# ---- fmem_write_control ----
### Placed standard cells, fmem_write_control

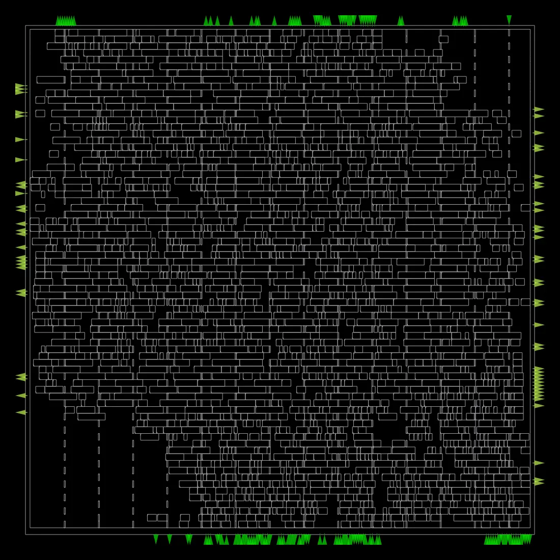
### Wiring heat map, fmem_write_control

21 x 21 tiles, from dark blue (low) to red (high), scaled to the fullest tile. Values are wire area over tile area, all layers added.
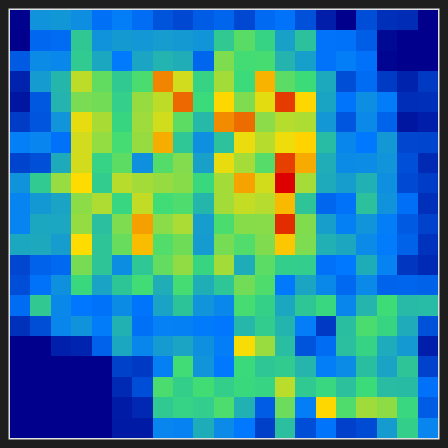
### src/rtl/fmem_pkg.sv
// Types and constants shared by the frame-memory write and read controllers.
package fmem_pkg;

   typedef enum logic [1:0] {
      IDLE   = 2'd0,
      ACTIVE = 2'd1,
      FLUSH  = 2'd2
   } wr_state_t;

   localparam int PIX_PER_WORD = 4;
   localparam int TIMING_W     = 11;
   localparam int LANE_W       = $clog2(PIX_PER_WORD);

endpackage

### src/rtl/fmem_write_control_fifo.sv
// Two-entry word buffer between the pixel packer and the frame-memory port.
module word_fifo2 #(
   parameter int WIDTH = 96
) (
   input  logic             clk,
   input  logic             rst,
   input  logic             clr,
   input  logic             push,
   input  logic             pop,
   input  logic [WIDTH-1:0] din,
   output logic [WIDTH-1:0] dout,
   output logic             full,
   output logic             empty
);

   logic [WIDTH-1:0] mem [2];
   logic             wr_ptr;
   logic             rd_ptr;
   logic [1:0]       cnt;
   logic             do_push;
   logic             do_pop;

   assign full    = (cnt == 2'd2);
   assign empty   = (cnt == 2'd0);
   assign do_pop  = pop & ~empty;
   // A pop in the same cycle frees the slot the push lands in.
   assign do_push = push & (~full | do_pop);
   assign dout    = mem[rd_ptr];

   always_ff @(posedge clk) begin
      if (rst || clr) begin
         wr_ptr <= 1'b0;
         rd_ptr <= 1'b0;
         cnt    <= 2'd0;
      end else begin
         if (do_push) wr_ptr <= ~wr_ptr;
         if (do_pop)  rd_ptr <= ~rd_ptr;
         cnt <= cnt + {1'b0, do_push} - {1'b0, do_pop};
      end
   end

   always_ff @(posedge clk) begin
      if (do_push) mem[wr_ptr] <= din;
   end

endmodule

### src/rtl/fmem_write_control.sv
// Windowed 24-bpp pixel packer: four pixels per word, buffered writes to frame memory.
// Handshake: a word is written only in a cycle the read side does not own the port (i_busy=0).
module fmem_write_control
   import fmem_pkg::*;
#(
   parameter int DATA_WIDTH = 24,
   parameter int MEM_WIDTH  = DATA_WIDTH * 4,
   parameter int ADDR_DEPTH = 512 * 512 / 4,
   parameter int ADDR_WIDTH = $clog2(ADDR_DEPTH)
) (
   input  logic                  i_clk,
   input  logic                  rst,
   input  logic                  i_vsync,
   input  logic                  i_de,
   input  logic [DATA_WIDTH-1:0] i_data,
   input  logic [TIMING_W-1:0]   i_PSC,
   input  logic [TIMING_W-1:0]   i_PEC,
   input  logic [TIMING_W-1:0]   i_SR,
   input  logic [TIMING_W-1:0]   i_ER,
   input  logic                  i_busy,
   output logic                  o_csn,
   output logic                  o_wen,
   output logic [ADDR_WIDTH-1:0] o_waddr,
   output logic [MEM_WIDTH-1:0]  o_wdata,
   output logic                  o_drop,
   output logic                  o_ovf,
   output logic [1:0]            dbg_state
);

   localparam logic [1:0] S_IDLE   = IDLE;
   localparam logic [1:0] S_ACTIVE = ACTIVE;
   localparam logic [1:0] S_FLUSH  = FLUSH;
   localparam logic [ADDR_WIDTH-1:0] LAST_ADDR = ADDR_WIDTH'(ADDR_DEPTH - 1);

   logic [1:0]            state;
   logic                  vs_d;
   logic                  de_d;
   logic                  vs_rise;
   logic                  de_fall;
   logic                  in_win;
   logic                  accept;
   logic                  last_lane;
   logic [TIMING_W-1:0]   col;
   logic [TIMING_W-1:0]   row;
   logic [LANE_W-1:0]     lane;
   logic [MEM_WIDTH-1:0]  word_reg;
   logic [MEM_WIDTH-1:0]  word_next;
   logic [MEM_WIDTH-1:0]  pend_word;
   logic                  push_pend;
   logic [ADDR_WIDTH-1:0] wptr;
   logic                  fifo_push;
   logic                  fifo_pop;
   logic                  fifo_full;
   logic                  fifo_empty;
   logic [MEM_WIDTH-1:0]  fifo_dout;

   assign dbg_state = state;
   assign vs_rise   = i_vsync & ~vs_d;
   assign de_fall   = ~i_de & de_d;
   assign in_win    = (col >= i_PSC) && (col <= i_PEC) && (row >= i_SR) && (row <= i_ER);
   assign accept    = (state != S_IDLE) && !vs_rise && i_de && in_win;
   assign last_lane = (lane == LANE_W'(PIX_PER_WORD - 1));
   // Frame restart outranks any push or pop landing on the same edge.
   assign fifo_push = push_pend & ~vs_rise;
   assign fifo_pop  = ~fifo_empty & ~i_busy & ~vs_rise;

   always_comb begin
      word_next = word_reg;
      for (int k = 0; k < PIX_PER_WORD; k++) begin
         if (int'(lane) == k) word_next[k*DATA_WIDTH +: DATA_WIDTH] = i_data;
      end
   end

   always_ff @(posedge i_clk) begin
      if (rst) begin
         state <= S_IDLE;
      end else if (vs_rise) begin
         state <= S_ACTIVE;
      end else begin
         case (state)
            S_ACTIVE, S_FLUSH: state <= (de_fall && lane != '0) ? S_FLUSH : S_ACTIVE;
            default:           state <= state;
         endcase
      end
   end

   always_ff @(posedge i_clk) begin
      if (rst) begin
         vs_d      <= 1'b0;
         de_d      <= 1'b0;
         col       <= '0;
         row       <= '0;
         lane      <= '0;
         word_reg  <= '0;
         pend_word <= '0;
         push_pend <= 1'b0;
      end else begin
         vs_d <= i_vsync;
         de_d <= i_de;
         if (vs_rise) begin
            col       <= '0;
            row       <= '0;
            lane      <= '0;
            word_reg  <= '0;
            push_pend <= 1'b0;
         end else begin
            col       <= i_de ? col + 1'b1 : '0;
            push_pend <= 1'b0;
            if (de_fall) row <= row + 1'b1;
            if (accept) begin
               if (last_lane) begin
                  pend_word <= word_next;
                  push_pend <= 1'b1;
                  word_reg  <= '0;
                  lane      <= '0;
               end else begin
                  word_reg <= word_next;
                  lane     <= lane + 1'b1;
               end
            end else if (de_fall && lane != '0 && state != S_IDLE) begin
               // Line ended mid-word: ship it with the unused lanes left at zero.
               pend_word <= word_reg;
               push_pend <= 1'b1;
               word_reg  <= '0;
               lane      <= '0;
            end
         end
      end
   end

   always_ff @(posedge i_clk) begin
      if (rst) begin
         o_csn   <= 1'b1;
         o_wen   <= 1'b1;
         o_waddr <= '0;
         o_wdata <= '0;
         o_drop  <= 1'b0;
         o_ovf   <= 1'b0;
         wptr    <= '0;
      end else begin
         o_csn <= 1'b1;
         o_wen <= 1'b1;
         if (vs_rise) begin
            wptr  <= '0;
            o_ovf <= 1'b0;
         end else if (fifo_pop) begin
            o_csn   <= 1'b0;
            o_wen   <= 1'b0;
            o_waddr <= wptr;
            o_wdata <= fifo_dout;
            if (wptr == LAST_ADDR) begin
               wptr  <= '0;
               o_ovf <= 1'b1;
            end else begin
               wptr <= wptr + 1'b1;
            end
         end
         if (fifo_push && fifo_full && !fifo_pop) o_drop <= 1'b1;
      end
   end

   word_fifo2 #(
      .WIDTH (MEM_WIDTH)
   ) u_fifo (
      .clk   (i_clk),
      .rst   (rst),
      .clr   (vs_rise),
      .push  (fifo_push),
      .pop   (fifo_pop),
      .din   (pend_word),
      .dout  (fifo_dout),
      .full  (fifo_full),
      .empty (fifo_empty)
   );

endmodule

### config.mk
export PLATFORM = sky130hd
export DESIGN_NAME = fmem_write_control
export DESIGN_NICKNAME = d
export VERILOG_FILES = /design/src/rtl/fmem_pkg.sv /design/src/rtl/fmem_write_control_fifo.sv /design/src/rtl/fmem_write_control.sv
export SDC_FILE = /design/constraint.sdc
export NUM_CORES = 1
export LEC_CHECK = 0
export CAP_MARGIN = 20
export CORE_MARGIN = 1.5
export CORE_UTILIZATION = 51
export DETAILED_ROUTE_END_ITERATION = 12
export GPL_TIMING_DRIVEN = 1
export PLACE_DENSITY = 0.72
export SLEW_MARGIN = 20
export SYNTH_ARGS = -nofsm -noshare
export SYNTH_HDL_FRONTEND = slang
export SYNTH_SLANG_ARGS = --single-unit
### constraint.sdc
create_clock -name i_clk -period 8.2 [get_ports i_clk]
set_input_delay 0.82 -clock i_clk [delete_from_list [all_inputs] [get_ports i_clk]]
set_output_delay 0.82 -clock i_clk [all_outputs]
set_load 0.005 [all_outputs]
==> flow_summary.json <==
{
  "grt_use_met2": 0.371,
  "use_met1": 0.311,
  "cts_buffers": 53,
  "layout_top_cell": "dfxtp_1",
  "antenna_found_initial": 0,
  "tns_ns": 0,
  "hp-class": "reg -> reg",
  "ant_nets": 0,
  "clk_path_buf_depth": 3,
  "syn-instance-count": 1812,
  "simple_gate_area_frac": 0.109,
  "hold_slack_ns": 0.452,
  "top_cell": "dfxtp_1",
  "core_um2": 40600,
  "ys_cells": 1812,
  "largest_reg_flops": 192,
  "cp_max_fo": 83,
  "rsz0062_at_grt": "false",
  "fin_skew_ns": 0.0191,
  "status": "complete, no violations",
  "initCoreUtil": 0.515,
  "largest_register": "u_fifo.mem",
  "cp_num_buf_inv": 3,
  "arrival_ns": 5.54
}
About 'Placed standard cells' of fmem_write_control:
Finished Layout Cells: 2539
FP Rows: 74

About 'Wiring heat map' of fmem_write_control:
The densest ninth of the die: middle. 26% of the tiles are over half the peak. The emptiest ninth of the die: bottom left. The fullest tile reaches 0.50. 7.3% of the tiles are nearly empty. The mean over all tiles is 0.18.
Global Route Usage Sum: 0.230
vias: 14.1k
final wirelength: 48.3 mm

[routing by layer]
layer / part of all wire / wire, µm
met1: 0.44 / 21400
met2: 0.47 / 22900
met3: 0.054 / 2590
met4: 0.029 / 1400
met5: 0 / 0
[path summary, 6_finish.rpt]
| path | slack, ns | from | end | depth (start not counted) |
|---|---|---|---|---|
| worst max-delay path | 3.20 | i_SR[6] | pend_word[88] | 11 |
| worst min-delay path | 0.45 | pend_word[35] | u_fifo.mem[0][35] | 0 |
| worst max register to register | 3.47 | row[0] | pend_word[88] | 10 |
| worst min register to register | 0.45 | pend_word[35] | u_fifo.mem[0][35] | 0 |
[power by group]
part / internal (mW) / switching [mW]
Clock: 1.53 / 1.02
Sequential: 2.79 / 0.00110
Combinational: 0.0488 / 0.0888
Total: 4.37 / 1.11
[final cells by class]
| cell class | count | area, µm² |
|---|---|---|
| clock buffers | 74 | 1500 |
| flip-flops and latches | 548 | 12900 |
| fillers | 3191 | 15600 |
| multi-input cells | 1046 | 7190 |
| repair buffers | 209 | 2050 |
| inverters | 104 | 395 |
| well taps | 532 | 666 |
| clock inverters | 26 | 352 |

# ---- uart_boot_ctrl ----
`src/rtl/uart_pkg.sv`:
```
// Shared types and constants for the UART boot loader: FSM state encoding and
// header/word byte counts.
package uart_pkg;

    typedef enum logic [2:0] {
        Idle,
        RecvLen,
        RecvData,
        RecvChk,
        Done,
        Error
    } boot_state_e;

    localparam int unsigned BootLenBytes = 4;
    localparam int unsigned WordBytes    = 4;

    function automatic logic is_busy(input boot_state_e s);
        return (s == RecvLen) || (s == RecvData) || (s == RecvChk);
    endfunction

endpackage

```
`src/rtl/uart_word_packer.sv`:
```
// Little-endian byte-to-word packer: places each valid byte in the next lane
// and flags the byte that completes a word. Used for the header and the payload.
module uart_word_packer
    import uart_pkg::*;
(
    input  logic        clk_i,
    input  logic        rst_ni,
    input  logic        clear_i,
    input  logic        byte_vld_i,
    input  logic [7:0]  byte_i,
    output logic [31:0] word_o,
    output logic        word_complete_o
);

    localparam int unsigned LaneW = $clog2(WordBytes);

    logic [LaneW-1:0] byte_cnt_q, byte_cnt_d;
    logic [31:0]      word_q, word_d;

    // word_o already carries the incoming byte so the consumer can act on the
    // completing byte in the same cycle it arrives.
    always_comb begin
        word_o                            = word_q;
        word_o[{byte_cnt_q, 3'b000} +: 8] = byte_i;
        word_complete_o = byte_vld_i && (byte_cnt_q == LaneW'(WordBytes - 1));
        byte_cnt_d      = byte_cnt_q;
        word_d          = word_q;
        if (clear_i) begin
            byte_cnt_d = '0;
            word_d     = '0;
        end else if (byte_vld_i) begin
            byte_cnt_d = byte_cnt_q + 1'b1;
            word_d     = word_o;
        end
    end

    always_ff @(posedge clk_i or negedge rst_ni) begin
        if (!rst_ni) begin
            byte_cnt_q <= '0;
            word_q     <= '0;
        end else begin
            byte_cnt_q <= byte_cnt_d;
            word_q     <= word_d;
        end
    end

endmodule

```
`src/rtl/uart_boot_ctrl.sv`:
```
// UART boot loader: parses a word-count header, writes payload words to
// instruction memory and holds the core in reset. Optional: UART_BOOT_CHECKSUM_EN.
module uart_boot_ctrl
    import uart_pkg::*;
#(
    parameter int unsigned AddrWidth     = 12,
    parameter int unsigned BaseAddr      = 0,
    parameter int unsigned MaxWords      = 4096,
    parameter int unsigned TimeoutCycles = 1_000_000
) (
    input  logic                 clk_i,
    input  logic                 rst_ni,
    input  logic                 start_i,
    input  logic                 rx_dv_i,
    input  logic [7:0]           rx_data_i,
    output logic                 mem_we_o,
    output logic [AddrWidth-1:0] mem_addr_o,
    output logic [31:0]          mem_wdata_o,
    output logic                 busy_o,
    output logic                 done_o,
    output logic                 err_o,
    output logic                 cpu_rst_o
);

    localparam int unsigned LenW = $clog2(MaxWords + 1);
    localparam int unsigned TmoW = $clog2(TimeoutCycles + 1);
`ifdef UART_BOOT_CHECKSUM_EN
    localparam boot_state_e LastState = RecvChk;
`else
    localparam boot_state_e LastState = Done;
`endif

    boot_state_e          state_q, state_d;
    logic [LenW-1:0]      len_q, len_d;
    logic [LenW-1:0]      wcnt_q, wcnt_d;
    logic [TmoW-1:0]      tmo_q, tmo_d;
    logic                 we_q, we_d;
    logic [AddrWidth-1:0] addr_q, addr_d;
    logic [31:0]          wdata_q, wdata_d;
`ifdef UART_BOOT_CHECKSUM_EN
    logic [7:0]           xor_q, xor_d;
`endif

    logic        busy;
    logic        pk_clear, pk_vld, pk_complete;
    logic [31:0] pk_word;

    assign busy   = is_busy(state_q);
    assign pk_vld = rx_dv_i && ((state_q == RecvLen) || (state_q == RecvData));

    uart_word_packer u_packer (
        .clk_i           (clk_i),
        .rst_ni          (rst_ni),
        .clear_i         (pk_clear),
        .byte_vld_i      (pk_vld),
        .byte_i          (rx_data_i),
        .word_o          (pk_word),
        .word_complete_o (pk_complete)
    );

    always_comb begin
        state_d  = state_q;
        len_d    = len_q;
        wcnt_d   = wcnt_q;
        we_d     = 1'b0;
        addr_d   = addr_q;
        wdata_d  = wdata_q;
        pk_clear = 1'b0;
        tmo_d    = (busy && !rx_dv_i) ? tmo_q + 1'b1 : '0;
`ifdef UART_BOOT_CHECKSUM_EN
        xor_d    = xor_q;
`endif
        case (state_q)
            Idle, Done, Error: begin
                if (start_i) begin
                    state_d  = RecvLen;
                    pk_clear = 1'b1;
                    wcnt_d   = '0;
                    tmo_d    = '0;
`ifdef UART_BOOT_CHECKSUM_EN
                    xor_d    = '0;
`endif
                end
            end
            RecvLen: begin
                if (pk_complete) begin
                    len_d = pk_word[LenW-1:0];
                    if (pk_word == '0)                   state_d = LastState;
                    else if (pk_word > 32'(MaxWords))    state_d = Error;
                    else                                 state_d = RecvData;
                end
            end
            RecvData: begin
`ifdef UART_BOOT_CHECKSUM_EN
                if (rx_dv_i) xor_d = xor_q ^ rx_data_i;
`endif
                // Strobe is registered, so Done arrives together with the last write.
                if (pk_complete) begin
                    we_d    = 1'b1;
                    addr_d  = AddrWidth'(BaseAddr + 32'(wcnt_q));
                    wdata_d = pk_word;
                    wcnt_d  = wcnt_q + 1'b1;
                    if (wcnt_d == len_q) state_d = LastState;
                end
            end
`ifdef UART_BOOT_CHECKSUM_EN
            RecvChk: begin
                if (rx_dv_i) state_d = (rx_data_i == xor_q) ? Done : Error;
            end
`endif
            default: state_d = Idle;
        endcase
        if (busy && !rx_dv_i && (tmo_q == TmoW'(TimeoutCycles - 1))) state_d = Error;
    end

    always_ff @(posedge clk_i or negedge rst_ni) begin
        if (!rst_ni) begin
            state_q <= Idle;
            len_q   <= '0;
            wcnt_q  <= '0;
            tmo_q   <= '0;
            we_q    <= 1'b0;
            addr_q  <= '0;
            wdata_q <= '0;
`ifdef UART_BOOT_CHECKSUM_EN
            xor_q   <= '0;
`endif
        end else begin
            state_q <= state_d;
            len_q   <= len_d;
            wcnt_q  <= wcnt_d;
            tmo_q   <= tmo_d;
            we_q    <= we_d;
            addr_q  <= addr_d;
            wdata_q <= wdata_d;
`ifdef UART_BOOT_CHECKSUM_EN
            xor_q   <= xor_d;
`endif
        end
    end

    assign mem_we_o    = we_q;
    assign mem_addr_o  = addr_q;
    assign mem_wdata_o = wdata_q;
    assign busy_o      = busy;
    assign done_o      = (state_q == Done);
    assign err_o       = (state_q == Error);
    assign cpu_rst_o   = (state_q != Done);

endmodule

```
`config.mk`:
```
export PLATFORM = sky130hd
export DESIGN_NAME = uart_boot_ctrl
export DESIGN_NICKNAME = d
export VERILOG_FILES = /design/src/rtl/uart_pkg.sv /design/src/rtl/uart_word_packer.sv /design/src/rtl/uart_boot_ctrl.sv
export SDC_FILE = /design/constraint.sdc
export NUM_CORES = 1
export LEC_CHECK = 0
export ABC_CLOCK_PERIOD_IN_PS = 4600
export CAP_MARGIN = 10
export CORE_UTILIZATION = 45
export CTS_CLUSTER_SIZE = 25
export DETAILED_ROUTE_END_ITERATION = 7
export PLACE_DENSITY_LB_ADDON = 0.15
export SYNTH_ARGS = -nofsm -noshare
export SYNTH_HDL_FRONTEND = slang
export SYNTH_HIERARCHICAL = 1
export SYNTH_SLANG_ARGS = --single-unit
export TNS_END_PERCENT = 50
```
`constraint.sdc`:
```
create_clock -name clk_i -period 4.6 [get_ports clk_i]
set_input_delay 1.38 -clock clk_i [delete_from_list [all_inputs] [get_ports clk_i]]
set_output_delay 1.38 -clock clk_i [all_outputs]
set_load 0.02 [all_outputs]
```
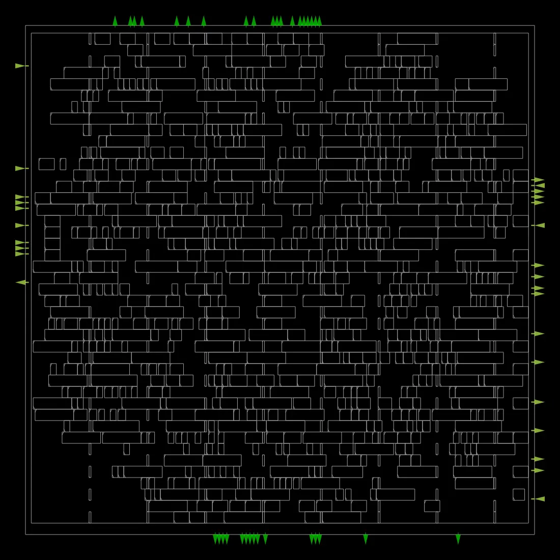
*Placed standard cells, uart_boot_ctrl*
Flops: 128
Finished Layout Cells: 923
FP Rows: 43
register share of the cell area: 0.411

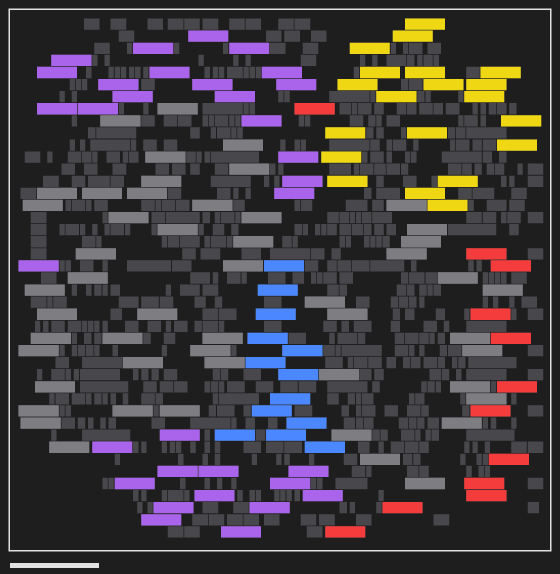
*Where the registers sit, uart_boot_ctrl*
The bar under the picture is 20 µm long. Other sequential cells in the stronger gray, the rest of the logic in the fainter gray.
`tmo_q`: marked yellow, flops 20, where top right. `mem_wdata_o`: marked purple, flops 32. `len_q`: marked blue, flops 13. `mem_addr_o`: marked red, flops 12.
Another 51 sequential cells are not colored.

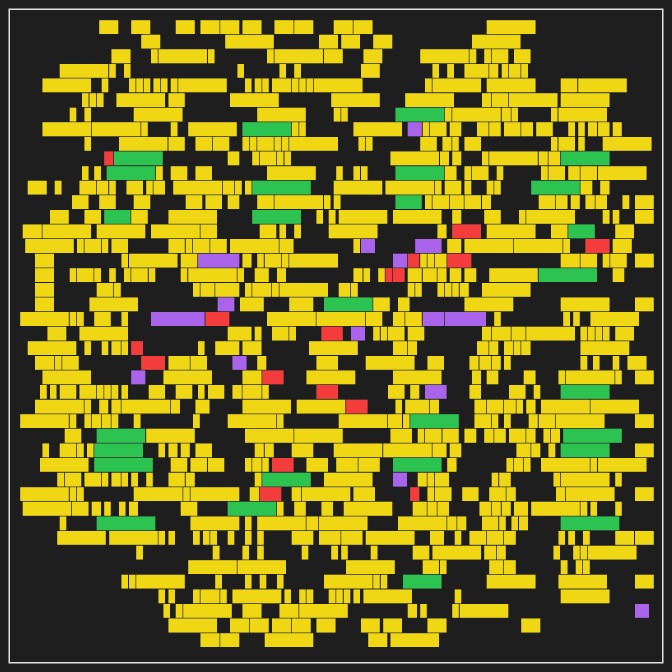
*Cells by drive strength, uart_boot_ctrl*
x2: marked red, cells 17. x6 and larger: marked green, cells 27. x3 and x4: marked purple, cells 15. x1 and smaller: marked yellow, cells 684.

==> flow_summary.json <==
{
  "status": "complete, no violations",
  "wl_met1_mm": 7.12,
  "synth_area_per_cell_um2": 9.39,
  "cpLargestDelayFamily": "simple AND/OR/NAND/NOR gates",
  "fin_crit_ns": 3.60,
  "grt-ovfl-total": 0,
  "logic_area_um2": 2940,
  "synth_flops": 128,
  "post_cts_buffers": 0,
  "drv_cap": 0,
  "yosys.area.top_type": "dfrtp_1",
  "r2r-end": "state_q[2]",
  "drt-pass1-iter-count": 6,
  "ys_sh_xor": 0.0477,
  "cts_resized": 0,
  "syn_area_um2": 6430,
  "initCoreUtil": 0.463,
  "critPathMaxStageDelay_ns": 0.56,
  "period_used_share": 0.782,
  "peakVddDrop_mv": 0.334,
  "grt_pass1_vias": 5052,
  "cp_max_fo": 9,
  "tap_cells": 180,
  "core_um2": 13900,
  "r2r-start": "u_packer/byte_cnt_q[0]",
  "ys_cells": 684,
  "ys_warn_count": 6,
  "cts.sinks": 128,
  "max_freq_ghz": 0.278,
  "synth_nets": 703,
  "wl_mm": 15.3,
  "place_area_um2": 7110,
  "crit_cells": 10
}
## cell usage in the layout (no fill, tap or decap), types with 3 or more instances in the layout
cell type	synthesis	layout
nand4_1	8	8
nor4_1	11	11
and2_1	4	4
a21oi_1	14	14
ha_1	7	7
or3_1	5	5
mux2_2	6	6
a2bb2oi_1	4	4
clkbuf_16	0	17
nand3b_1	3	3
nor2_1	59	58
a22o_1	29	29
xor2_1	15	15
a32oi_1	11	11
dfrtp_1	128	128
o21ai_0	16	16
nor3_1	6	6
xnor2_1	20	20
and3_1	5	5
o31ai_1	8	8
bufinv_16	0	6
clkdlybuf4s50_1	0	59
buf_4	4	6
nand3_1	21	21
nand2_1	171	170
o32ai_1	5	5
mux2_1	10	10
inv_1	22	22
clkbuf_8	0	3
nor2b_1	4	4
and4b_1	3	3
o21ai_1	11	11
## where the power goes
| part | switching, mW | internal (mW) |
|---|---|---|
| Clock | 0.481 | 1.06 |
| Sequential | 0.0678 | 1.18 |
| Combinational | 0.452 | 0.248 |
| Total | 1.00 | 2.49 |
## stage by stage
stage | power [mW] | util
floorplan | 1.76 | -
global placement | 1.95 | 0.512
detailed placement | 1.96 | 0.512
CTS | 3.51 | 0.561
global route | 3.65 | 0.561
finish | 3.49 | 0.561

# ---- mem_access_stage ----
### Cells by drive strength, mem_access_stage

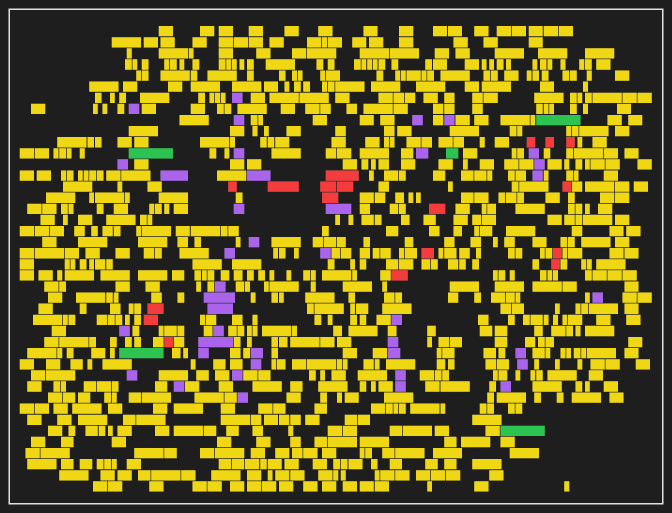
### Placed standard cells, mem_access_stage

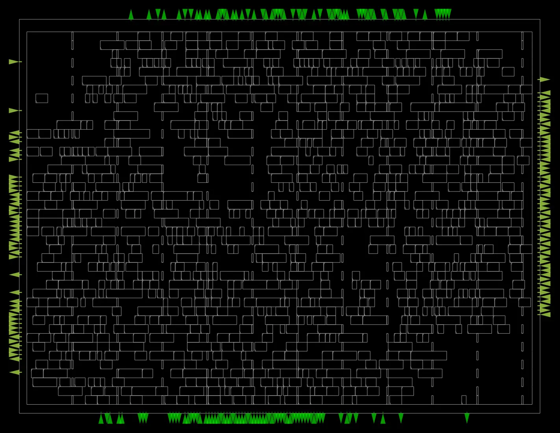
### Where the registers sit, mem_access_stage

The bar under the picture is 50 µm long. Other sequential cells in the stronger gray, the rest of the logic in the fainter gray.
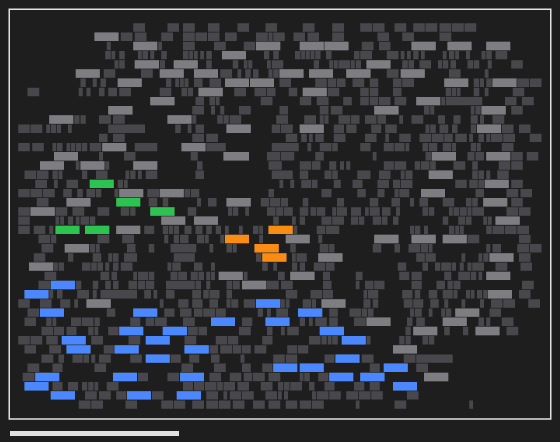
[config.mk]
export PLATFORM = sky130hd
export DESIGN_NAME = mem_access_stage
export DESIGN_NICKNAME = d
export VERILOG_FILES = /design/src/rtl/mem_access_stage.sv
export SDC_FILE = /design/constraint.sdc
export NUM_CORES = 1
export LEC_CHECK = 0
export CORE_ASPECT_RATIO = 0.75
export CORE_MARGIN = 2
export CORE_UTILIZATION = 35
export CTS_BUF_LIST = sky130_fd_sc_hd__clkbuf_4
export DETAILED_ROUTE_END_ITERATION = 7
export HOLD_SLACK_MARGIN = 0.1
export SLEW_MARGIN = 20
export SYNTH_ARGS = -nofsm -noshare
export SYNTH_HDL_FRONTEND = slang
export SYNTH_SLANG_ARGS = --single-unit
[constraint.sdc]
create_clock -name clk -period 5.8 [get_ports clk]
set_input_delay 1.45 -clock clk [delete_from_list [all_inputs] [get_ports clk]]
set_output_delay 1.45 -clock clk [all_outputs]
set_load 0.005 [all_outputs]
[src/rtl/mem_access_stage.sv]
// mem_access_stage: MEM pipeline stage performing aligned loads/stores over a req/ack bus.
// Optional watchdog on outstanding accesses enabled by defining MEM_TIMEOUT_EN.
`default_nettype none

module mem_access_stage #(
    parameter int ADDR_W         = 32,
    parameter int TIMEOUT_CYCLES = 16
) (
    input  logic              clk,
    input  logic              rst,
    input  logic              valid_in,
    input  logic [31:0]       data_in,
    input  logic [31:0]       store_data,
    input  logic [3:0]        mem_op,
    input  logic              reg_write_en_in,
    input  logic [4:0]        reg_addr_in,
    output logic              stall_req,
    output logic              dmem_req,
    output logic              dmem_we,
    output logic [ADDR_W-1:0] dmem_addr,
    output logic [31:0]       dmem_wdata,
    output logic [3:0]        dmem_be,
    input  logic [31:0]       dmem_rdata,
    input  logic              dmem_ack,
    output logic [31:0]       data_out,
    output logic              reg_write_en_out,
    output logic [4:0]        reg_addr_out,
    output logic              valid_out,
    output logic              align_err
);

    localparam logic [3:0] OP_LB  = 4'd1;
    localparam logic [3:0] OP_LBU = 4'd2;
    localparam logic [3:0] OP_LH  = 4'd3;
    localparam logic [3:0] OP_LHU = 4'd4;
    localparam logic [3:0] OP_LW  = 4'd5;
    localparam logic [3:0] OP_SB  = 4'd6;
    localparam logic [3:0] OP_SH  = 4'd7;
    localparam logic [3:0] OP_SW  = 4'd8;

    typedef enum logic [0:0] {
        S_IDLE = 1'b0,
        S_BUSY = 1'b1
    } state_t;

    state_t            state_q, state_d;
    logic              req_q, req_d;
    logic              we_q, we_d;
    logic [ADDR_W-1:0] addr_q, addr_d;
    logic [31:0]       wdata_q, wdata_d;
    logic [3:0]        be_q, be_d;
    logic [3:0]        op_q, op_d;
    logic [31:0]       data_q, data_d;
    logic              rwe_q, rwe_d;
    logic [4:0]        ra_q, ra_d;
    logic [31:0]       dout_q, dout_d;
    logic              dwe_q, dwe_d;
    logic [4:0]        dra_q, dra_d;
    logic              vout_q, vout_d;
    logic              aerr_q, aerr_d;

    logic              is_byte, is_half, is_word, is_store, is_mem, misaligned;
    logic [3:0]        be_calc;
    logic [31:0]       wdata_calc;
    logic [ADDR_W-1:0] addr_full;
    logic [31:0]       load_result;
    logic [7:0]        ld_byte;
    logic [15:0]       ld_half;

    always_comb begin
        is_byte  = (mem_op == OP_LB) || (mem_op == OP_LBU) || (mem_op == OP_SB);
        is_half  = (mem_op == OP_LH) || (mem_op == OP_LHU) || (mem_op == OP_SH);
        is_word  = (mem_op == OP_LW) || (mem_op == OP_SW);
        is_store = (mem_op == OP_SB) || (mem_op == OP_SH) || (mem_op == OP_SW);
        is_mem   = is_byte || is_half || is_word;
        misaligned = (is_half && data_in[0]) || (is_word && (data_in[1:0] != 2'b00));
    end

    always_comb begin
        be_calc    = 4'b0000;
        wdata_calc = 32'd0;
        if (is_byte) begin
            be_calc = 4'b0001 << data_in[1:0];
        end else if (is_half) begin
            be_calc = data_in[1] ? 4'b1100 : 4'b0011;
        end else if (is_word) begin
            be_calc = 4'b1111;
        end
        case (mem_op)
            OP_SB:   wdata_calc = {4{store_data[7:0]}};
            OP_SH:   wdata_calc = {2{store_data[15:0]}};
            OP_SW:   wdata_calc = store_data;
            default: wdata_calc = 32'd0;
        endcase
    end

    assign addr_full = data_in[ADDR_W-1:0];

    // Lane selection uses the byte offset captured with the request.
    always_comb begin
        ld_byte     = dmem_rdata[8*data_q[1:0] +: 8];
        ld_half     = data_q[1] ? dmem_rdata[31:16] : dmem_rdata[15:0];
        load_result = dmem_rdata;
        case (op_q)
            OP_LB:   load_result = {{24{ld_byte[7]}}, ld_byte};
            OP_LBU:  load_result = {24'd0, ld_byte};
            OP_LH:   load_result = {{16{ld_half[15]}}, ld_half};
            OP_LHU:  load_result = {16'd0, ld_half};
            default: load_result = dmem_rdata;
        endcase
    end

`ifdef MEM_TIMEOUT_EN
    localparam int CNT_W = $clog2(TIMEOUT_CYCLES + 1);
    logic [CNT_W-1:0] cnt_q, cnt_d;
    logic             tmo_hit;
    assign tmo_hit = (cnt_q == CNT_W'(TIMEOUT_CYCLES - 1));
`endif

    always_comb begin
        state_d   = state_q;
        req_d     = req_q;
        we_d      = we_q;
        addr_d    = addr_q;
        wdata_d   = wdata_q;
        be_d      = be_q;
        op_d      = op_q;
        data_d    = data_q;
        rwe_d     = rwe_q;
        ra_d      = ra_q;
        dout_d    = dout_q;
        dwe_d     = 1'b0;
        dra_d     = dra_q;
        vout_d    = 1'b0;
        aerr_d    = 1'b0;
        stall_req = 1'b0;
`ifdef MEM_TIMEOUT_EN
        cnt_d     = cnt_q;
`endif
        case (state_q)
            S_IDLE: begin
`ifdef MEM_TIMEOUT_EN
                cnt_d = '0;
`endif
                if (valid_in && is_mem && misaligned) begin
                    vout_d = 1'b1;
                    aerr_d = 1'b1;
                    dout_d = data_in;
                    dra_d  = reg_addr_in;
                end else if (valid_in && is_mem) begin
                    stall_req = 1'b1;
                    state_d   = S_BUSY;
                    req_d     = 1'b1;
                    we_d      = is_store;
                    addr_d    = {addr_full[ADDR_W-1:2], 2'b00};
                    be_d      = be_calc;
                    wdata_d   = wdata_calc;
                    op_d      = mem_op;
                    data_d    = data_in;
                    rwe_d     = reg_write_en_in;
                    ra_d      = reg_addr_in;
                end else begin
                    dout_d = data_in;
                    dra_d  = reg_addr_in;
                    vout_d = valid_in;
                    dwe_d  = reg_write_en_in & valid_in;
                end
            end
            S_BUSY: begin
                stall_req = ~dmem_ack;
                if (dmem_ack) begin
                    state_d = S_IDLE;
                    req_d   = 1'b0;
                    vout_d  = 1'b1;
                    dout_d  = we_q ? data_q : load_result;
                    dwe_d   = rwe_q;
                    dra_d   = ra_q;
                end
`ifdef MEM_TIMEOUT_EN
                else if (tmo_hit) begin
                    stall_req = 1'b0;
                    state_d   = S_IDLE;
                    req_d     = 1'b0;
                    vout_d    = 1'b1;
                    aerr_d    = 1'b1;
                    dra_d     = ra_q;
                end else begin
                    cnt_d = cnt_q + 1'b1;
                end
`endif
            end
            default: state_d = S_IDLE;
        endcase
    end

    always_ff @(posedge clk) begin
        if (rst) begin
            state_q <= S_IDLE;
            req_q   <= 1'b0;
            we_q    <= 1'b0;
            addr_q  <= '0;
            wdata_q <= 32'd0;
            be_q    <= 4'd0;
            op_q    <= 4'd0;
            data_q  <= 32'd0;
            rwe_q   <= 1'b0;
            ra_q    <= 5'd0;
            dout_q  <= 32'd0;
            dwe_q   <= 1'b0;
            dra_q   <= 5'd0;
            vout_q  <= 1'b0;
            aerr_q  <= 1'b0;
`ifdef MEM_TIMEOUT_EN
            cnt_q   <= '0;
`endif
        end else begin
            state_q <= state_d;
            req_q   <= req_d;
            we_q    <= we_d;
            addr_q  <= addr_d;
            wdata_q <= wdata_d;
            be_q    <= be_d;
            op_q    <= op_d;
            data_q  <= data_d;
            rwe_q   <= rwe_d;
            ra_q    <= ra_d;
            dout_q  <= dout_d;
            dwe_q   <= dwe_d;
            dra_q   <= dra_d;
            vout_q  <= vout_d;
            aerr_q  <= aerr_d;
`ifdef MEM_TIMEOUT_EN
            cnt_q   <= cnt_d;
`endif
        end
    end

    assign dmem_req         = req_q;
    assign dmem_we          = we_q;
    assign dmem_addr        = addr_q;
    assign dmem_wdata       = wdata_q;
    assign dmem_be          = be_q;
    assign data_out         = dout_q;
    assign reg_write_en_out = dwe_q;
    assign reg_addr_out     = dra_q;
    assign valid_out        = vout_q;
    assign align_err        = aerr_q;

endmodule

`default_nettype wire

==> flow_summary.json <==
{
  "arrival_ns": 3.89,
  "rsz0062_at_grt": "false",
  "r2r-start": "data_q[1]",
  "cts_resized": 0,
  "ys_cells": 779,
  "vias": 6314,
  "clkTransAtPathRegs_ns": 0.11,
  "use_met1": 0.342,
  "met2_length_mm": 8.90,
  "ys_sh_aoi": 0.310,
  "cpLargestDelayFamily": "buffers and inverters",
  "logic_gate_count": 536,
  "status": "complete, no violations",
  "met3_length_mm": 1.59,
  "slew_violations": 0,
  "comb-cell-share": 0.379,
  "r2r-end": "data_out[13]",
  "switching_power_uw": 617,
  "grt_max_degree": 83,
  "tool_warnings": 26,
  "port_buffers": 218,
  "crit_chain": "clkdlybuf4s50_1 -> nor2b_1 -> o21a_1 -> o31ai_4 -> and2_0 -> inv_1 -> clkdlybuf4s50_1",
  "r2r_setup_slack_ns": 3.10,
  "synthTopCellsByCount": "dfxtp_1 (121), nand2_1 (105), a21oi_1 (76)",
  "dominant_cells": "combinational gates",
  "top_logic_kind": "AND-OR/OR-AND gates",
  "drc": 0,
  "rows": 42,
  "seqPwrFrac": 0.446,
  "dp_cells": 1152,
  "final_cell_mix": "clkdlybuf4s50_1 (217), dfxtp_1 (120), nand2_1 (105)",
  "ant_nets": 0
}
## Picture notes: 'Cells by drive strength' of mem_access_stage
x1 and smaller: marked yellow, cells 879. x6 and larger: marked green, cells 5. x3 and x4: marked purple, cells 40. x2: marked red, cells 18.

## Picture notes: 'Placed standard cells' of mem_access_stage
core region area: 17700 µm²
final core occ: 0.491

## Picture notes: 'Where the registers sit' of mem_access_stage
`op_q`: marked orange, flops 4, where middle. `reg_addr_out`: marked green, flops 5, where left middle. `dmem_wdata`: marked blue, flops 32.
Another 80 sequential cells are not colored.

## power groups by stage
stage | clock, mW | combinational (mW) | sequential (mW)
final | 0.695 | 0.462 | 0.931
after global routing | 0.751 | 0.502 | 0.939
after CTS | 0.715 | 0.463 | 0.931
after detailed placement | 0 | 0.460 | 0.949
after global placement | 0 | 0.458 | 0.950
after floorplan | 0 | 0.243 | 0.935
## how the worst max path moves through the flow
stage | from | to | slack, ns | depth (start not counted)
4_1_cts | mem_op[0] | stall_req | 0.47 | 7
2_1_floorplan | mem_op[1] | stall_req | 1.61 | 7
5_1_grt | mem_op[0] | stall_req | 0.26 | 7
3_5_place_dp | mem_op[0] | stall_req | 0.50 | 7
3_3_place_gp | mem_op[0] | stall_req | 0.50 | 7
6_report | mem_op[0] | stall_req | 0.46 | 7
## state kept, by name, summed over array words and instances (netlist names)
register / cells
op_q: 4
valid_out: 1
dmem_wdata: 32
ra_q: 5
reg_addr_out: 5
reg_write_en_out: 1
state_q: 1
dmem_req: 1
dmem_we: 1
data_out: 32
data_q: 32
align_err: 1
dmem_be: 4
rwe_q: 1

# ---- fpaddsub_normalize_module ----
[config.mk]
export PLATFORM = sky130hd
export DESIGN_NAME = fpaddsub_normalize_module
export DESIGN_NICKNAME = d
export VERILOG_FILES = /design/src/rtl/fpaddsub_normalize_module.sv
export SDC_FILE = /design/constraint.sdc
export NUM_CORES = 1
export LEC_CHECK = 0
export CORE_MARGIN = 2
export CORE_UTILIZATION = 25
export DETAILED_ROUTE_END_ITERATION = 6
export PLACE_DENSITY_LB_ADDON = 0.15
export SYNTH_ARGS = -nofsm -noshare
export SYNTH_HDL_FRONTEND = slang
export SYNTH_SLANG_ARGS = --single-unit
export TNS_END_PERCENT = 30
[constraint.sdc]
create_clock -name clk -period 6.55 [get_ports clk]
set_clock_uncertainty 0.1 [all_clocks]
set_input_delay 1.31 -clock clk [delete_from_list [all_inputs] [get_ports clk]]
set_output_delay 1.31 -clock clk [all_outputs]
set_load 0.02 [all_outputs]
[src/rtl/fpaddsub_normalize_module.sv]
// rtl/fpaddsub_normalize_module.sv - 2-stage post-add normalizer (LZC, shift, exponent adjust, G/R/S).
// Optional macro FPADDSUB_NORM_DENORM_EN: produce subnormals on underflow instead of flushing to zero.
module fpaddsub_normalize_module (
    input  logic        clk,
    input  logic        rst,
    input  logic        InValid,
    output logic        InReady,
    input  logic [32:0] Sum,
    input  logic        PSgn,
    input  logic        Opr,
    input  logic [7:0]  Emax,
    output logic        OutValid,
    input  logic        OutReady,
    output logic [22:0] NormM,
    output logic [7:0]  NormE,
    output logic        G,
    output logic        R,
    output logic        S,
    output logic        Sign,
    output logic        Zero,
    output logic        Ovf,
    output logic        Unf
);

    logic        r_s1_valid;
    logic [32:0] r_s1_sum;
    logic        r_s1_psgn;
    logic        r_s1_opr;
    logic [7:0]  r_s1_emax;
    logic [5:0]  r_s1_lzc;

    logic        r_s2_valid;
    logic [22:0] r_norm_m;
    logic [7:0]  r_norm_e;
    logic        r_g, r_r, r_s, r_sign, r_zero, r_ovf, r_unf;

    logic        w_s2_adv;
    logic [5:0]  w_lzc;
    logic        w_found;

    logic [5:0]        w_shamt;
    logic signed [9:0] w_exp_norm;
    logic [9:0]        w_exp_carry;
    logic              w_under;
    logic [30:0]       w_win;
    logic              w_sticky;
    logic              w_flush;
    logic [7:0]        w_e;
    logic [22:0]       w_m;
    logic              w_g, w_r, w_s, w_sign, w_zero, w_ovf, w_unf;
`ifdef FPADDSUB_NORM_DENORM_EN
    logic              w_den;
`endif

    assign w_s2_adv = !r_s2_valid || OutReady;
    assign InReady  = !r_s1_valid || w_s2_adv;

    always_comb begin
        w_lzc   = 6'd33;
        w_found = 1'b0;
        for (int i = 32; i >= 0; i--) begin
            if (!w_found && Sum[i]) begin
                w_lzc   = 6'(32 - i);
                w_found = 1'b1;
            end
        end
    end

    // Exponent math is 10-bit signed so a deep cancellation can never wrap into NormE.
    assign w_shamt     = r_s1_lzc - 6'd1;
    assign w_exp_norm  = $signed({2'b00, r_s1_emax}) - $signed({4'b0000, r_s1_lzc}) + 10'sd1;
    assign w_exp_carry = {2'b00, r_s1_emax} + 10'd1;
    assign w_under     = w_exp_norm < 10'sd1;

    always_comb begin
        w_win    = '0;
        w_sticky = 1'b0;
        w_flush  = 1'b0;
        w_e      = '0;
        w_zero   = 1'b0;
        w_ovf    = 1'b0;
        w_unf    = 1'b0;
        w_sign   = r_s1_psgn;
`ifdef FPADDSUB_NORM_DENORM_EN
        w_den    = 1'b0;
`endif
        if (r_s1_lzc == 6'd33) begin
            w_zero = 1'b1;
            w_sign = r_s1_opr ? 1'b0 : r_s1_psgn;
        end else if (r_s1_sum[32]) begin
            w_win    = r_s1_sum[31:1];
            w_sticky = r_s1_sum[0];
            if (w_exp_carry == 10'd255) begin
                w_ovf   = 1'b1;
                w_flush = 1'b1;
                w_e     = 8'hFF;
            end else begin
                w_e = w_exp_carry[7:0];
            end
        end else if (!w_under) begin
            w_win = 31'(r_s1_sum[30:0] << w_shamt);
            w_e   = w_exp_norm[7:0];
        end else begin
`ifdef FPADDSUB_NORM_DENORM_EN
            w_win = 31'(r_s1_sum[30:0] << (r_s1_emax - 8'd1));
            w_den = 1'b1;
`else
            w_unf   = 1'b1;
            w_flush = 1'b1;
`endif
        end
        w_m = w_flush ? 23'd0 : w_win[30:8];
        w_g = !w_flush && w_win[7];
        w_r = !w_flush && w_win[6];
        w_s = !w_flush && ((|w_win[5:0]) || w_sticky);
`ifdef FPADDSUB_NORM_DENORM_EN
        if (w_den) begin
            w_unf = w_g || w_r || w_s;
        end
`endif
    end

    always_ff @(posedge clk or negedge rst) begin
        if (!rst) begin
            r_s1_valid <= 1'b0;
            r_s1_sum   <= '0;
            r_s1_psgn  <= 1'b0;
            r_s1_opr   <= 1'b0;
            r_s1_emax  <= '0;
            r_s1_lzc   <= '0;
            r_s2_valid <= 1'b0;
            r_norm_m   <= '0;
            r_norm_e   <= '0;
            r_g        <= 1'b0;
            r_r        <= 1'b0;
            r_s        <= 1'b0;
            r_sign     <= 1'b0;
            r_zero     <= 1'b0;
            r_ovf      <= 1'b0;
            r_unf      <= 1'b0;
        end else begin
            if (InReady) begin
                r_s1_valid <= InValid;
                if (InValid) begin
                    r_s1_sum  <= Sum;
                    r_s1_psgn <= PSgn;
                    r_s1_opr  <= Opr;
                    r_s1_emax <= Emax;
                    r_s1_lzc  <= w_lzc;
                end
            end
            if (w_s2_adv) begin
                r_s2_valid <= r_s1_valid;
                if (r_s1_valid) begin
                    r_norm_m <= w_m;
                    r_norm_e <= w_e;
                    r_g      <= w_g;
                    r_r      <= w_r;
                    r_s      <= w_s;
                    r_sign   <= w_sign;
                    r_zero   <= w_zero;
                    r_ovf    <= w_ovf;
                    r_unf    <= w_unf;
                end
            end
        end
    end

    assign OutValid = r_s2_valid;
    assign NormM    = r_norm_m;
    assign NormE    = r_norm_e;
    assign G        = r_g;
    assign R        = r_r;
    assign S        = r_s;
    assign Sign     = r_sign;
    assign Zero     = r_zero;
    assign Ovf      = r_ovf;
    assign Unf      = r_unf;

endmodule

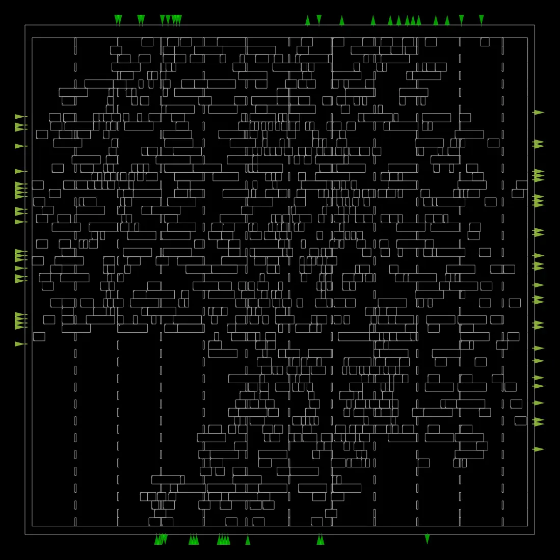
*Placed standard cells, fpaddsub_normalize_module*
num tapcells: 330
final core occ: 0.315
Finished Layout Cells: 1101
Flops: 89

==> flow_summary.json <==
{
  "crit_chain": "clkdlybuf4s50_1 -> nand3b_1 -> clkdlybuf4s50_1",
  "yosys_most_used_dff": "dfrtp_1",
  "synthAdderAreaFrac": 0.0245,
  "slowest_stage": "clkdlybuf4s50_1",
  "cts_tree": "done",
  "area_leaders": "dfrtp_1 (35%), mux2_2 (7.7%), mux4_2 (6.6%), nand2_1 (5.9%), mux2i_1 (4.5%)",
  "cp_common_cell": "clkdlybuf4s50_1",
  "p_int_mw": 1.46,
  "final.setup.worst_slack_ns": 2.58,
  "worstSetupEndpoint": "InReady",
  "status": "complete, no violations",
  "cts_buffers": 9,
  "antenna_found_initial": 0,
  "period_used_share": 0.606,
  "cts_htree_levels": 3,
  "tns_ns": 0,
  "antenna_cells": 0,
  "swShare": 0.396,
  "holdBufCountCts": 0,
  "seqPwrFrac": 0.315,
  "cp_max_fo": 3,
  "grt-ovfl-total": 0,
  "place_congestion": 0.938,
  "drive_above_1_share": 0.137,
  "grt_max_degree": 57,
  "post_cts_buffers": 0,
  "ant_nets": 0,
  "syn-instance-count": 701,
  "layout_top_cell": "nand2_1",
  "die_area_um2": 27100,
  "worstMarginPinSlew_ns": 0.921,
  "powerDensity_nw_per_um2": 303,
  "power_frac_comb": 0.440,
  "crit_cells": 3,
  "cts-root-buf": "clkbuf_16",
  "met3_length_um": 861,
  "die_x_um": 165,
  "max-slew-margin-rel": 0.383,
  "critPathRequiredTime_ns": 5.14,
  "max_freq_ghz": 0.252,
  "wl_met1_mm": 10.7,
  "drt-wirelength-per-cell_um": 18.3,
  "wl_mm": 20.1,
  "vias": 5640,
  "critical_path_class": "in -> out",
  "synth_area_per_cell_um2": 9.20,
  "switching_power_uw": 956,
  "top_area_frac": 0.345,
  "ys_sh_xor": 0.0285,
  "grt.busiest_layer": "met1",
  "area_growth_pct": 23.4,
  "p_leak_nw": 3.14,
  "dp_cells": 1085,
  "clkTransAtPathRegs_ns": 0.06,
  "critPathMaxStageDelay_ns": 0.62,
  "simple_gate_area_frac": 0.164,
  "ys_area_um2": 6450,
  "cts_resized": 0,
  "dp_hpwl_mm": 15.4,
  "synth-async-reset-ratio": 1.00,
  "reg2reg_depth": 10,
  "drv_cap": 0,
  "viasPerCell": 5.12
}
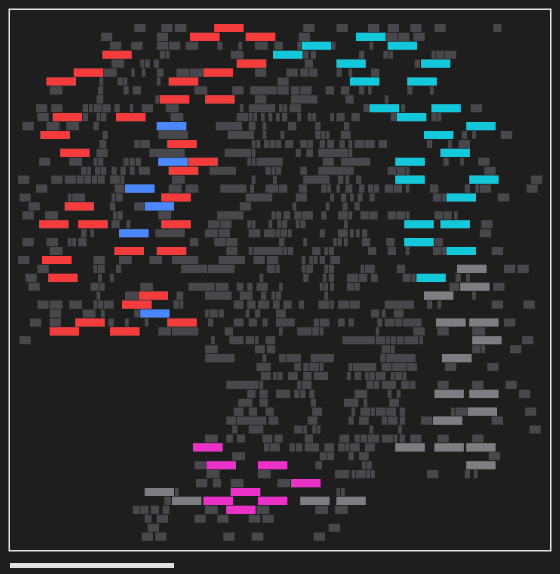
*Where the registers sit, fpaddsub_normalize_module*
The bar under the picture is 50 µm long. Other sequential cells in the stronger gray, the rest of the logic in the fainter gray.
`r_s1_sum`: marked red, flops 33. `r_s1_lzc`: marked blue, flops 6. `r_s1_emax`: marked magenta, flops 8, where bottom middle. `NormM`: marked cyan, flops 23, where top right.

[power by group through the flow]
stage | Combinational, mW | Sequential (mW) | Clock (mW)
2_1_floorplan | 0.656 | 0.795 | 0
3_3_place_gp | 1.06 | 0.771 | 0
3_5_place_dp | 1.06 | 0.771 | 0
4_1_cts | 1.06 | 0.760 | 0.615
5_1_grt | 1.17 | 0.777 | 0.636
6_report | 1.06 | 0.759 | 0.591
[registers in the layout, indices dropped and copies added (netlist names)]
| register | flops |
|---|---|
| r_s1_sum | 33 |
| NormM | 23 |
| NormE | 8 |
| r_s1_emax | 8 |
| r_s1_lzc | 6 |
| G | 1 |
| OutValid | 1 |
| Ovf | 1 |
| R | 1 |
| S | 1 |
| Sign | 1 |
| Unf | 1 |
| Zero | 1 |
| r_s1_opr | 1 |
| r_s1_psgn | 1 |
| r_s1_valid | 1 |
[final cells by class]
| class | instances | area [µm²] |
|---|---|---|
| Tap cell | 330 | 413 |
| Clock buffer | 9 | 225 |
| Clock inverter | 7 | 106 |
| Sequential cell | 89 | 2230 |
| Timing Repair Buffer | 96 | 933 |
| Multi-Input combinational cell | 552 | 3990 |
| Fill cell | 2689 | 17300 |
| Inverter | 18 | 67.6 |

# ---- tagged_register_file ----
**config.mk**
```make
export PLATFORM = sky130hd
export DESIGN_NAME = tagged_register_file
export DESIGN_NICKNAME = d
export VERILOG_FILES = /design/src/rtl/tagged_register_file.sv
export SDC_FILE = /design/constraint.sdc
export NUM_CORES = 2
export LEC_CHECK = 0
export CORE_ASPECT_RATIO = 1.25
export CORE_MARGIN = 10
export CORE_UTILIZATION = 35
export DETAILED_ROUTE_END_ITERATION = 8
export GPL_ROUTABILITY_DRIVEN = 0
export REMOVE_ABC_BUFFERS = 1
export SLEW_MARGIN = 30
export SYNTH_ARGS = -nofsm -noshare
export SYNTH_HDL_FRONTEND = slang
export SYNTH_SLANG_ARGS = --single-unit
```
**constraint.sdc**
```tcl
create_clock -name clk_in -period 10.9 [get_ports clk_in]
set_clock_uncertainty 0.2 [all_clocks]
set_input_delay 1.635 -clock clk_in [delete_from_list [all_inputs] [get_ports clk_in]]
set_output_delay 1.635 -clock clk_in [all_outputs]
set_load 0.03 [all_outputs]
```
**src/rtl/tagged_register_file.sv**
```systemverilog
// Architectural register file with per-register busy bit and producer tag.
// Issue marks a destination busy under a tag. A commit with a matching tag retires the value.
module tagged_register_file #(
  parameter int XLEN  = 32,
  parameter int NREGS = 32,
  parameter int NREAD = 2,
  parameter int TAG_W = 4,
  parameter int AW    = $clog2(NREGS),
  parameter int CW    = $clog2(NREGS + 1)
) (
  input  logic                   clk_in,
  input  logic                   rst_n_in,
  input  logic [NREAD*AW-1:0]    rs_in,
  output logic [NREAD*XLEN-1:0]  rd_out,
  output logic [NREAD-1:0]       rbusy_out,
  output logic [NREAD*TAG_W-1:0] rtag_out,
  input  logic                   issue_valid_in,
  input  logic [AW-1:0]          issue_addr_in,
  input  logic [TAG_W-1:0]       issue_tag_in,
  input  logic                   commit_valid_in,
  input  logic [AW-1:0]          commit_addr_in,
  input  logic [TAG_W-1:0]       commit_tag_in,
  input  logic [XLEN-1:0]        commit_data_in,
  input  logic                   flush_in,
  output logic [CW-1:0]          busy_count_out
);

  logic [XLEN-1:0]  value_q [NREGS];
  logic [XLEN-1:0]  value_d [NREGS];
  logic [TAG_W-1:0] tag_q   [NREGS];
  logic [TAG_W-1:0] tag_d   [NREGS];
  logic [NREGS-1:0] busy_q;
  logic [NREGS-1:0] busy_d;
  logic [CW-1:0]    count_q;
  logic [CW-1:0]    count_d;

  logic issue_en_s;
  logic commit_en_s;
  logic issue_set_s;
  logic commit_clear_s;

  // Qualify issue/commit: register 0 and out-of-range addresses are inert.
  always_comb begin
    issue_en_s     = issue_valid_in && (issue_addr_in != '0) && !flush_in
                     && (int'(issue_addr_in) < NREGS);
    commit_en_s    = commit_valid_in && (commit_addr_in != '0)
                     && (int'(commit_addr_in) < NREGS);
    issue_set_s    = 1'b0;
    commit_clear_s = 1'b0;
    if (issue_en_s) begin
      issue_set_s = !busy_q[issue_addr_in];
    end else begin
      issue_set_s = 1'b0;
    end
    // A same-cycle issue to the committed register keeps it busy under the new tag.
    if (commit_en_s) begin
      commit_clear_s = busy_q[commit_addr_in]
                       && (tag_q[commit_addr_in] == commit_tag_in)
                       && !(issue_en_s && (issue_addr_in == commit_addr_in));
    end else begin
      commit_clear_s = 1'b0;
    end
  end

  // Next-state computation for values, busy bits, tags and busy count.
  always_comb begin
    value_d = value_q;
    tag_d   = tag_q;
    busy_d  = busy_q;
    count_d = count_q;
    if (commit_en_s) begin
      value_d[commit_addr_in] = commit_data_in;
    end else begin
      value_d = value_q;
    end
    if (flush_in) begin
      busy_d  = '0;
      count_d = '0;
    end else begin
      if (commit_clear_s) begin
        busy_d[commit_addr_in] = 1'b0;
      end else begin
        busy_d = busy_d;
      end
      if (issue_en_s) begin
        busy_d[issue_addr_in] = 1'b1;
        tag_d[issue_addr_in]  = issue_tag_in;
      end else begin
        tag_d = tag_q;
      end
      count_d = count_q + CW'(issue_set_s) - CW'(commit_clear_s);
    end
  end

  // State registers with synchronous active-low reset.
  always_ff @(posedge clk_in) begin
    if (!rst_n_in) begin
      for (int i = 0; i < NREGS; i++) begin
        value_q[i] <= '0;
        tag_q[i]   <= '0;
      end
      busy_q  <= '0;
      count_q <= '0;
    end else begin
      value_q <= value_d;
      tag_q   <= tag_d;
      busy_q  <= busy_d;
      count_q <= count_d;
    end
  end

  assign busy_count_out = count_q;

  // Combinational read ports with commit-address bypass.
  always_comb begin
    rd_out    = '0;
    rbusy_out = '0;
    rtag_out  = '0;
    for (int k = 0; k < NREAD; k++) begin
      logic [AW-1:0] rs;
      rs = rs_in[k*AW +: AW];
      if ((rs != '0) && (int'(rs) < NREGS)) begin
        rtag_out[k*TAG_W +: TAG_W] = tag_q[rs];
        if (commit_en_s && (commit_addr_in == rs)) begin
          rd_out[k*XLEN +: XLEN] = commit_data_in;
          rbusy_out[k]           = busy_q[rs] && (tag_q[rs] != commit_tag_in);
        end else begin
          rd_out[k*XLEN +: XLEN] = value_q[rs];
          rbusy_out[k]           = busy_q[rs];
        end
      end else begin
        rd_out[k*XLEN +: XLEN]     = '0;
        rbusy_out[k]               = 1'b0;
        rtag_out[k*TAG_W +: TAG_W] = '0;
      end
    end
  end

endmodule

```
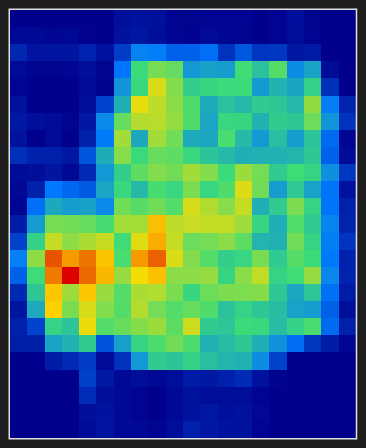
*Wiring heat map, tagged_register_file*
20 x 25 tiles, from dark blue (low) to red (high), scaled to the fullest tile. Values are wire area over tile area, all layers added.
The densest ninth of the die: middle. The emptiest ninth of the die: top left. 23% of the tiles are nearly empty. 27% of the tiles are over half the peak. The fullest tile reaches 0.74. The mean over all tiles is 0.22.
Global Route Usage Sum: 0.241
vias: 54.9k

==> flow_summary.json <==
{
  "design_area_um2": 73600,
  "rsz0062_at_grt": "false",
  "powerDensity_nw_per_um2": 136,
  "tool_warnings": 53,
  "dominant_cells": "combinational gates",
  "wl_mm": 258,
  "clk_path_buf_depth": 3,
  "r2r-end": "busy_count_out[4]",
  "ys_sh_aoi": 0.149,
  "status": "complete, no violations",
  "logic_gate_count": 4874,
  "ys_warn_count": 0,
  "buffer_area_frac": 0.0379,
  "slew_violations": 0,
  "nClkBuffers": 204,
  "layout.nets": 6585,
  "cts_htree_levels": 4,
  "cts_buffers": 138,
  "dp_hpwl_mm": 142,
  "synth-edff-count": 0,
  "r2r_setup_slack_ns": 6.27,
  "cts_resized": 0,
  "hold_end": "value_q[264]",
  "synthTopCellsByCount": "nand2_1 (2140), dfxtp_1 (1190), a21boi_0 (1052)",
  "slowest_stage": "buf_4",
  "inv_count": 17,
  "sh_seq_area": 0.324,
  "top_cell": "nand2_1",
  "ioPinCount": 145,
  "grt_max_degree": 263,
  "post-place-ws_ns": 3.34,
  "period_used_share": 0.716,
  "yosys_most_used_dff": "dfxtp_1",
  "p_leak_nw": 23.4,
  "crit_chain": "clkbuf_8 -> buf_4 -> mux4_2 -> mux2i_1 -> mux4_2 -> a211oi_1 -> clkdlybuf4s50_1",
  "core_um2": 186000,
  "max_freq_ghz": 0.128,
  "area_leaders": "dfxtp_1 (36%), mux4_2 (24%), nand2_1 (12%), a21boi_0 (12%), mux2i_1 (3.9%)",
  "synth_area_per_cell_um2": 9.66,
  "fin_crit_ns": 7.80,
  "p_int_mw": 7.43,
  "drv_cap": 0,
  "die_area_um2": 205000,
  "power_mw": 10.0,
  "max-slew-margin-rel": 0.299,
  "yosys.area.top_type": "dfxtp_1",
  "port_buffers": 144,
  "hold_slack_ns": 0.275,
  "simple_gate_area_frac": 0.153,
  "initCoreUtil": 0.352,
  "layout_top_cell": "nand2_1",
  "critPathRequiredTime_ns": 9.07,
  "arrival_ns": 5.96,
  "grt-ovfl-total": 0,
  "n_fill_cell": 17893,
  "ys_cells": 6790,
  "clkPwrFrac": 0.472,
  "peakVddDrop_mv": 0.0952,
  "ys_seq_share": 0.363,
  "grt_pass1_wl_mm": 374,
  "ys_sh_mux": 0.283,
  "antenna_found_initial": 6
}
==> state kept, by name (all words and copies together), names as in the netlist <==
register / flops
busy_q: 32
tag_q: 128
value_q: 1024
busy_count_out: 6
==> stage by stage <==
stage               utilization  std cells
floorplan                     -       6081
global route              0.395       9120
CTS                       0.394       9117
global placement          0.370       8875
finish                    0.395       9121
detailed placement        0.370       8876
==> worst max-delay path by stage <==
stage          slack (ns)      endpoint  cells after the start
3_5_place_dp         3.34    rd_out[47]                      8
2_1_floorplan        3.93  rbusy_out[1]                      5
5_1_grt              3.17     rd_out[0]                      9
3_3_place_gp         3.38    rd_out[47]                      8
6_report             3.10     rd_out[6]                      7
4_1_cts              3.33    rd_out[47]                      8
==> power groups by stage <==
stage | sequential [mW] | clock, mW | combinational, mW
after CTS | 4.40 | 4.77 | 0.871
after floorplan | 4.49 | 0 | 0.338
final | 4.40 | 4.73 | 0.886
after global routing | 4.40 | 4.94 | 0.918
after detailed placement | 4.50 | 0 | 0.870
after global placement | 4.49 | 0 | 0.865
==> per-layer routing <==
metal,vias to the layer above,track usage,share of wire
li1,23366,-,-
met1,27247,0.311,0.38
met2,3411,0.376,0.45
met3,824,0.0529,0.11
met4,4,0.130,0.062
met5,-,0,0.000093

# ---- execute_div ----
### Routed clock nets over the placement, execute_div

The bar under the picture is 100 µm long.
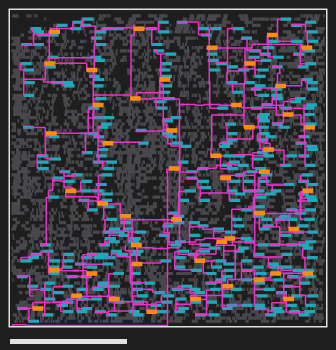
### Cells by drive strength, execute_div

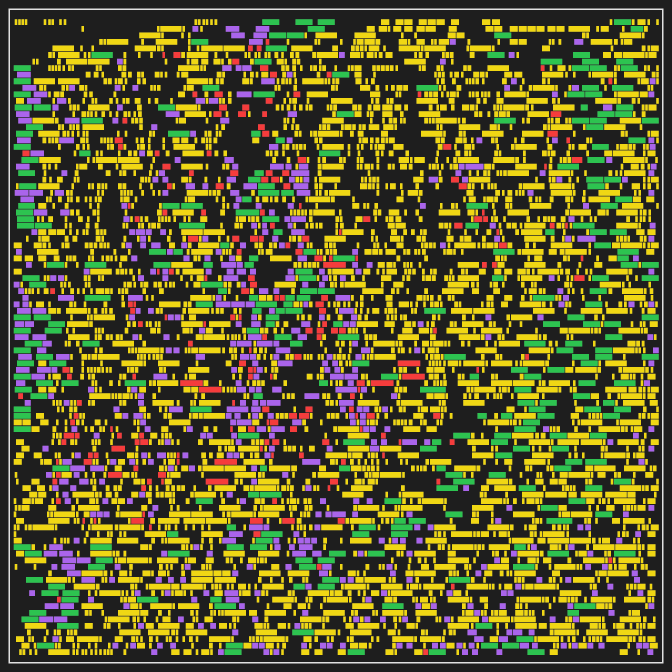
**config.mk**
```make
export PLATFORM = sky130hd
export DESIGN_NAME = execute_div
export DESIGN_NICKNAME = d
export VERILOG_FILES = /design/src/rtl/execute_div_pkg.sv /design/src/rtl/execute_div_core.sv /design/src/rtl/execute_div.sv
export SDC_FILE = /design/constraint.sdc
export NUM_CORES = 1
export LEC_CHECK = 0
export ABC_AREA = 1
export CELL_PAD_IN_SITES_DETAIL_PLACEMENT = 0
export CELL_PAD_IN_SITES_GLOBAL_PLACEMENT = 1
export CORE_UTILIZATION = 35
export DETAILED_ROUTE_END_ITERATION = 7
export HOLD_SLACK_MARGIN = 0.1
export PLACE_DENSITY_LB_ADDON = 0.1
export SLEW_MARGIN = 40
export SYNTH_ARGS = -nofsm -noshare
export SYNTH_HDL_FRONTEND = slang
export SYNTH_SLANG_ARGS = --single-unit
```
**constraint.sdc**
```tcl
create_clock -name clk -period 3.8 [get_ports clk]
set_input_delay 0.95 -clock clk [delete_from_list [all_inputs] [get_ports clk]]
set_output_delay 0.95 -clock clk [all_outputs]
set_load 0.1 [all_outputs]
```
**src/rtl/execute_div_pkg.sv**
```systemverilog
// Shared types for the divide execution unit: issue/writeback/feedback packs,
// divider state enum and the restoring-step and sign-fixup helpers.
package execute_div_pkg;

  localparam int XLEN  = 32;
  localparam int PHY_W = 6;
  localparam int ROB_W = 7;

  typedef enum logic [1:0] {
    DIV_IDLE,
    DIV_BUSY,
    DIV_DONE
  } div_state_t;

  typedef enum logic [1:0] {
    div_div,
    div_divu,
    div_rem,
    div_remu
  } div_op_t;

  typedef enum logic [3:0] {
    instruction_address_misaligned = 4'd0,
    instruction_access_fault       = 4'd1,
    illegal_instruction            = 4'd2,
    breakpoint                     = 4'd3,
    load_address_misaligned        = 4'd4,
    load_access_fault              = 4'd5,
    store_address_misaligned       = 4'd6,
    store_access_fault             = 4'd7,
    environment_call_from_m_mode   = 4'd11
  } riscv_exception_t;

  typedef enum logic [1:0] {
    arg_src_reg,
    arg_src_imm,
    arg_src_disable
  } arg_src_t;

  typedef enum logic [2:0] {
    op_alu,
    op_bru,
    op_csr,
    op_div,
    op_mul,
    op_lsu
  } op_t;

  typedef enum logic [2:0] {
    op_unit_alu,
    op_unit_bru,
    op_unit_csr,
    op_unit_div,
    op_unit_mul,
    op_unit_lsu
  } op_unit_t;

  typedef struct packed {
    logic             enable;
    logic [31:0]      value;
    logic             valid;
    logic [ROB_W-1:0] rob_id;
    logic [31:0]      pc;
    logic [31:0]      imm;
    logic             has_exception;
    riscv_exception_t exception_id;
    logic [31:0]      exception_value;
    arg_src_t         arg1_src;
    logic             rs1_need_map;
    logic [PHY_W-1:0] rs1_phy;
    logic [31:0]      src1_value;
    arg_src_t         arg2_src;
    logic             rs2_need_map;
    logic [PHY_W-1:0] rs2_phy;
    logic [31:0]      src2_value;
    logic             rd_enable;
    logic             need_rename;
    logic [PHY_W-1:0] rd_phy;
    logic [11:0]      csr;
    op_t              op;
    op_unit_t         op_unit;
    div_op_t          sub_op;
  } issue_execute_pack_t;

  typedef struct packed {
    logic             enable;
    logic [31:0]      value;
    logic             valid;
    logic [ROB_W-1:0] rob_id;
    logic [31:0]      pc;
    logic [31:0]      imm;
    logic             has_exception;
    riscv_exception_t exception_id;
    logic [31:0]      exception_value;
    logic             bru_jump;
    logic [31:0]      bru_next_pc;
    arg_src_t         arg1_src;
    logic             rs1_need_map;
    logic [PHY_W-1:0] rs1_phy;
    logic [31:0]      src1_value;
    arg_src_t         arg2_src;
    logic             rs2_need_map;
    logic [PHY_W-1:0] rs2_phy;
    logic [31:0]      src2_value;
    logic             rd_enable;
    logic             need_rename;
    logic [PHY_W-1:0] rd_phy;
    logic [31:0]      rd_value;
    logic [11:0]      csr;
    logic [31:0]      csr_newvalue;
    logic             csr_newvalue_valid;
    op_t              op;
    op_unit_t         op_unit;
    div_op_t          sub_op;
  } execute_wb_pack_t;

  typedef struct packed {
    logic             enable;
    logic [PHY_W-1:0] phy_id;
    logic [31:0]      value;
  } execute_feedback_channel_t;

  typedef struct packed {
    logic enable;
    logic flush;
  } commit_feedback_pack_t;

  function automatic logic op_signed(input div_op_t op);
    return (op == div_div) | (op == div_rem);
  endfunction

  function automatic logic op_is_div(input div_op_t op);
    return (op == div_div) | (op == div_divu);
  endfunction

  // One restoring step on {rem, quo}; bit 32 of the trial difference is the borrow.
  function automatic logic [63:0] div_step(
    input logic [31:0] rem,
    input logic [31:0] quo,
    input logic [31:0] dvs
  );
    logic [32:0] t;
    logic [32:0] d;
    t = {rem, quo[31]};
    d = t - {1'b0, dvs};
    if (!d[32])
      return {d[31:0], quo[30:0], 1'b1};
    return {t[31:0], quo[30:0], 1'b0};
  endfunction

  function automatic logic [31:0] div_fixup(
    input div_op_t     op,
    input logic [31:0] a,
    input logic [31:0] b,
    input logic [31:0] q,
    input logic [31:0] r
  );
    logic sgn;
    logic isd;
    sgn = op_signed(op);
    isd = op_is_div(op);
    if (b == '0)
      return isd ? 32'hFFFF_FFFF : a;
    if (sgn && a == 32'h8000_0000 && b == 32'hFFFF_FFFF)
      return isd ? 32'h8000_0000 : 32'h0;
    if (isd)
      return (sgn & (a[31] ^ b[31])) ? -q : q;
    return (sgn & a[31]) ? -r : r;
  endfunction

endpackage

```
**src/rtl/execute_div_core.sv**
```systemverilog
// Iterative unsigned restoring divider, ITER_PER_CYCLE quotient bits per cycle.
// o_done flags the cycle that resolves the final quotient bits.
module div_core
  import execute_div_pkg::*;
#(
  parameter int ITER_PER_CYCLE = 1
) (
  input  logic        clk,
  input  logic        rst_n,
  input  logic        i_start,
  input  logic        i_abort,
  input  logic [31:0] i_dividend,
  input  logic [31:0] i_divisor,
  output logic        o_done,
  output logic [31:0] o_quotient,
  output logic [31:0] o_remainder
);

  localparam int N = 32 / ITER_PER_CYCLE;

  logic [5:0]  r_cnt;
  logic [31:0] r_rem;
  logic [31:0] r_quo;
  logic [31:0] r_dvs;
  logic [63:0] w_acc;

  always_comb begin
    w_acc = {r_rem, r_quo};
    for (int i = 0; i < ITER_PER_CYCLE; i++)
      w_acc = div_step(w_acc[63:32], w_acc[31:0], r_dvs);
  end

  always_ff @(posedge clk or negedge rst_n) begin
    if (!rst_n) begin
      r_cnt <= '0;
      r_rem <= '0;
      r_quo <= '0;
      r_dvs <= '0;
    end else if (i_abort) begin
      r_cnt <= '0;
    end else if (i_start) begin
      r_cnt <= 6'(N);
      r_rem <= '0;
      r_quo <= i_dividend;
      r_dvs <= i_divisor;
    end else if (r_cnt != '0) begin
      r_cnt <= r_cnt - 6'd1;
      r_rem <= w_acc[63:32];
      r_quo <= w_acc[31:0];
    end
  end

  assign o_done      = (r_cnt == 6'd1);
  assign o_quotient  = r_quo;
  assign o_remainder = r_rem;

endmodule

```
**src/rtl/execute_div.sv**
```systemverilog
// RV32M divide execution unit: pops issue FIFO, runs div_core, writes back.
// Optional DIV_EARLY_OUT_EN resolves trivial divides at pop.
module execute_div
  import execute_div_pkg::*;
#(
  parameter int ITER_PER_CYCLE = 1
) (
  input  logic                      clk,
  input  logic                      rst,
  input  issue_execute_pack_t       issue_div_fifo_data_out,
  input  logic                      issue_div_fifo_data_out_valid,
  output logic                      issue_div_fifo_pop,
  output execute_wb_pack_t          div_wb_port_data_in,
  output logic                      div_wb_port_we,
  output logic                      div_wb_port_flush,
  output execute_feedback_channel_t div_execute_channel_feedback_pack,
  input  commit_feedback_pack_t     commit_feedback_pack
);

  div_state_t          r_state;
  div_state_t          w_next;
  issue_execute_pack_t r_pack;
  logic [31:0]         r_result;
  logic                r_use_core;

  logic        w_flush;
  logic        w_pop;
  logic        w_go;
  logic        w_sgn;
  logic        w_early;
  logic        w_start;
  logic        w_last;
  logic        w_fb_en;
  logic [31:0] w_a;
  logic [31:0] w_b;
  logic [31:0] w_a_mag;
  logic [31:0] w_b_mag;
  logic [31:0] w_q;
  logic [31:0] w_r;
  logic [31:0] w_result;

  assign w_flush = commit_feedback_pack.enable
                 & commit_feedback_pack.flush;
  assign div_wb_port_flush = w_flush;

  assign w_pop = issue_div_fifo_data_out_valid & !w_flush
               & (r_state == DIV_IDLE | r_state == DIV_DONE);
  assign issue_div_fifo_pop = w_pop;

  assign w_go = issue_div_fifo_data_out.enable
              & issue_div_fifo_data_out.valid
              & !issue_div_fifo_data_out.has_exception;

  assign w_a   = issue_div_fifo_data_out.src1_value;
  assign w_b   = issue_div_fifo_data_out.src2_value;
  assign w_sgn = op_signed(issue_div_fifo_data_out.sub_op);

  assign w_a_mag = (w_sgn & w_a[31]) ? -w_a : w_a;
  assign w_b_mag = (w_sgn & w_b[31]) ? -w_b : w_b;

`ifdef DIV_EARLY_OUT_EN
  assign w_early = (w_b == '0)
                 | (w_sgn & w_a == 32'h8000_0000
                    & w_b == 32'hFFFF_FFFF)
                 | (w_b_mag > w_a_mag);
`else
  assign w_early = 1'b0;
`endif

  assign w_start = w_pop & w_go & !w_early;

  div_core #(
    .ITER_PER_CYCLE(ITER_PER_CYCLE)
  ) u_core (
    .clk        (clk),
    .rst_n      (rst),
    .i_start    (w_start),
    .i_abort    (w_flush),
    .i_dividend (w_a_mag),
    .i_divisor  (w_b_mag),
    .o_done     (w_last),
    .o_quotient (w_q),
    .o_remainder(w_r)
  );

  always_ff @(posedge clk or negedge rst) begin
    if (!rst)
      r_state <= DIV_IDLE;
    else
      r_state <= w_next;
  end

  always_comb begin
    w_next = r_state;
    if (w_flush)
      w_next = DIV_IDLE;
    else if (w_pop)
      w_next = w_start ? DIV_BUSY : DIV_DONE;
    else begin
      unique case (r_state)
        DIV_BUSY: w_next = w_last ? DIV_DONE : DIV_BUSY;
        default:  w_next = DIV_IDLE;
      endcase
    end
  end

  // Early-out ops use a zero quotient and |src1| remainder; fixup covers the rest.
  always_ff @(posedge clk or negedge rst) begin
    if (!rst) begin
      r_pack     <= '0;
      r_result   <= '0;
      r_use_core <= 1'b0;
    end else if (w_pop) begin
      r_pack     <= issue_div_fifo_data_out;
      r_use_core <= w_start;
      r_result   <= w_go
        ? div_fixup(issue_div_fifo_data_out.sub_op,
                    w_a, w_b, 32'h0, w_a_mag)
        : 32'h0;
    end
  end

  assign w_result = r_use_core
    ? div_fixup(r_pack.sub_op, r_pack.src1_value,
                r_pack.src2_value, w_q, w_r)
    : r_result;

  assign w_fb_en = (r_state == DIV_DONE)
                 & r_pack.enable & r_pack.valid
                 & !r_pack.has_exception
                 & r_pack.rd_enable & r_pack.need_rename;

  always_comb begin
    div_wb_port_data_in = '0;
    div_execute_channel_feedback_pack = '0;
    div_wb_port_we = 1'b0;
    if (r_state == DIV_DONE) begin
      div_wb_port_we = !w_flush;
      div_wb_port_data_in.enable          = r_pack.enable;
      div_wb_port_data_in.value           = r_pack.value;
      div_wb_port_data_in.valid           = r_pack.valid;
      div_wb_port_data_in.rob_id          = r_pack.rob_id;
      div_wb_port_data_in.pc              = r_pack.pc;
      div_wb_port_data_in.imm             = r_pack.imm;
      div_wb_port_data_in.has_exception   = r_pack.has_exception;
      div_wb_port_data_in.exception_id    = r_pack.exception_id;
      div_wb_port_data_in.exception_value = r_pack.exception_value;
      div_wb_port_data_in.arg1_src        = r_pack.arg1_src;
      div_wb_port_data_in.rs1_need_map    = r_pack.rs1_need_map;
      div_wb_port_data_in.rs1_phy         = r_pack.rs1_phy;
      div_wb_port_data_in.src1_value      = r_pack.src1_value;
      div_wb_port_data_in.arg2_src        = r_pack.arg2_src;
      div_wb_port_data_in.rs2_need_map    = r_pack.rs2_need_map;
      div_wb_port_data_in.rs2_phy         = r_pack.rs2_phy;
      div_wb_port_data_in.src2_value      = r_pack.src2_value;
      div_wb_port_data_in.rd_enable       = r_pack.rd_enable;
      div_wb_port_data_in.need_rename     = r_pack.need_rename;
      div_wb_port_data_in.rd_phy          = r_pack.rd_phy;
      div_wb_port_data_in.rd_value        = w_result;
      div_wb_port_data_in.csr             = r_pack.csr;
      div_wb_port_data_in.op              = r_pack.op;
      div_wb_port_data_in.op_unit         = r_pack.op_unit;
      div_wb_port_data_in.sub_op          = r_pack.sub_op;
      if (w_fb_en) begin
        div_execute_channel_feedback_pack.enable = 1'b1;
        div_execute_channel_feedback_pack.phy_id = r_pack.rd_phy;
        div_execute_channel_feedback_pack.value  = w_result;
      end
    end
  end

endmodule

```
==> flow_summary.json <==
{
  "top_cell": "nand2_1",
  "cp-end-kind": "output port",
  "yosys_most_used_dff": "dfrtp_1",
  "design_area_um2": 38500,
  "tns_ns": -9.33,
  "synthTopCellsByCount": "nand2_1 (821), inv_1 (494), nor2_1 (475)",
  "slew_violations": 0,
  "track_usage": 0.305,
  "violations": "setup timing",
  "swShare": 0.475,
  "tool_warnings": 47,
  "clock_area_frac": 0.0425,
  "setup_viol": 63,
  "cp-start-kind": "flip-flop",
  "ys_warn_count": 0,
  "viasPerCell": 5.00,
  "clk_path_buf_depth": 3,
  "top_area_frac": 0.386,
  "synthAdderAreaFrac": 0.0207,
  "status": "finished, violations left",
  "pg_comb_mw": 12.4,
  "place_congestion": 0.932,
  "seqPwrFrac": 0.253,
  "final.setup.worst_slack_ns": -0.283,
  "flops": 389
}
Notes on 'Routed clock nets over the placement' of execute_div above:
flip-flops: marked cyan, count 389. clock wires: marked magenta, length 6270 µm. clock-net drivers: marked orange, count 48.
Position of the flops: widely spread. There are 49 routed clock nets.
skew final: 0.0145 ns
clk pwr: 4.80 mW
Late-Pin Clk Latency: 0.60 ns
Clock power frac: 0.209

Notes on 'Cells by drive strength' of execute_div above:
x6 and larger: marked green, cells 291. x3 and x4: marked purple, cells 549. x2: marked red, cells 204. x1 and smaller: marked yellow, cells 3417.

==> timing repair <==
| action | in CTS | in global routing |
|---|---|---|
| endpoints found under the setup margin | 69 | 65 |
| buffers inserted | 45 | 46 |
| pin swaps | 63 | 108 |
| hold buffers | 0 | 0 |
| gates resized | 203 | 179 |
| cloned | 1 | 2 |
==> metal layers <==
metal  up-vias  share of wire  GRT usage
met2       850           0.50      0.533
li1      13193              -          -
met5         -        0.00011          0
met3       169          0.052     0.0391
met4         2          0.035     0.0955
met1     12799           0.42      0.388
==> sequential cells by signal, indices dropped and copies added, names as in the netlist <==
signal	cells
r_pack	252
r_result	32
r_state	2
r_use_core	1
u_core.o_quotient	32
u_core.o_remainder	32
u_core.r_cnt	6
u_core.r_dvs	32
==> worst max-delay path: stages (launching register included) <==
cell      delay [ns]
dfrtp_1         0.42
inv_1           0.14
nor4_2          0.23
nand3_1         0.19
nor2_1          0.15
buf_4           0.16
nand2_2         0.09
buf_6           0.13
o211ai_1        0.19
nand2_1         0.23
o211ai_1        0.14
buf_4           0.18
a21oi_4         0.07
buf_12          0.21

# ---- regfile_wb_arbiter ----
### Wiring heat map, regfile_wb_arbiter

32 x 32 tiles, from dark blue (low) to red (high), scaled to the fullest tile. Values are wire area over tile area, all layers added.
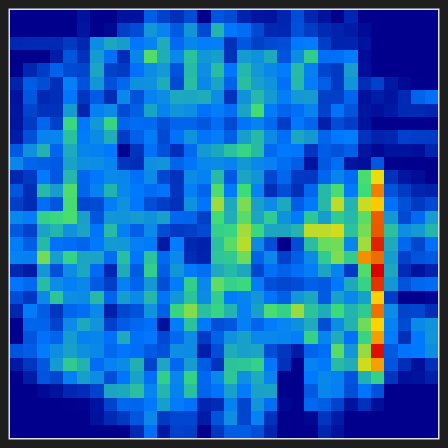
**config.mk**
```make
export PLATFORM = sky130hd
export DESIGN_NAME = regfile_wb_arbiter
export DESIGN_NICKNAME = d
export VERILOG_FILES = /design/src/rtl/regfile_pkg.sv /design/src/rtl/wb_fifo.sv /design/src/rtl/regfile_wb_arbiter.sv
export SDC_FILE = /design/constraint.sdc
export NUM_CORES = 1
export LEC_CHECK = 0
export CELL_PAD_IN_SITES_DETAIL_PLACEMENT = 1
export CELL_PAD_IN_SITES_GLOBAL_PLACEMENT = 1
export CORE_MARGIN = 5
export CORE_UTILIZATION = 40
export DETAILED_ROUTE_END_ITERATION = 8
export PLACE_DENSITY_LB_ADDON = 0.25
export SKIP_CTS_REPAIR_TIMING = 1
export SYNTH_ARGS = -nofsm -noshare
export SYNTH_HDL_FRONTEND = slang
export SYNTH_SLANG_ARGS = --single-unit
```
**constraint.sdc**
```tcl
create_clock -name clk -period 2.5 [get_ports clk]
set_input_delay 0.5 -clock clk [delete_from_list [all_inputs] [get_ports clk]]
set_output_delay 0.5 -clock clk [all_outputs]
set_load 0.02 [all_outputs]
```
**src/rtl/regfile_pkg.sv**
```systemverilog
// regfile_pkg: shared register-file widths, write-back entry type and SP reset value
package regfile_pkg;
   localparam int REG_ADDR_W = 5;
   localparam int DATA_W = 32;
   localparam int NUM_REGS = 32;
   localparam logic [31:0] SP_RESET = 32'h00000600;
   typedef struct packed {
      logic [REG_ADDR_W-1:0] rd;
      logic [DATA_W-1:0]     data;
   } wb_entry_t;
endpackage

```
**src/rtl/wb_fifo.sv**
```systemverilog
// wb_fifo: MDU write-back FIFO exposing per-entry valid/register fields for busy decode
module wb_fifo
   import regfile_pkg::*;
#(
   parameter int DEPTH = 4,
   parameter int DW    = 32
) (
   input  logic                    clk,
   input  logic                    reset,
   input  logic                    push,
   input  logic [REG_ADDR_W-1:0]   push_reg,
   input  logic [DW-1:0]           push_data,
   input  logic                    pop,
   output logic                    full,
   output logic                    empty,
   output logic [$clog2(DEPTH):0]  count,
   output logic [REG_ADDR_W-1:0]   head_reg,
   output logic [DW-1:0]           head_data,
   output logic [DEPTH-1:0]        ent_valid,
   output logic [REG_ADDR_W-1:0]   ent_reg [DEPTH]
);
   logic [$clog2(DEPTH)-1:0] wr_ptr, rd_ptr;
   logic [DW-1:0] ent_data [DEPTH];

   assign full      = count == ($clog2(DEPTH)+1)'(DEPTH);
   assign empty     = count == '0;
   assign head_reg  = ent_reg[rd_ptr];
   assign head_data = ent_data[rd_ptr];

   always_ff @(posedge clk or posedge reset) begin
      if (reset) begin
         wr_ptr    <= '0;
         rd_ptr    <= '0;
         count     <= '0;
         ent_valid <= '0;
      end else begin
         if (push) begin
            wr_ptr            <= wr_ptr + 1'b1;
            ent_valid[wr_ptr] <= 1'b1;
         end
         if (pop) begin
            rd_ptr            <= rd_ptr + 1'b1;
            ent_valid[rd_ptr] <= 1'b0;
         end
         count <= count + ($clog2(DEPTH)+1)'(push) - ($clog2(DEPTH)+1)'(pop);
      end
   end

   // payload needs no reset; ent_valid gates every use of it
   always_ff @(posedge clk) begin
      if (push) begin
         ent_reg[wr_ptr]  <= push_reg;
         ent_data[wr_ptr] <= push_data;
      end
   end
endmodule

```
**src/rtl/regfile_wb_arbiter.sv**
```systemverilog
// regfile_wb_arbiter: merges pipeline WB (priority) and queued MDU writes onto the register-file write port
module regfile_wb_arbiter
   import regfile_pkg::*;
#(
   parameter int DEPTH  = 4,
   parameter int DATA_W = regfile_pkg::DATA_W
) (
   input  logic                    clk,
   input  logic                    reset,
   input  logic                    i_wb_valid,
   input  logic [REG_ADDR_W-1:0]   i_wb_reg,
   input  logic [DATA_W-1:0]       i_wb_data,
   input  logic                    i_mdu_valid,
   input  logic [REG_ADDR_W-1:0]   i_mdu_reg,
   input  logic [DATA_W-1:0]       i_mdu_data,
   output logic                    o_mdu_ready,
   output logic                    o_reg_write,
   output logic [REG_ADDR_W-1:0]   o_write_register,
   output logic [DATA_W-1:0]       o_write_data,
   output logic [NUM_REGS-1:0]     o_busy,
   output logic [$clog2(DEPTH):0]  o_count
);
   logic                  wb_req, push, pop, full, empty;
   logic [REG_ADDR_W-1:0] head_reg;
   logic [DATA_W-1:0]     head_data;
   logic [DEPTH-1:0]      ent_valid;
   logic [REG_ADDR_W-1:0] ent_reg [DEPTH];

   // writes to r0 are architecturally void: neither a WB request nor a queued entry
   assign wb_req      = i_wb_valid && i_wb_reg != '0;
   assign o_mdu_ready = !reset && !full;
   assign push        = i_mdu_valid && o_mdu_ready && i_mdu_reg != '0;
   assign pop         = !wb_req && !empty;

   wb_fifo #(.DEPTH(DEPTH), .DW(DATA_W)) u_fifo (
      .clk       (clk),
      .reset     (reset),
      .push      (push),
      .push_reg  (i_mdu_reg),
      .push_data (i_mdu_data),
      .pop       (pop),
      .full      (full),
      .empty     (empty),
      .count     (o_count),
      .head_reg  (head_reg),
      .head_data (head_data),
      .ent_valid (ent_valid),
      .ent_reg   (ent_reg)
   );

   always_comb begin
      o_busy = '0;
      for (int i = 0; i < DEPTH; i++)
         if (ent_valid[i]) o_busy[ent_reg[i]] = 1'b1;
      o_busy[0] = 1'b0;
   end

   always_ff @(posedge clk or posedge reset) begin
      if (reset) begin
         o_reg_write      <= 1'b0;
         o_write_register <= '0;
         o_write_data     <= '0;
      end else begin
         o_reg_write <= wb_req || !empty;
         if (wb_req) begin
            o_write_register <= i_wb_reg;
            o_write_data     <= i_wb_data;
         end else if (!empty) begin
            o_write_register <= head_reg;
            o_write_data     <= head_data;
         end
      end
   end
endmodule
```
==> flow_summary.json <==
{
  "crit_start": "u_fifo.ent_reg[12]",
  "rows": 54,
  "fin_skew_ns": 0.00874,
  "ys_warn_count": 0,
  "power_mw": 11.3,
  "r2r_setup_slack_ns": 0.43,
  "grt.busiest_layer": "met2",
  "r2r-start": "u_fifo.count[1]",
  "cts.sinks": 197,
  "grt-ovfl-total": 0,
  "antenna_found_initial": 0,
  "area_leaders": "edfxtp_1 (51%), dfrtp_1 (14%), mux4_2 (9.6%), nand2_1 (3.5%), a31oi_1 (2.3%)",
  "use_met1": 0.254,
  "powerDensity_nw_per_um2": 974,
  "top_logic_kind": "simple AND/OR/NAND/NOR gates",
  "setup_viol": 1,
  "area_growth_pct": 33.3,
  "drv_cap": 0,
  "drc": 0,
  "synth_area_per_cell_um2": 14.4,
  "met2_length_mm": 13.6,
  "max_freq_ghz": 0.399,
  "ys_cells": 604,
  "final.setup.worst_slack_ns": -0.00465,
  "synth_flops": 197,
  "rsz0062_at_grt": "true",
  "largest_reg_flops": 128,
  "syn-instance-count": 604,
  "critPathMaxStageDelay_ns": 0.40,
  "design_area_um2": 11600,
  "grt_pass1_wl_mm": 38.9,
  "die_h_um": 158,
  "synthAdderAreaFrac": 0.0152,
  "critical_path_class": "reg -> out",
  "cp-end-kind": "output port",
  "wl_mm": 25.8,
  "clkTransAtPathRegs_ns": 0.07,
  "ys_sh_aoi": 0.0937,
  "status": "finished, violations left",
  "drive_above_1_share": 0.229,
  "grt_pass1_vias": 6688,
  "wl_met1_mm": 10.5,
  "synth-async-reset-ratio": 0.249,
  "initCoreUtil": 0.403,
  "synthTopCellsByCount": "edfxtp_1 (148), nand2_1 (81), dfrtp_1 (49), nor2_1 (49), mux4_2 (37)",
  "instances_no_fill": 1096,
  "vias": 6119,
  "yosys_most_used_dff": "edfxtp_1",
  "grt_use_met2": 0.372,
  "peakVddDrop_mv": 0.570,
  "violations": "setup timing",
  "cts_buffers": 17,
  "die_area_um2": 24800,
  "top_cell": "edfxtp_1",
  "period_used_share": 1.00
}
About 'Wiring heat map' of regfile_wb_arbiter:
5.4% of the tiles are over half the peak. The fullest tile reaches 0.70. 12% of the tiles are nearly empty. The emptiest ninth of the die: top right.

cell type report:
| class | count | area, µm² |
|---|---|---|
| Fill cell | 2159 | 10000 |
| Sequential cell | 197 | 5680 |
| Multi-Input combinational cell | 362 | 2920 |
| Timing Repair Buffer | 214 | 1970 |
| Clock buffer | 17 | 425 |
| Tap cell | 280 | 350 |
| Clock inverter | 15 | 215 |
| Inverter | 11 | 45.0 |
stage by stage:
stage | worst slack [ns] | TNS, ns | util
after detailed placement | -0.281 | -14.82 | 0.501
after global placement | -0.232 | -13.57 | 0.501
after global routing | -0.0690 | -0.187 | 0.537
final | -0.00465 | -0.00465 | 0.537
after CTS | -0.499 | -10.77 | 0.530
after floorplan | 0.00442 | 0 | -
critical path, delay by kind of cell (launching register included):
kind / cells / cell delay (ns)
buf+inv: 3 / 0.46
simple gates: 1 / 0.39
compound gates: 2 / 0.33
flops: 1 / 0.40
report_power, final:
part	leakage (nW)	internal (mW)	total [mW]	switching, mW
clock network	0.309	1.71	2.96	1.26
registers	1.90	4.11	4.44	0.328
logic	2.23	1.77	3.90	2.13

# ---- keypad_scan ----
### Where the registers sit, keypad_scan

The bar under the picture is 20 µm long. Other sequential cells in the stronger gray, the rest of the logic in the fainter gray.
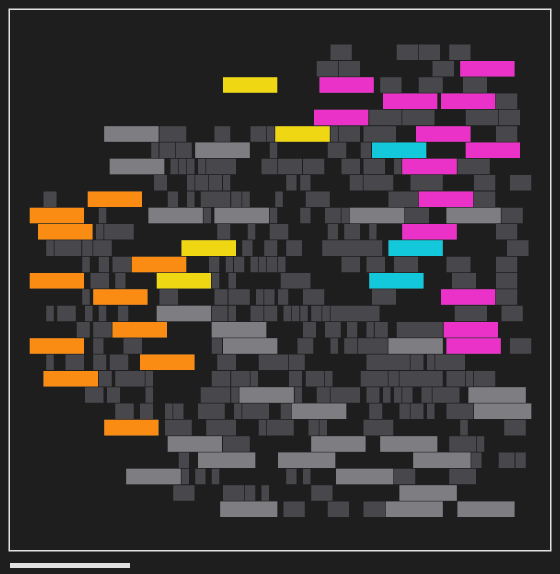
### Routed clock nets over the placement, keypad_scan

The bar under the picture is 20 µm long.
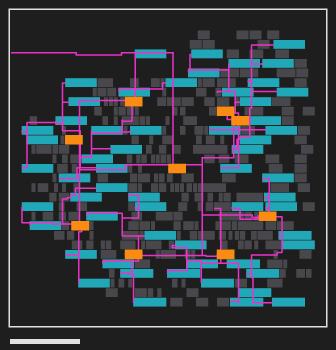
### Placed standard cells, keypad_scan

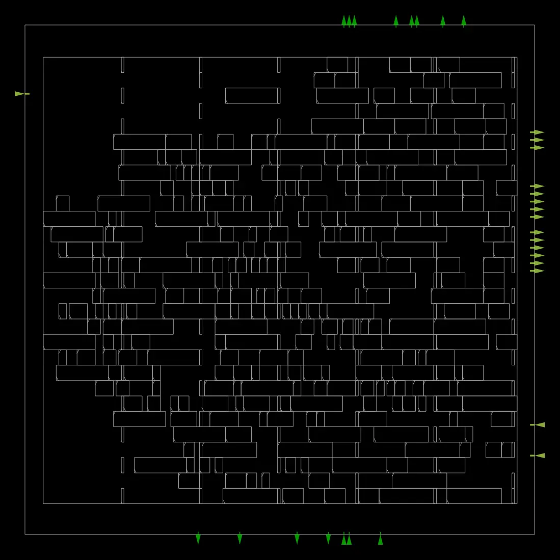
**src/rtl/keypad_scan.sv**
```systemverilog
// 4x4 hex keypad scanner: column drive, row sync, frame-level debounce with ghost rejection,
// one-cycle press strobe and a 16-bit history of the last four keys.
module keypad_scan #(
  parameter int unsigned SCAN_DIV = 2048,
  parameter int unsigned DEBOUNCE = 4
) (
  input  logic        i_clk,
  input  logic        i_rst_n,
  output logic [3:0]  o_kp_col,
  input  logic [3:0]  i_kp_row,
  output logic [3:0]  o_key,
  output logic        o_key_valid,
  output logic        o_pressed,
  output logic [15:0] o_value
);

  localparam int unsigned SlotW = $clog2(SCAN_DIV);
  localparam logic [SlotW-1:0] SlotLast = SlotW'(SCAN_DIV - 1);
  localparam logic [3:0] DebMax = 4'(DEBOUNCE);

  logic [3:0]       row_meta_q, row_sync_q;
  logic [SlotW-1:0] slot_q;
  logic [1:0]       col_idx_q;
  logic [3:0]       kp_col_q;
  logic [1:0]       acc_cnt_q;
  logic [3:0]       acc_key_q;
  logic             prev_is_key_q;
  logic [3:0]       prev_code_q;
  logic [3:0]       stable_q;
  logic [3:0]       key_q;
  logic             valid_q;
  logic             pressed_q;
  logic [15:0]      value_q;

  logic       sample, frame_end;
  logic [1:0] col_next;
  logic [3:0] low;
  logic [1:0] samp_cnt, samp_row;
  logic [1:0] base_cnt;
  logic [3:0] base_key;
  logic [2:0] tot_cnt;
  logic [1:0] frame_cnt;
  logic [3:0] frame_key;
  logic       res_is_key;
  logic [3:0] res_code;
  logic       same_res;
  logic [3:0] stable_nxt;
  logic       accept_key, accept_none;

  assign sample    = (slot_q == SlotLast);
  assign frame_end = sample && (col_idx_q == 2'd3);
  assign col_next  = col_idx_q + 2'd1;
  assign low       = ~row_sync_q;

  // Low-bit count per sample saturates at 2: anything above one key is a ghost/multi press.
  always_comb begin
    samp_cnt = 2'd0;
    samp_row = 2'd0;
    for (int i = 0; i < 4; i++) begin
      if (low[i]) begin
        samp_row = 2'(i);
        if (samp_cnt != 2'd2) samp_cnt = samp_cnt + 2'd1;
      end
    end
  end

  always_comb begin
    base_cnt   = (col_idx_q == 2'd0) ? 2'd0 : acc_cnt_q;
    base_key   = (col_idx_q == 2'd0) ? 4'd0 : acc_key_q;
    tot_cnt    = {1'b0, base_cnt} + {1'b0, samp_cnt};
    frame_cnt  = (tot_cnt >= 3'd2) ? 2'd2 : tot_cnt[1:0];
    frame_key  = (samp_cnt != 2'd0) ? {samp_row, col_idx_q} : base_key;
    res_is_key = (frame_cnt == 2'd1);
    res_code   = res_is_key ? frame_key : 4'd0;
    same_res   = (res_is_key == prev_is_key_q) && (res_code == prev_code_q);
    if (same_res) stable_nxt = (stable_q >= DebMax) ? DebMax : stable_q + 4'd1;
    else          stable_nxt = 4'd1;
    accept_key  = res_is_key && (!pressed_q || (key_q != res_code));
    accept_none = !res_is_key && pressed_q;
  end

  always_ff @(posedge i_clk or negedge i_rst_n) begin
    if (!i_rst_n) begin
      row_meta_q <= 4'hf;
      row_sync_q <= 4'hf;
      slot_q     <= '0;
      col_idx_q  <= 2'd0;
      kp_col_q   <= 4'b1110;
      acc_cnt_q  <= 2'd0;
      acc_key_q  <= 4'd0;
    end else begin
      row_meta_q <= i_kp_row;
      row_sync_q <= row_meta_q;
      if (sample) begin
        slot_q    <= '0;
        col_idx_q <= col_next;
        kp_col_q  <= ~(4'b0001 << col_next);
        acc_cnt_q <= frame_cnt;
        acc_key_q <= frame_key;
      end else begin
        slot_q <= slot_q + 1'b1;
      end
    end
  end

  always_ff @(posedge i_clk or negedge i_rst_n) begin
    if (!i_rst_n) begin
      prev_is_key_q <= 1'b0;
      prev_code_q   <= 4'd0;
      stable_q      <= 4'd0;
      key_q         <= 4'd0;
      valid_q       <= 1'b0;
      pressed_q     <= 1'b0;
      value_q       <= 16'd0;
    end else begin
      valid_q <= 1'b0;
      if (frame_end) begin
        prev_is_key_q <= res_is_key;
        prev_code_q   <= res_code;
        stable_q      <= stable_nxt;
        if (stable_nxt == DebMax) begin
          if (accept_key) begin
            key_q     <= res_code;
            valid_q   <= 1'b1;
            pressed_q <= 1'b1;
            value_q   <= {value_q[11:0], res_code};
          end else if (accept_none) begin
            pressed_q <= 1'b0;
          end
        end
      end
    end
  end

  assign o_kp_col    = kp_col_q;
  assign o_key       = key_q;
  assign o_key_valid = valid_q;
  assign o_pressed   = pressed_q;
  assign o_value     = value_q;

endmodule
```
**config.mk**
```make
export PLATFORM = sky130hd
export DESIGN_NAME = keypad_scan
export DESIGN_NICKNAME = d
export VERILOG_FILES = /design/src/rtl/keypad_scan.sv
export SDC_FILE = /design/constraint.sdc
export NUM_CORES = 1
export LEC_CHECK = 0
export CAP_MARGIN = 10
export CORE_MARGIN = 3
export CORE_UTILIZATION = 41
export DETAILED_ROUTE_END_ITERATION = 10
export PLACE_DENSITY = 0.61
export SYNTH_ARGS = -nofsm -noshare
export SYNTH_HDL_FRONTEND = slang
export SYNTH_SLANG_ARGS = --single-unit
```
**constraint.sdc**
```tcl
create_clock -name i_clk -period 5 [get_ports i_clk]
set_input_delay 0.5 -clock i_clk [delete_from_list [all_inputs] [get_ports i_clk]]
set_output_delay 0.5 -clock i_clk [all_outputs]
set_load 0.1 [all_outputs]
```
==> flow_summary.json <==
{
  "status": "complete, no violations",
  "syn_area_um2": 2890,
  "switching_power_uw": 216,
  "grt_use_met2": 0.226,
  "drtIter0Drc": 139,
  "max_freq_ghz": 0.226,
  "antenna_found_initial": 0,
  "vias": 1927,
  "wl_mm": 5.25,
  "yosys.area.top_type": "dfrtp_1",
  "place_congestion": 0.806,
  "synth_area_per_cell_um2": 11.3,
  "cts_tree": "done",
  "met2_length_mm": 2.45,
  "cts-root-buf": "clkbuf_8",
  "ys_warn_count": 0,
  "setup_viol": 0,
  "synthTopCellsByCount": "dfrtp_1 (47), nand2_1 (31), o21ai_0 (18)",
  "rsz0062_at_grt": "false",
  "grt.busiest_layer": "met2",
  "worstMarginPinSlew_ns": 0.973,
  "area_leaders": "dfrtp_1 (41%), dfstp_2 (10%), ha_1 (5.2%), nand2_1 (4.0%), mux2_4 (3.6%)",
  "r2r-start": "row_sync_q[0]",
  "hold_violations": 0,
  "viasPerCell": 4.95,
  "wl_met1_mm": 2.48,
  "syn-instance-count": 257,
  "critPathRequiredTime_ns": 5.22,
  "ys_sh_xor": 0.0424,
  "ys_seq_share": 0.506,
  "fin_crit_ns": 4.43,
  "area_growth_pct": 18.9,
  "met3_length_um": 235,
  "drive_above_1_share": 0.182,
  "cp-start-kind": "flip-flop"
}
## Picture notes: 'Where the registers sit' of keypad_scan
`o_value`: marked magenta, flops 13. `o_key`: marked cyan, flops 3. `prev_code_q`: marked yellow, flops 4. `slot_q`: marked orange, flops 11, where left middle.

## Picture notes: 'Routed clock nets over the placement' of keypad_scan
clock wires: marked magenta, length 840 µm. flip-flops: marked cyan, count 58. clock-net drivers: marked orange, count 9.
Position of the flops: widely spread. There are 10 routed clock nets.
Clock power frac: 0.429
Late-Pin Clk Latency: 0.34 ns
clk pwr: 399 µW
skew final: 0.00386 ns

## Picture notes: 'Placed standard cells' of keypad_scan
register share of the cell area: 0.426
num tapcells: 93
Flops: 58
fillers: 620
final core occ: 0.521

==> power groups by stage <==
stage	Sequential (mW)	Clock, mW	Combinational, mW
6_report	0.479	0.399	0.0525
4_1_cts	0.479	0.411	0.0540
5_1_grt	0.479	0.434	0.0593
3_3_place_gp	0.487	0	0.0536
3_5_place_dp	0.487	0	0.0536
2_1_floorplan	0.485	0	0.0367
==> cell type report <==
cell class,count,area share
Sequential cell,58,0.426
Multi-Input combinational cell,175,0.378
Timing Repair Buffer,34,0.0953
Clock buffer,14,0.0502
Tap cell,93,0.0338
Inverter,13,0.0142
Clock inverter,2,0.00291
==> stage by stage <==
step	cell area (µm²)	power, mW	utilization	cells
3_5_place_dp	3260	0.540	0.493	373
5_1_grt	3440	0.972	0.521	389
3_3_place_gp	3260	0.540	0.493	373
2_1_floorplan	2890	0.522	-	257
4_1_cts	3440	0.943	0.521	389
6_report	3440	0.930	0.521	389
==> critical path, delay by kind of cell (launching register included) <==
kind | cells | cell delay, ns
flip-flops | 1 | 0.54
buffers and inverters | 2 | 0.38
adder cells (fa/ha/maj) | 2 | 0.95
AND/OR/NAND/NOR | 6 | 1.49
AND-OR/OR-AND | 2 | 0.31
multiplexers | 2 | 0.65

# ---- cnn1d_frame_ctrl ----
===== config.mk =====
export PLATFORM = sky130hd
export DESIGN_NAME = cnn1d_frame_ctrl
export DESIGN_NICKNAME = d
export VERILOG_FILES = /design/src/rtl/cnn1d_frame_ctrl.sv
export SDC_FILE = /design/constraint.sdc
export NUM_CORES = 1
export LEC_CHECK = 0
export CORE_MARGIN = 3
export CORE_UTILIZATION = 47
export CTS_CLUSTER_DIAMETER = 30
export DETAILED_ROUTE_END_ITERATION = 8
export PLACE_DENSITY = 0.77
export SETUP_SLACK_MARGIN = 0.4
export SLEW_MARGIN = 20
export SYNTH_ARGS = -nofsm -noshare
export SYNTH_HDL_FRONTEND = slang
export SYNTH_SLANG_ARGS = --single-unit

===== constraint.sdc =====
create_clock -name clk -period 2 [get_ports clk]
set_clock_uncertainty 0.2 [all_clocks]
set_input_delay 0.3 -clock clk [delete_from_list [all_inputs] [get_ports clk]]
set_output_delay 0.3 -clock clk [all_outputs]
set_load 0.05 [all_outputs]

===== src/rtl/cnn1d_frame_ctrl.sv =====
// cnn1d_frame_ctrl
// Inference sequencer between the ADC sample stream and the 1-D CNN datapath.
// Each inference passes exactly FRAME_LEN accepted samples through to the
// CNN. The block then waits for the CNN condition result, or gives up after
// TIMEOUT cycles, and holds the outcome on a ready/valid result port. After
// the result is taken it either re-arms straight away (continuous) or idles.
//
// Ports
//   clk, rst                  clock, asynchronous active-low reset
//   start, continuous, abort  host control (start/abort are 1-cycle pulses)
//   busy                      high whenever not idle
//   ctrl_valid_in/ready_in/data_in    ADC sample stream in
//   ctrl_valid_out/ready_out/data_out sample stream toward the CNN
//   res_valid_in/ready_in/condition_in CNN result handshake
//   result_valid/ready/condition/timeout  latched inference outcome
//   frame_count               completed result handshakes (wraps)
//
// state    | meaning
// ---------+-----------------------------------------------------------
// S_IDLE   | waiting for start, all handshakes closed
// S_STREAM | ADC -> CNN pass-through, counting transfers to FRAME_LEN
// S_DRAIN  | frame sent, waiting for CNN result with timeout timer
// S_RESULT | outcome presented on result_valid until handshake

module cnn1d_frame_ctrl #(
    parameter int ADC_WIDTH       = 12,
    parameter int COND_WIDTH      = 2,
    parameter int FRAME_LEN       = 1024,
    parameter int TIMEOUT         = 65535,
    parameter int FRAME_CNT_WIDTH = 16
) (
    input  logic                       clk,
    input  logic                       rst,
    input  logic                       start,
    input  logic                       continuous,
    input  logic                       abort,
    output logic                       busy,
    input  logic                       ctrl_valid_in,
    output logic                       ctrl_ready_in,
    input  logic [ADC_WIDTH-1:0]       ctrl_data_in,
    output logic                       ctrl_valid_out,
    input  logic                       ctrl_ready_out,
    output logic [ADC_WIDTH-1:0]       ctrl_data_out,
    input  logic                       res_valid_in,
    output logic                       res_ready_in,
    input  logic [COND_WIDTH-1:0]      res_condition_in,
    output logic                       result_valid,
    input  logic                       result_ready,
    output logic [COND_WIDTH-1:0]      result_condition,
    output logic                       result_timeout,
    output logic [FRAME_CNT_WIDTH-1:0] frame_count
);

    localparam logic [1:0] S_IDLE   = 2'd0;
    localparam logic [1:0] S_STREAM = 2'd1;
    localparam logic [1:0] S_DRAIN  = 2'd2;
    localparam logic [1:0] S_RESULT = 2'd3;

    localparam int SCW = $clog2(FRAME_LEN + 1);
    localparam int TCW = $clog2(TIMEOUT + 1);

    localparam logic [SCW-1:0] FRAME_LAST = SCW'(FRAME_LEN - 1);
    localparam logic [TCW-1:0] TMR_LOAD   = TCW'(TIMEOUT - 1);

    logic [1:0]                 state;
    logic [SCW-1:0]             smp_cnt;
    logic [TCW-1:0]             tmr;
    logic [COND_WIDTH-1:0]      cond_q;
    logic                       timeout_q;
    logic [FRAME_CNT_WIDTH-1:0] frame_cnt_q;

    logic in_stream;
    logic xfer;

    assign in_stream = (state == S_STREAM);
    assign xfer      = in_stream & ctrl_valid_in & ctrl_ready_out;

    // Zero-latency pass-through; data is not gated because valid qualifies it.
    assign ctrl_valid_out   = in_stream & ctrl_valid_in;
    assign ctrl_ready_in    = in_stream & ctrl_ready_out;
    assign ctrl_data_out    = ctrl_data_in;

    assign res_ready_in     = (state == S_DRAIN);
    assign result_valid     = (state == S_RESULT);
    assign busy             = (state != S_IDLE);
    assign result_condition = cond_q;
    assign result_timeout   = timeout_q;
    assign frame_count      = frame_cnt_q;

    always_ff @(posedge clk or negedge rst) begin
        if (!rst) begin
            state       <= S_IDLE;
            smp_cnt     <= '0;
            tmr         <= '0;
            cond_q      <= '0;
            timeout_q   <= 1'b0;
            frame_cnt_q <= '0;
        end else if (abort) begin
            // Latched condition and frame count survive an abort on purpose.
            state   <= S_IDLE;
            smp_cnt <= '0;
            tmr     <= '0;
        end else begin
            case (state)
                S_IDLE: begin
                    if (start) begin
                        state   <= S_STREAM;
                        smp_cnt <= '0;
                    end
                end
                S_STREAM: begin
                    if (xfer) begin
                        smp_cnt <= smp_cnt + SCW'(1);
                        if (smp_cnt == FRAME_LAST) begin
                            state <= S_DRAIN;
                            tmr   <= TMR_LOAD;
                        end
                    end
                end
                S_DRAIN: begin
                    // A result on the expiry cycle takes precedence.
                    if (res_valid_in) begin
                        cond_q    <= res_condition_in;
                        timeout_q <= 1'b0;
                        state     <= S_RESULT;
                    end else if (tmr == '0) begin
                        timeout_q <= 1'b1;
                        state     <= S_RESULT;
                    end else begin
                        tmr <= tmr - TCW'(1);
                    end
                end
                S_RESULT: begin
                    if (result_ready) begin
                        frame_cnt_q <= frame_cnt_q + FRAME_CNT_WIDTH'(1);
                        if (continuous) begin
                            state   <= S_STREAM;
                            smp_cnt <= '0;
                        end else begin
                            state <= S_IDLE;
                        end
                    end
                end
                default: state <= S_IDLE;
            endcase
        end
    end

endmodule


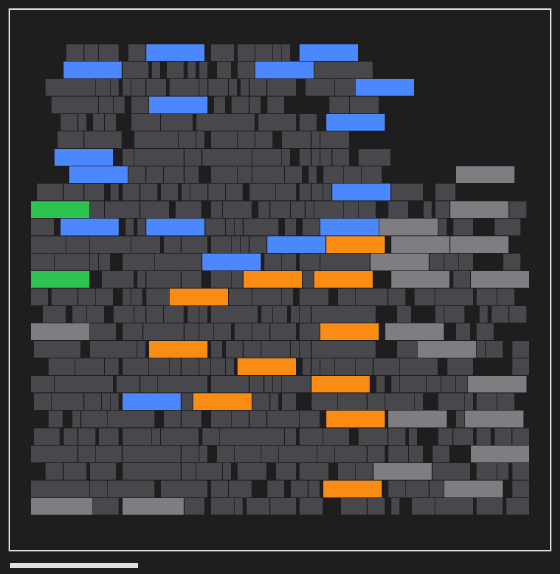
*Where the registers sit, cnn1d_frame_ctrl*
The bar under the picture is 20 µm long. Other sequential cells in the stronger gray, the rest of the logic in the fainter gray.
`tmr`: marked blue, flops 16. `result_condition`: marked green, flops 2. `smp_cnt`: marked orange, flops 11.
Another 19 sequential cells are not colored.

==> stage by stage <==
step,power (mW),cell area (µm²)
floorplan,2.82,2940
global placement,3.61,3640
detailed placement,3.69,3640
CTS,4.87,4250
global route,5.80,4630
finish,5.56,4630
==> flip-flops by register name, summed over array words and instances (netlist names) <==
register and cells:
frame_count 16, result_condition 2, state 2, tmr 16, result_timeout 1, smp_cnt 11
==> worst paths after layout <==
kind / startpoint / slack [ns] / end / cells past startpoint
setup / recovery: state[0] / -0.17 / tmr[9] / 8
hold / removal: frame_count[15] / 0.26 / frame_count[15] / 1
setup reg to reg: state[0] / -0.17 / tmr[9] / 8
hold reg to reg: frame_count[15] / 0.26 / frame_count[15] / 1
max in group asynchronous: rst / 0.72 / state[1] / 3
min in group asynchronous: rst / 0.27 / frame_count[4] / 2
==> cells in the mapped netlist (11+ instances only) <==
cell / count
o21ai_0: 19
xnor2_1: 11
dfrtp_1: 48
nand2_1: 44
a31oi_1: 14
nand3_1: 13
nor2_1: 21
a21oi_1: 16
buf_4: 12
==> per-layer routing <==
metal  wire [µm]  global-route usage
met2        4920               0.420
met1        3910               0.295
met5           0                   0
met4         300              0.0994
met3         765              0.0422
==> flow_summary.json <==
{
  "cts_tree": "done",
  "violations": "setup timing",
  "yosys.area.top_type": "dfrtp_1",
  "synth_nets": 349,
  "vias": 3074,
  "grt_pass1_wl_mm": 14.1,
  "setup_viol": 30,
  "tap_cells": 72,
  "post-place-ws_ns": -0.295,
  "grt_max_degree": 22,
  "holdBufCountCts": 1,
  "dp_hpwl_mm": 5.34,
  "post_cts_buffers": 9,
  "ant_nets": 0,
  "drive_above_1_share": 0.542,
  "buffers": 121,
  "worstMarginPinSlew_ns": 0.484,
  "area_leaders": "dfrtp_1 (42%), nand2_1 (5.8%), ha_1 (3.5%), xnor2_1 (3.4%), o21ai_0 (3.3%)",
  "critPathRequiredTime_ns": 2.01,
  "rows": 27,
  "power_frac_comb": 0.612,
  "power.group.top": "combinational cells",
  "instances_no_fill": 493,
  "status": "finished, violations left",
  "synth_area_per_cell_um2": 9.03,
  "track_usage": 0.242,
  "crit_chain": "inv_2 -> buf_6 -> ha_4 -> nor2_4 -> a21oi_2 -> o22a_4 -> and2_4 -> mux2_4",
  "final.setup.worst_slack_ns": -0.166
}

# ---- conv_pool_stage_flat ----
### Cells by drive strength, conv_pool_stage_flat

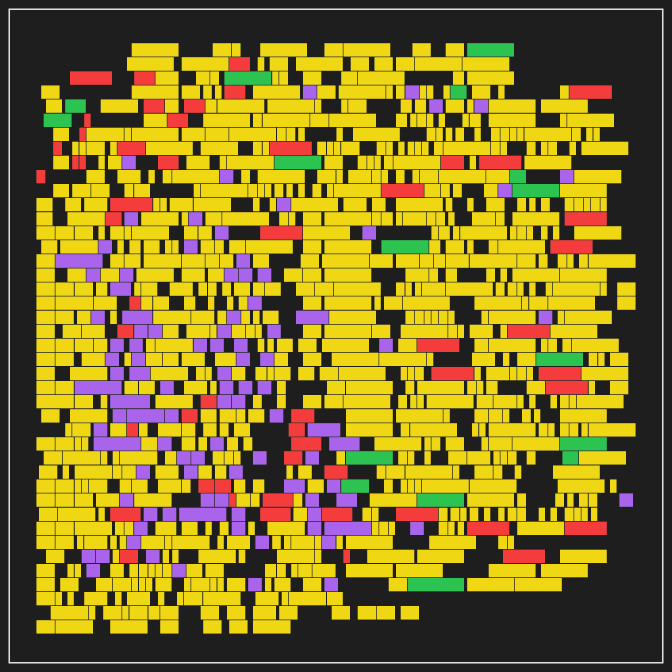
### Placed standard cells, conv_pool_stage_flat

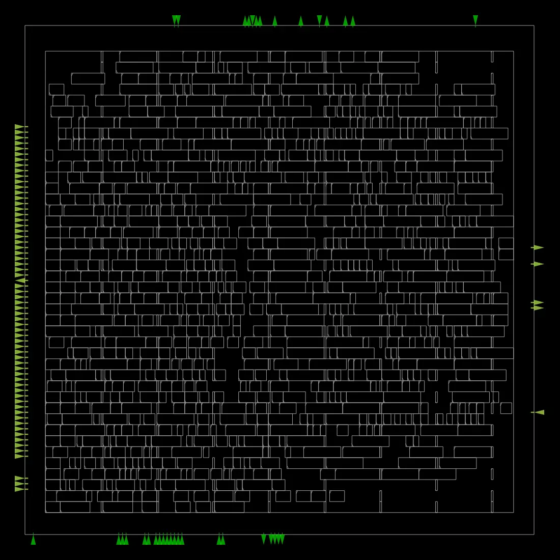
$ cat config.mk
export PLATFORM = sky130hd
export DESIGN_NAME = conv_pool_stage_flat
export DESIGN_NICKNAME = d
export VERILOG_FILES = /design/src/rtl/conv_pool_stage_if.sv /design/src/rtl/conv_pool_stage.sv /design/src/flat_wrapper.sv
export SDC_FILE = /design/constraint.sdc
export NUM_CORES = 1
export LEC_CHECK = 0
export CAP_MARGIN = 10
export CORE_MARGIN = 5
export CORE_UTILIZATION = 55
export CTS_CLUSTER_SIZE = 30
export DETAILED_ROUTE_END_ITERATION = 6
export PLACE_DENSITY = 0.8
export SYNTH_ARGS = -nofsm -noshare
export SYNTH_HDL_FRONTEND = slang
export SYNTH_SLANG_ARGS = --single-unit
$ cat constraint.sdc
create_clock -name clk -period 4.8 [get_ports clk]
set_input_delay 1.2 -clock clk [delete_from_list [all_inputs] [get_ports clk]]
set_output_delay 1.2 -clock clk [all_outputs]
set_load 0.01 [all_outputs]
$ cat src/rtl/conv_pool_stage_if.sv
`default_nettype none
// ============================================================================
// Module      : conv_pool_stage_if
// Description : Pixel-in / pooled-result-out handshake bundle for
//               conv_pool_stage.
// Revision    : 1.0  initial release
// ============================================================================
interface conv_pool_stage_if #(
    parameter int N = 16,
    parameter int C = 4
);
    logic [C*N-1:0] in_data;
    logic [N-1:0]   in_bias;
    logic           in_valid;
    logic           in_ready;
    logic           pool_mode;
    logic [N-1:0]   out_data;
    logic           out_valid;
    logic           out_ready;
    logic           end_op;

    modport master (
        output in_data, in_bias, in_valid, pool_mode, out_ready,
        input  in_ready, out_data, out_valid, end_op
    );

    modport slave (
        input  in_data, in_bias, in_valid, pool_mode, out_ready,
        output in_ready, out_data, out_valid, end_op
    );
endinterface
`default_nettype wire

$ cat src/rtl/conv_pool_stage.sv
`default_nettype none
// ============================================================================
// Module      : conv_pool_stage
// Description : Channel sum + bias, saturate, ReLU, then PxP max/avg pooling
//               over an MxM raster-ordered frame. CONV_POOL_AVG_EN compiles in
//               the average-pooling path (otherwise max pooling only).
// Revision    : 1.0  initial release
// ============================================================================
module conv_pool_stage #(
    parameter int N = 16,
    parameter int Q = 12,
    parameter int C = 4,
    parameter int M = 8,
    parameter int P = 2
) (
    input  wire logic         clk,
    input  wire logic         global_rst_n,
    conv_pool_stage_if.slave  bus
);

    localparam int c_LP  = $clog2(P);
    localparam int c_CW  = $clog2(M);
    localparam int c_SW  = N + $clog2(C + 1);
    localparam int c_ENT = M / P;
    localparam int c_IW  = (c_ENT > 1) ? $clog2(c_ENT) : 1;
`ifdef CONV_POOL_AVG_EN
    localparam int c_BW  = N + 2 * c_LP;
`else
    localparam int c_BW  = N;
`endif

    localparam logic [c_CW-1:0]        c_LAST_POS = c_CW'(M - 1);
    localparam logic signed [c_SW-1:0] c_SAT_MAX  = c_SW'({1'b0, {(N-1){1'b1}}});

    localparam logic [1:0] c_IDLE  = 2'd0;
    localparam logic [1:0] c_RUN   = 2'd1;
    localparam logic [1:0] c_DRAIN = 2'd2;

    generate
        if (C < 1 || P < 2 || (P & (P - 1)) != 0 || (M % P) != 0 || Q >= N) begin : g_param_error
            $error("conv_pool_stage: illegal parameter combination");
        end
    endgenerate

    // ------------------------------------------------------------------------
    // Handshake and frame position
    // ------------------------------------------------------------------------
    logic            r_out_valid;
    logic [N-1:0]    r_out_data;
    logic            r_out_end;
    logic            w_in_ready;
    logic            w_accept;
    logic            w_out_xfer;
    logic [c_CW-1:0] r_row;
    logic [c_CW-1:0] r_col;
    logic            w_first_px;
    logic            w_last_px;
    logic [1:0]      r_state;
    logic [1:0]      w_state_nxt;

    // A pending, un-taken result stalls the whole pipeline.
    assign w_in_ready = !(r_out_valid && !bus.out_ready);
    assign w_accept   = bus.in_valid && w_in_ready;
    assign w_out_xfer = r_out_valid && bus.out_ready;
    assign w_first_px = (r_row == '0) && (r_col == '0);
    assign w_last_px  = (r_row == c_LAST_POS) && (r_col == c_LAST_POS);

    assign bus.in_ready  = w_in_ready;
    assign bus.out_valid = r_out_valid;
    assign bus.out_data  = r_out_data;
    assign bus.end_op    = r_out_end;

    always_ff @(posedge clk or negedge global_rst_n) begin
        if (!global_rst_n) begin
            r_row <= '0;
            r_col <= '0;
        end else if (w_accept) begin
            if (r_col == c_LAST_POS) begin
                r_col <= '0;
                r_row <= (r_row == c_LAST_POS) ? '0 : r_row + 1'b1;
            end else begin
                r_col <= r_col + 1'b1;
            end
        end
    end

    always_comb begin
        w_state_nxt = r_state;
        case (r_state)
            c_IDLE:  if (w_accept) w_state_nxt = c_RUN;
            c_RUN:   if (w_accept && w_last_px) w_state_nxt = c_DRAIN;
            c_DRAIN: begin
                if (w_accept)
                    w_state_nxt = c_RUN;
                else if (w_out_xfer && r_out_end)
                    w_state_nxt = c_IDLE;
            end
            default: w_state_nxt = c_IDLE;
        endcase
    end

    always_ff @(posedge clk or negedge global_rst_n) begin
        if (!global_rst_n)
            r_state <= c_IDLE;
        else
            r_state <= w_state_nxt;
    end

    // ------------------------------------------------------------------------
    // Pooling mode, latched on pixel 0 and held for the frame
    // ------------------------------------------------------------------------
`ifdef CONV_POOL_AVG_EN
    logic r_frame_mode;
    logic w_px_mode;

    assign w_px_mode = w_first_px ? bus.pool_mode : r_frame_mode;

    always_ff @(posedge clk or negedge global_rst_n) begin
        if (!global_rst_n)
            r_frame_mode <= 1'b0;
        else if (w_accept && w_first_px)
            r_frame_mode <= bus.pool_mode;
    end
`else
    logic w_unused_mode;
    assign w_unused_mode = bus.pool_mode;
`endif

    // ------------------------------------------------------------------------
    // Stage 1: channel sum + bias, saturate, ReLU
    // ------------------------------------------------------------------------
    logic signed [c_SW-1:0] w_sum;
    logic [N-1:0]           w_act;

    always_comb begin
        w_sum = c_SW'($signed(bus.in_bias));
        for (int i = 0; i < C; i++) begin
            w_sum = w_sum + c_SW'($signed(bus.in_data[i*N +: N]));
        end
        if (w_sum[c_SW-1])
            w_act = '0;
        else if (w_sum > c_SAT_MAX)
            w_act = {1'b0, {(N-1){1'b1}}};
        else
            w_act = w_sum[N-1:0];
    end

    logic            r_s1_valid;
    logic [N-1:0]    r_s1_data;
    logic [c_LP-1:0] r_s1_row_lo;
    logic [c_CW-1:0] r_s1_col;
    logic            r_s1_last;
`ifdef CONV_POOL_AVG_EN
    logic            r_s1_mode;
`endif

    always_ff @(posedge clk or negedge global_rst_n) begin
        if (!global_rst_n) begin
            r_s1_valid  <= 1'b0;
            r_s1_data   <= '0;
            r_s1_row_lo <= '0;
            r_s1_col    <= '0;
            r_s1_last   <= 1'b0;
`ifdef CONV_POOL_AVG_EN
            r_s1_mode   <= 1'b0;
`endif
        end else if (w_in_ready) begin
            r_s1_valid <= bus.in_valid;
            if (w_accept) begin
                r_s1_data   <= w_act;
                r_s1_row_lo <= r_row[c_LP-1:0];
                r_s1_col    <= r_col;
                r_s1_last   <= w_last_px;
`ifdef CONV_POOL_AVG_EN
                r_s1_mode   <= w_px_mode;
`endif
            end
        end
    end

    // ------------------------------------------------------------------------
    // Stage 2: per-window row buffer and output register
    // ------------------------------------------------------------------------
    logic [c_BW-1:0] r_buf [c_ENT];
    logic [c_IW-1:0] w_idx;
    logic            w_win_first;
    logic            w_win_last;
    logic            w_s2_go;
    logic [c_BW-1:0] w_cur;
    logic [c_BW-1:0] w_ext;
    logic [c_BW-1:0] w_upd;
    logic [N-1:0]    w_result;

    assign w_idx       = c_IW'(r_s1_col >> c_LP);
    assign w_win_first = (r_s1_row_lo == '0) && (r_s1_col[c_LP-1:0] == '0);
    assign w_win_last  = (&r_s1_row_lo) && (&r_s1_col[c_LP-1:0]);
    assign w_s2_go     = w_in_ready && r_s1_valid;

    // Activations are non-negative after ReLU, so unsigned max/sum is exact.
    always_comb begin
        w_cur = r_buf[w_idx];
        w_ext = c_BW'(r_s1_data);
        w_upd = (w_ext > w_cur) ? w_ext : w_cur;
`ifdef CONV_POOL_AVG_EN
        if (r_s1_mode)
            w_upd = w_cur + w_ext;
`endif
        if (w_win_first)
            w_upd = w_ext;
`ifdef CONV_POOL_AVG_EN
        w_result = r_s1_mode ? N'(w_upd >> (2 * c_LP)) : N'(w_upd);
`else
        w_result = N'(w_upd);
`endif
    end

    always_ff @(posedge clk or negedge global_rst_n) begin
        if (!global_rst_n) begin
            for (int i = 0; i < c_ENT; i++) begin
                r_buf[i] <= '0;
            end
        end else if (w_s2_go) begin
            r_buf[w_idx] <= w_upd;
        end
    end

    // A new result may load in the same cycle the previous one is taken.
    always_ff @(posedge clk or negedge global_rst_n) begin
        if (!global_rst_n) begin
            r_out_valid <= 1'b0;
            r_out_data  <= '0;
            r_out_end   <= 1'b0;
        end else if (w_s2_go && w_win_last) begin
            r_out_valid <= 1'b1;
            r_out_data  <= w_result;
            r_out_end   <= r_s1_last;
        end else if (w_out_xfer) begin
            r_out_valid <= 1'b0;
            r_out_data  <= '0;
            r_out_end   <= 1'b0;
        end
    end

endmodule
`default_nettype wire

$ cat src/flat_wrapper.sv
// flat-port wrapper written by rule: the top's interface ports become plain ports
module conv_pool_stage_flat 
#(
    parameter int N = 16,
    parameter int Q = 12,
    parameter int C = 4,
    parameter int M = 8,
    parameter int P = 2
)
  (clk, global_rst_n, bus_in_data, bus_in_bias, bus_in_valid, bus_pool_mode, bus_out_ready, bus_in_ready, bus_out_data, bus_out_valid, bus_end_op);
  conv_pool_stage_if #(.N(N), .C(C)) bus_i ();
  input  wire logic clk;
  input  wire logic global_rst_n;
  input wire logic [$bits(bus_i.in_data)-1:0] bus_in_data;
  input wire logic [$bits(bus_i.in_bias)-1:0] bus_in_bias;
  input wire logic [$bits(bus_i.in_valid)-1:0] bus_in_valid;
  input wire logic [$bits(bus_i.pool_mode)-1:0] bus_pool_mode;
  input wire logic [$bits(bus_i.out_ready)-1:0] bus_out_ready;
  output wire logic [$bits(bus_i.in_ready)-1:0] bus_in_ready;
  output wire logic [$bits(bus_i.out_data)-1:0] bus_out_data;
  output wire logic [$bits(bus_i.out_valid)-1:0] bus_out_valid;
  output wire logic [$bits(bus_i.end_op)-1:0] bus_end_op;
  assign bus_i.in_data = bus_in_data;
  assign bus_i.in_bias = bus_in_bias;
  assign bus_i.in_valid = bus_in_valid;
  assign bus_i.pool_mode = bus_pool_mode;
  assign bus_i.out_ready = bus_out_ready;
  assign bus_in_ready = bus_i.in_ready;
  assign bus_out_data = bus_i.out_data;
  assign bus_out_valid = bus_i.out_valid;
  assign bus_end_op = bus_i.end_op;
  conv_pool_stage #(.N(N), .Q(Q), .C(C), .M(M), .P(P)) u_core (.clk(clk), .global_rst_n(global_rst_n), .bus(bus_i));
endmodule
==> flow_summary.json <==
{
  "status": "finished, violations left",
  "violations": "setup timing",
  "worstMarginPinSlew_ns": 1.14,
  "ant_nets": 0,
  "drc": 0,
  "wl_mm": 19.1,
  "cp-end-kind": "flip-flop",
  "r2r-end": "u_core.r_buf[41]",
  "layout_top_cell": "dfrtp_1",
  "final_cell_mix": "dfrtp_1 (110), clkdlybuf4s50_1 (90), nand2_1 (86)",
  "cp_max_fo": 8,
  "grt_max_degree": 83,
  "slew_violations": 0,
  "ys_sh_xor": 0.0331,
  "max_freq_ghz": 0.166,
  "holdBufCountCts": 0,
  "drtIter0Drc": 673,
  "dominant_cells": "combinational gates",
  "area_leaders": "dfrtp_1 (37%), fa_1 (9.7%), ha_1 (9.0%), o21ai_0 (5.2%), mux4_2 (4.9%)",
  "hold_slack_ns": 0.482,
  "clk_path_buf_depth": 2,
  "synthAdderAreaFrac": 0.187,
  "logic_area_um2": 4420,
  "hold_end": "u_core.r_buf[23]",
  "synthTopCellsByCount": "dfrtp_1 (110), inv_1 (92), nand2_1 (88)",
  "cpLargestDelayFamily": "AND-OR/OR-AND gates",
  "ys_area_um2": 7410,
  "inv_count": 92,
  "clock_area_frac": 0.0314,
  "tap_cells": 176,
  "yosys_most_used_dff": "dfrtp_1",
  "dp_hpwl_mm": 14.5,
  "hold_path_startpoint": "u_core.r_buf[23]",
  "ys_cells": 751,
  "nClkBuffers": 9,
  "fin_skew_ns": 0.00870,
  "cts_htree_levels": 3,
  "n_fill_cell": 971,
  "crit_cells": 22,
  "max-slew-margin-rel": 0.242,
  "final.setup.worst_slack_ns": -1.23,
  "grt_pass1_vias": 6716,
  "viasPerCell": 5.76,
  "ys_warn_count": 0,
  "setup_viol": 15,
  "port_buffers": 102,
  "drt-wirelength-per-cell_um": 17.4,
  "hold_depth": 2,
  "design_area_um2": 9670,
  "top_area_frac": 0.372,
  "area_growth_pct": 30.6,
  "vias": 6312,
  "p_leak_nw": 4.60,
  "grt-ovfl-total": 0,
  "insertion_delay_ns": 0.36,
  "clkTransAtPathRegs_ns": 0.07,
  "track_usage": 0.241,
  "ys_types": 53,
  "worstSetupEndpoint": "u_core.r_s1_data[3]",
  "peakVddDrop_mv": 0.333,
  "syn-instance-count": 751,
  "ioPinCount": 104,
  "drv_cap": 0,
  "cts_tree": "done"
}
About 'Cells by drive strength' of conv_pool_stage_flat:
x2: marked red, cells 53. x3 and x4: marked purple, cells 99. x1 and smaller: marked yellow, cells 752. x6 and larger: marked green, cells 16.

About 'Placed standard cells' of conv_pool_stage_flat:
register share of the cell area: 0.285
Flops: 110
final core occ: 0.730
FP Rows: 42

-- state kept, by name, indices dropped and copies added, names as in the netlist --
name	cells
u_core.r_s1_valid	1
u_core.r_row	3
u_core.r_s1_last	1
u_core.r_s1_col	3
u_core.r_s1_row_lo	1
u_core.r_s1_data	16
u_core.bus.out_valid	1
u_core.r_col	3
u_core.bus.out_data	16
u_core.bus.end_op	1
u_core.r_buf	64
-- repair_timing --
item / in CTS / in global routing
pin swaps: 36 / 16
endpoints found under the setup margin: 15 / 15
cloned: 1 / 0
endpoints found under the hold margin: 0 / 0
setup buffers: 2 / 0
gates resized: 46 / 14
-- worst min-delay path, cell delays in order (launching register included) --
cell and delay, ns:
dfrtp_1 0.34, nand2_1 0.04, o21ai_0 0.06
-- routing by layer --
layer / GRT usage / share of wire
met2: 0.426 / 0.51
met5: 0 / 0
met3: 0.0411 / 0.061
met1: 0.306 / 0.41
met4: 0.0656 / 0.015
-- report_power, final --
part / switching (mW) / internal, mW / total [mW] / leakage, nW
Clock: 0.346 / 0.410 / 0.756 / 0.139
Combinational: 2.26 / 2.03 / 4.29 / 3.05
Sequential: 0.322 / 1.31 / 1.63 / 1.41
Total: 2.93 / 3.75 / 6.68 / 4.60


## Gallery

Wiring heat map.
image #1
17 x 17 tiles, from dark blue (low) to red (high), scaled to the fullest tile. Values are wire area over tile area, all layers added.
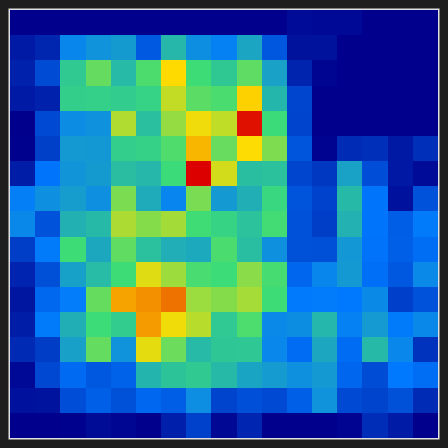
image #2
27 x 27 tiles, from dark blue (low) to red (high), scaled to the fullest tile. Values are wire area over tile area, all layers added.
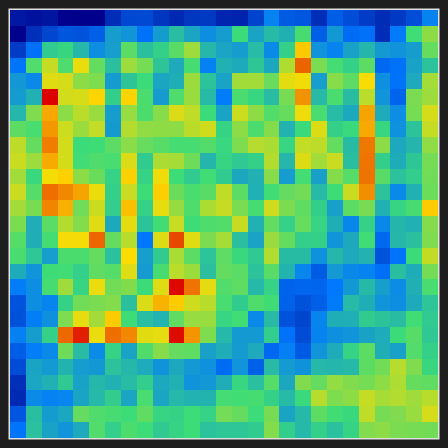
image #3
18 x 18 tiles, from dark blue (low) to red (high), scaled to the fullest tile. Values are wire area over tile area, all layers added.
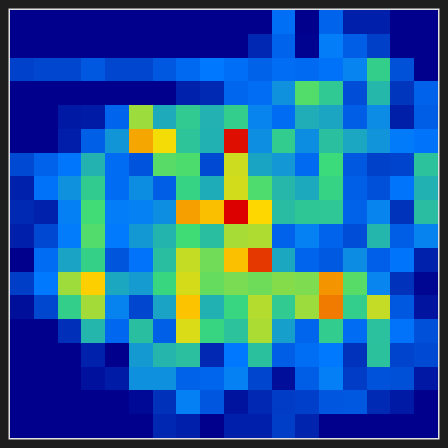
image #4
24 x 24 tiles, from dark blue (low) to red (high), scaled to the fullest tile. Values are wire area over tile area, all layers added.
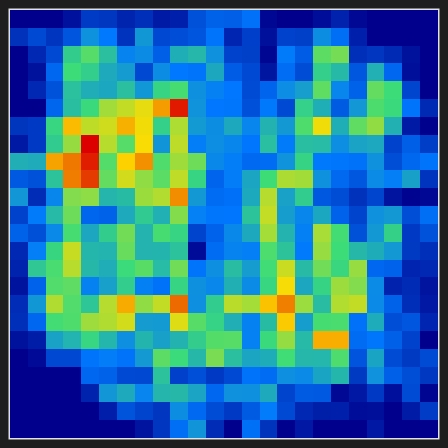
image #5
33 x 33 tiles, from dark blue (low) to red (high), scaled to the fullest tile. Values are wire area over tile area, all layers added.
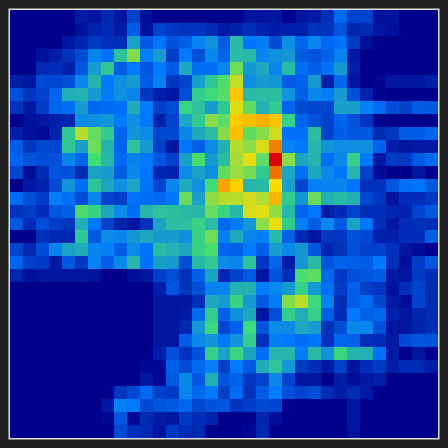
image #6
25 x 25 tiles, from dark blue (low) to red (high), scaled to the fullest tile. Values are wire area over tile area, all layers added.
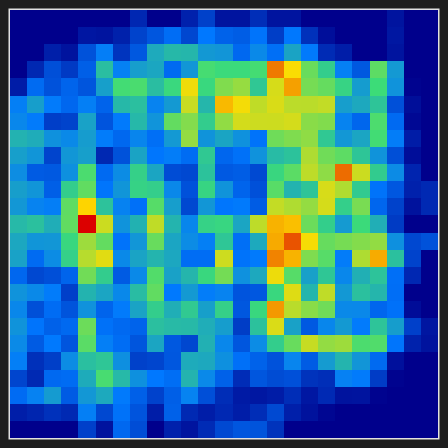
Image #4 comes from uart_boot_ctrl.
Image #6 comes from conv_pool_stage_flat.
Image #3 comes from keypad_scan.
Image #5 comes from fpaddsub_normalize_module.
Image #1 comes from cnn1d_frame_ctrl.
Image #2 comes from execute_div.

Key to image #6:
The fullest tile reaches 0.66. The mean over all tiles is 0.19. 17% of the tiles are over half the peak. 13% of the tiles are nearly empty.


==> notes/layouts.md <==
Pictures saved along the way, in no particular order.

Where the registers sit.
shot_01.png
The bar under the picture is 50 µm long. Other sequential cells in the stronger gray, the rest of the logic in the fainter gray.
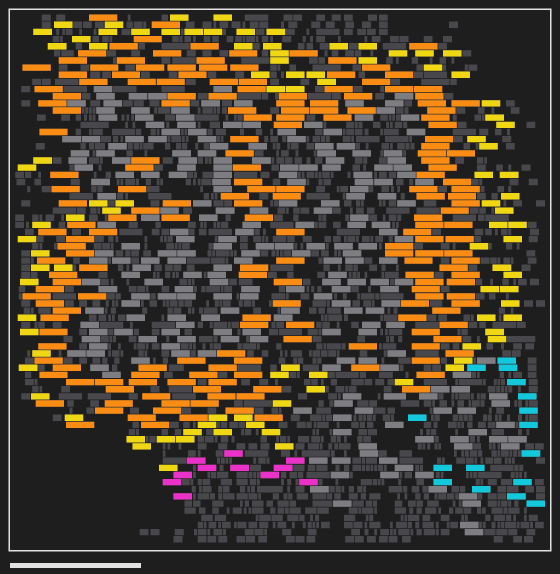
shot_02.png
The bar under the picture is 100 µm long. Other sequential cells in the stronger gray, the rest of the logic in the fainter gray.
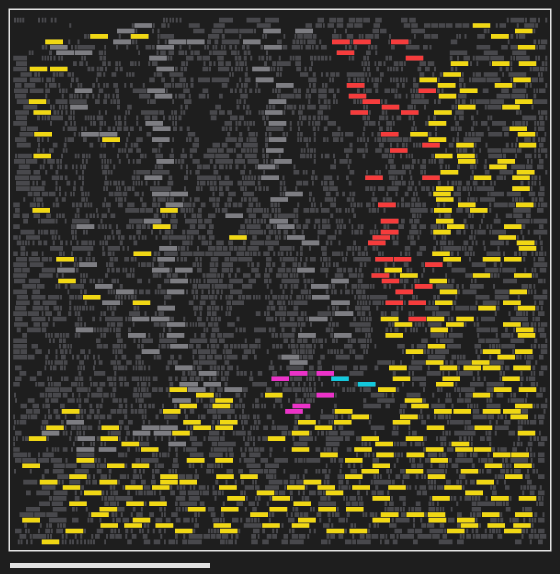
shot_03.png
The bar under the picture is 100 µm long. Other cells in gray.
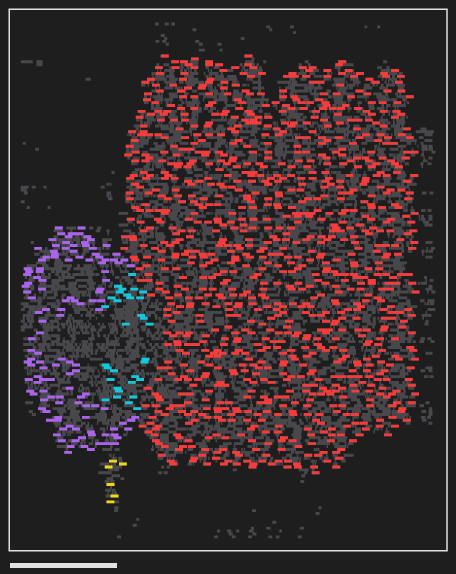
shot_04.png
The bar under the picture is 50 µm long. Other sequential cells in the stronger gray, the rest of the logic in the fainter gray.
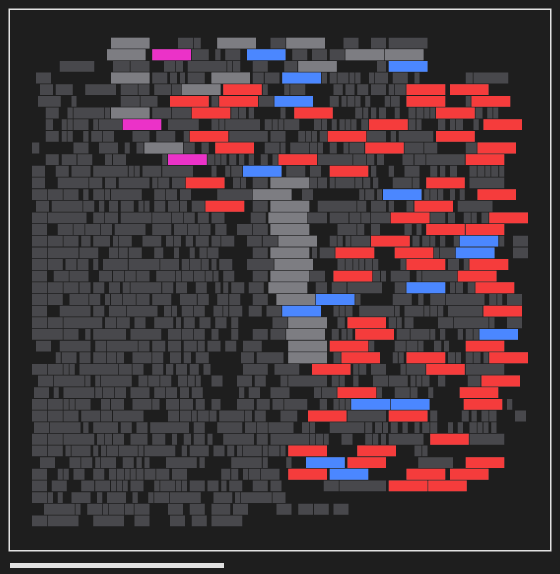
shot_04.png is conv_pool_stage_flat.
shot_02.png is execute_div.
shot_03.png is tagged_register_file.
shot_01.png is fmem_write_control.
The one with the most cells is shot_03.png.
The one with the fewest sequential cells is shot_04.png.

Power figures rest on the tool's default switching activity, not on a simulated workload.
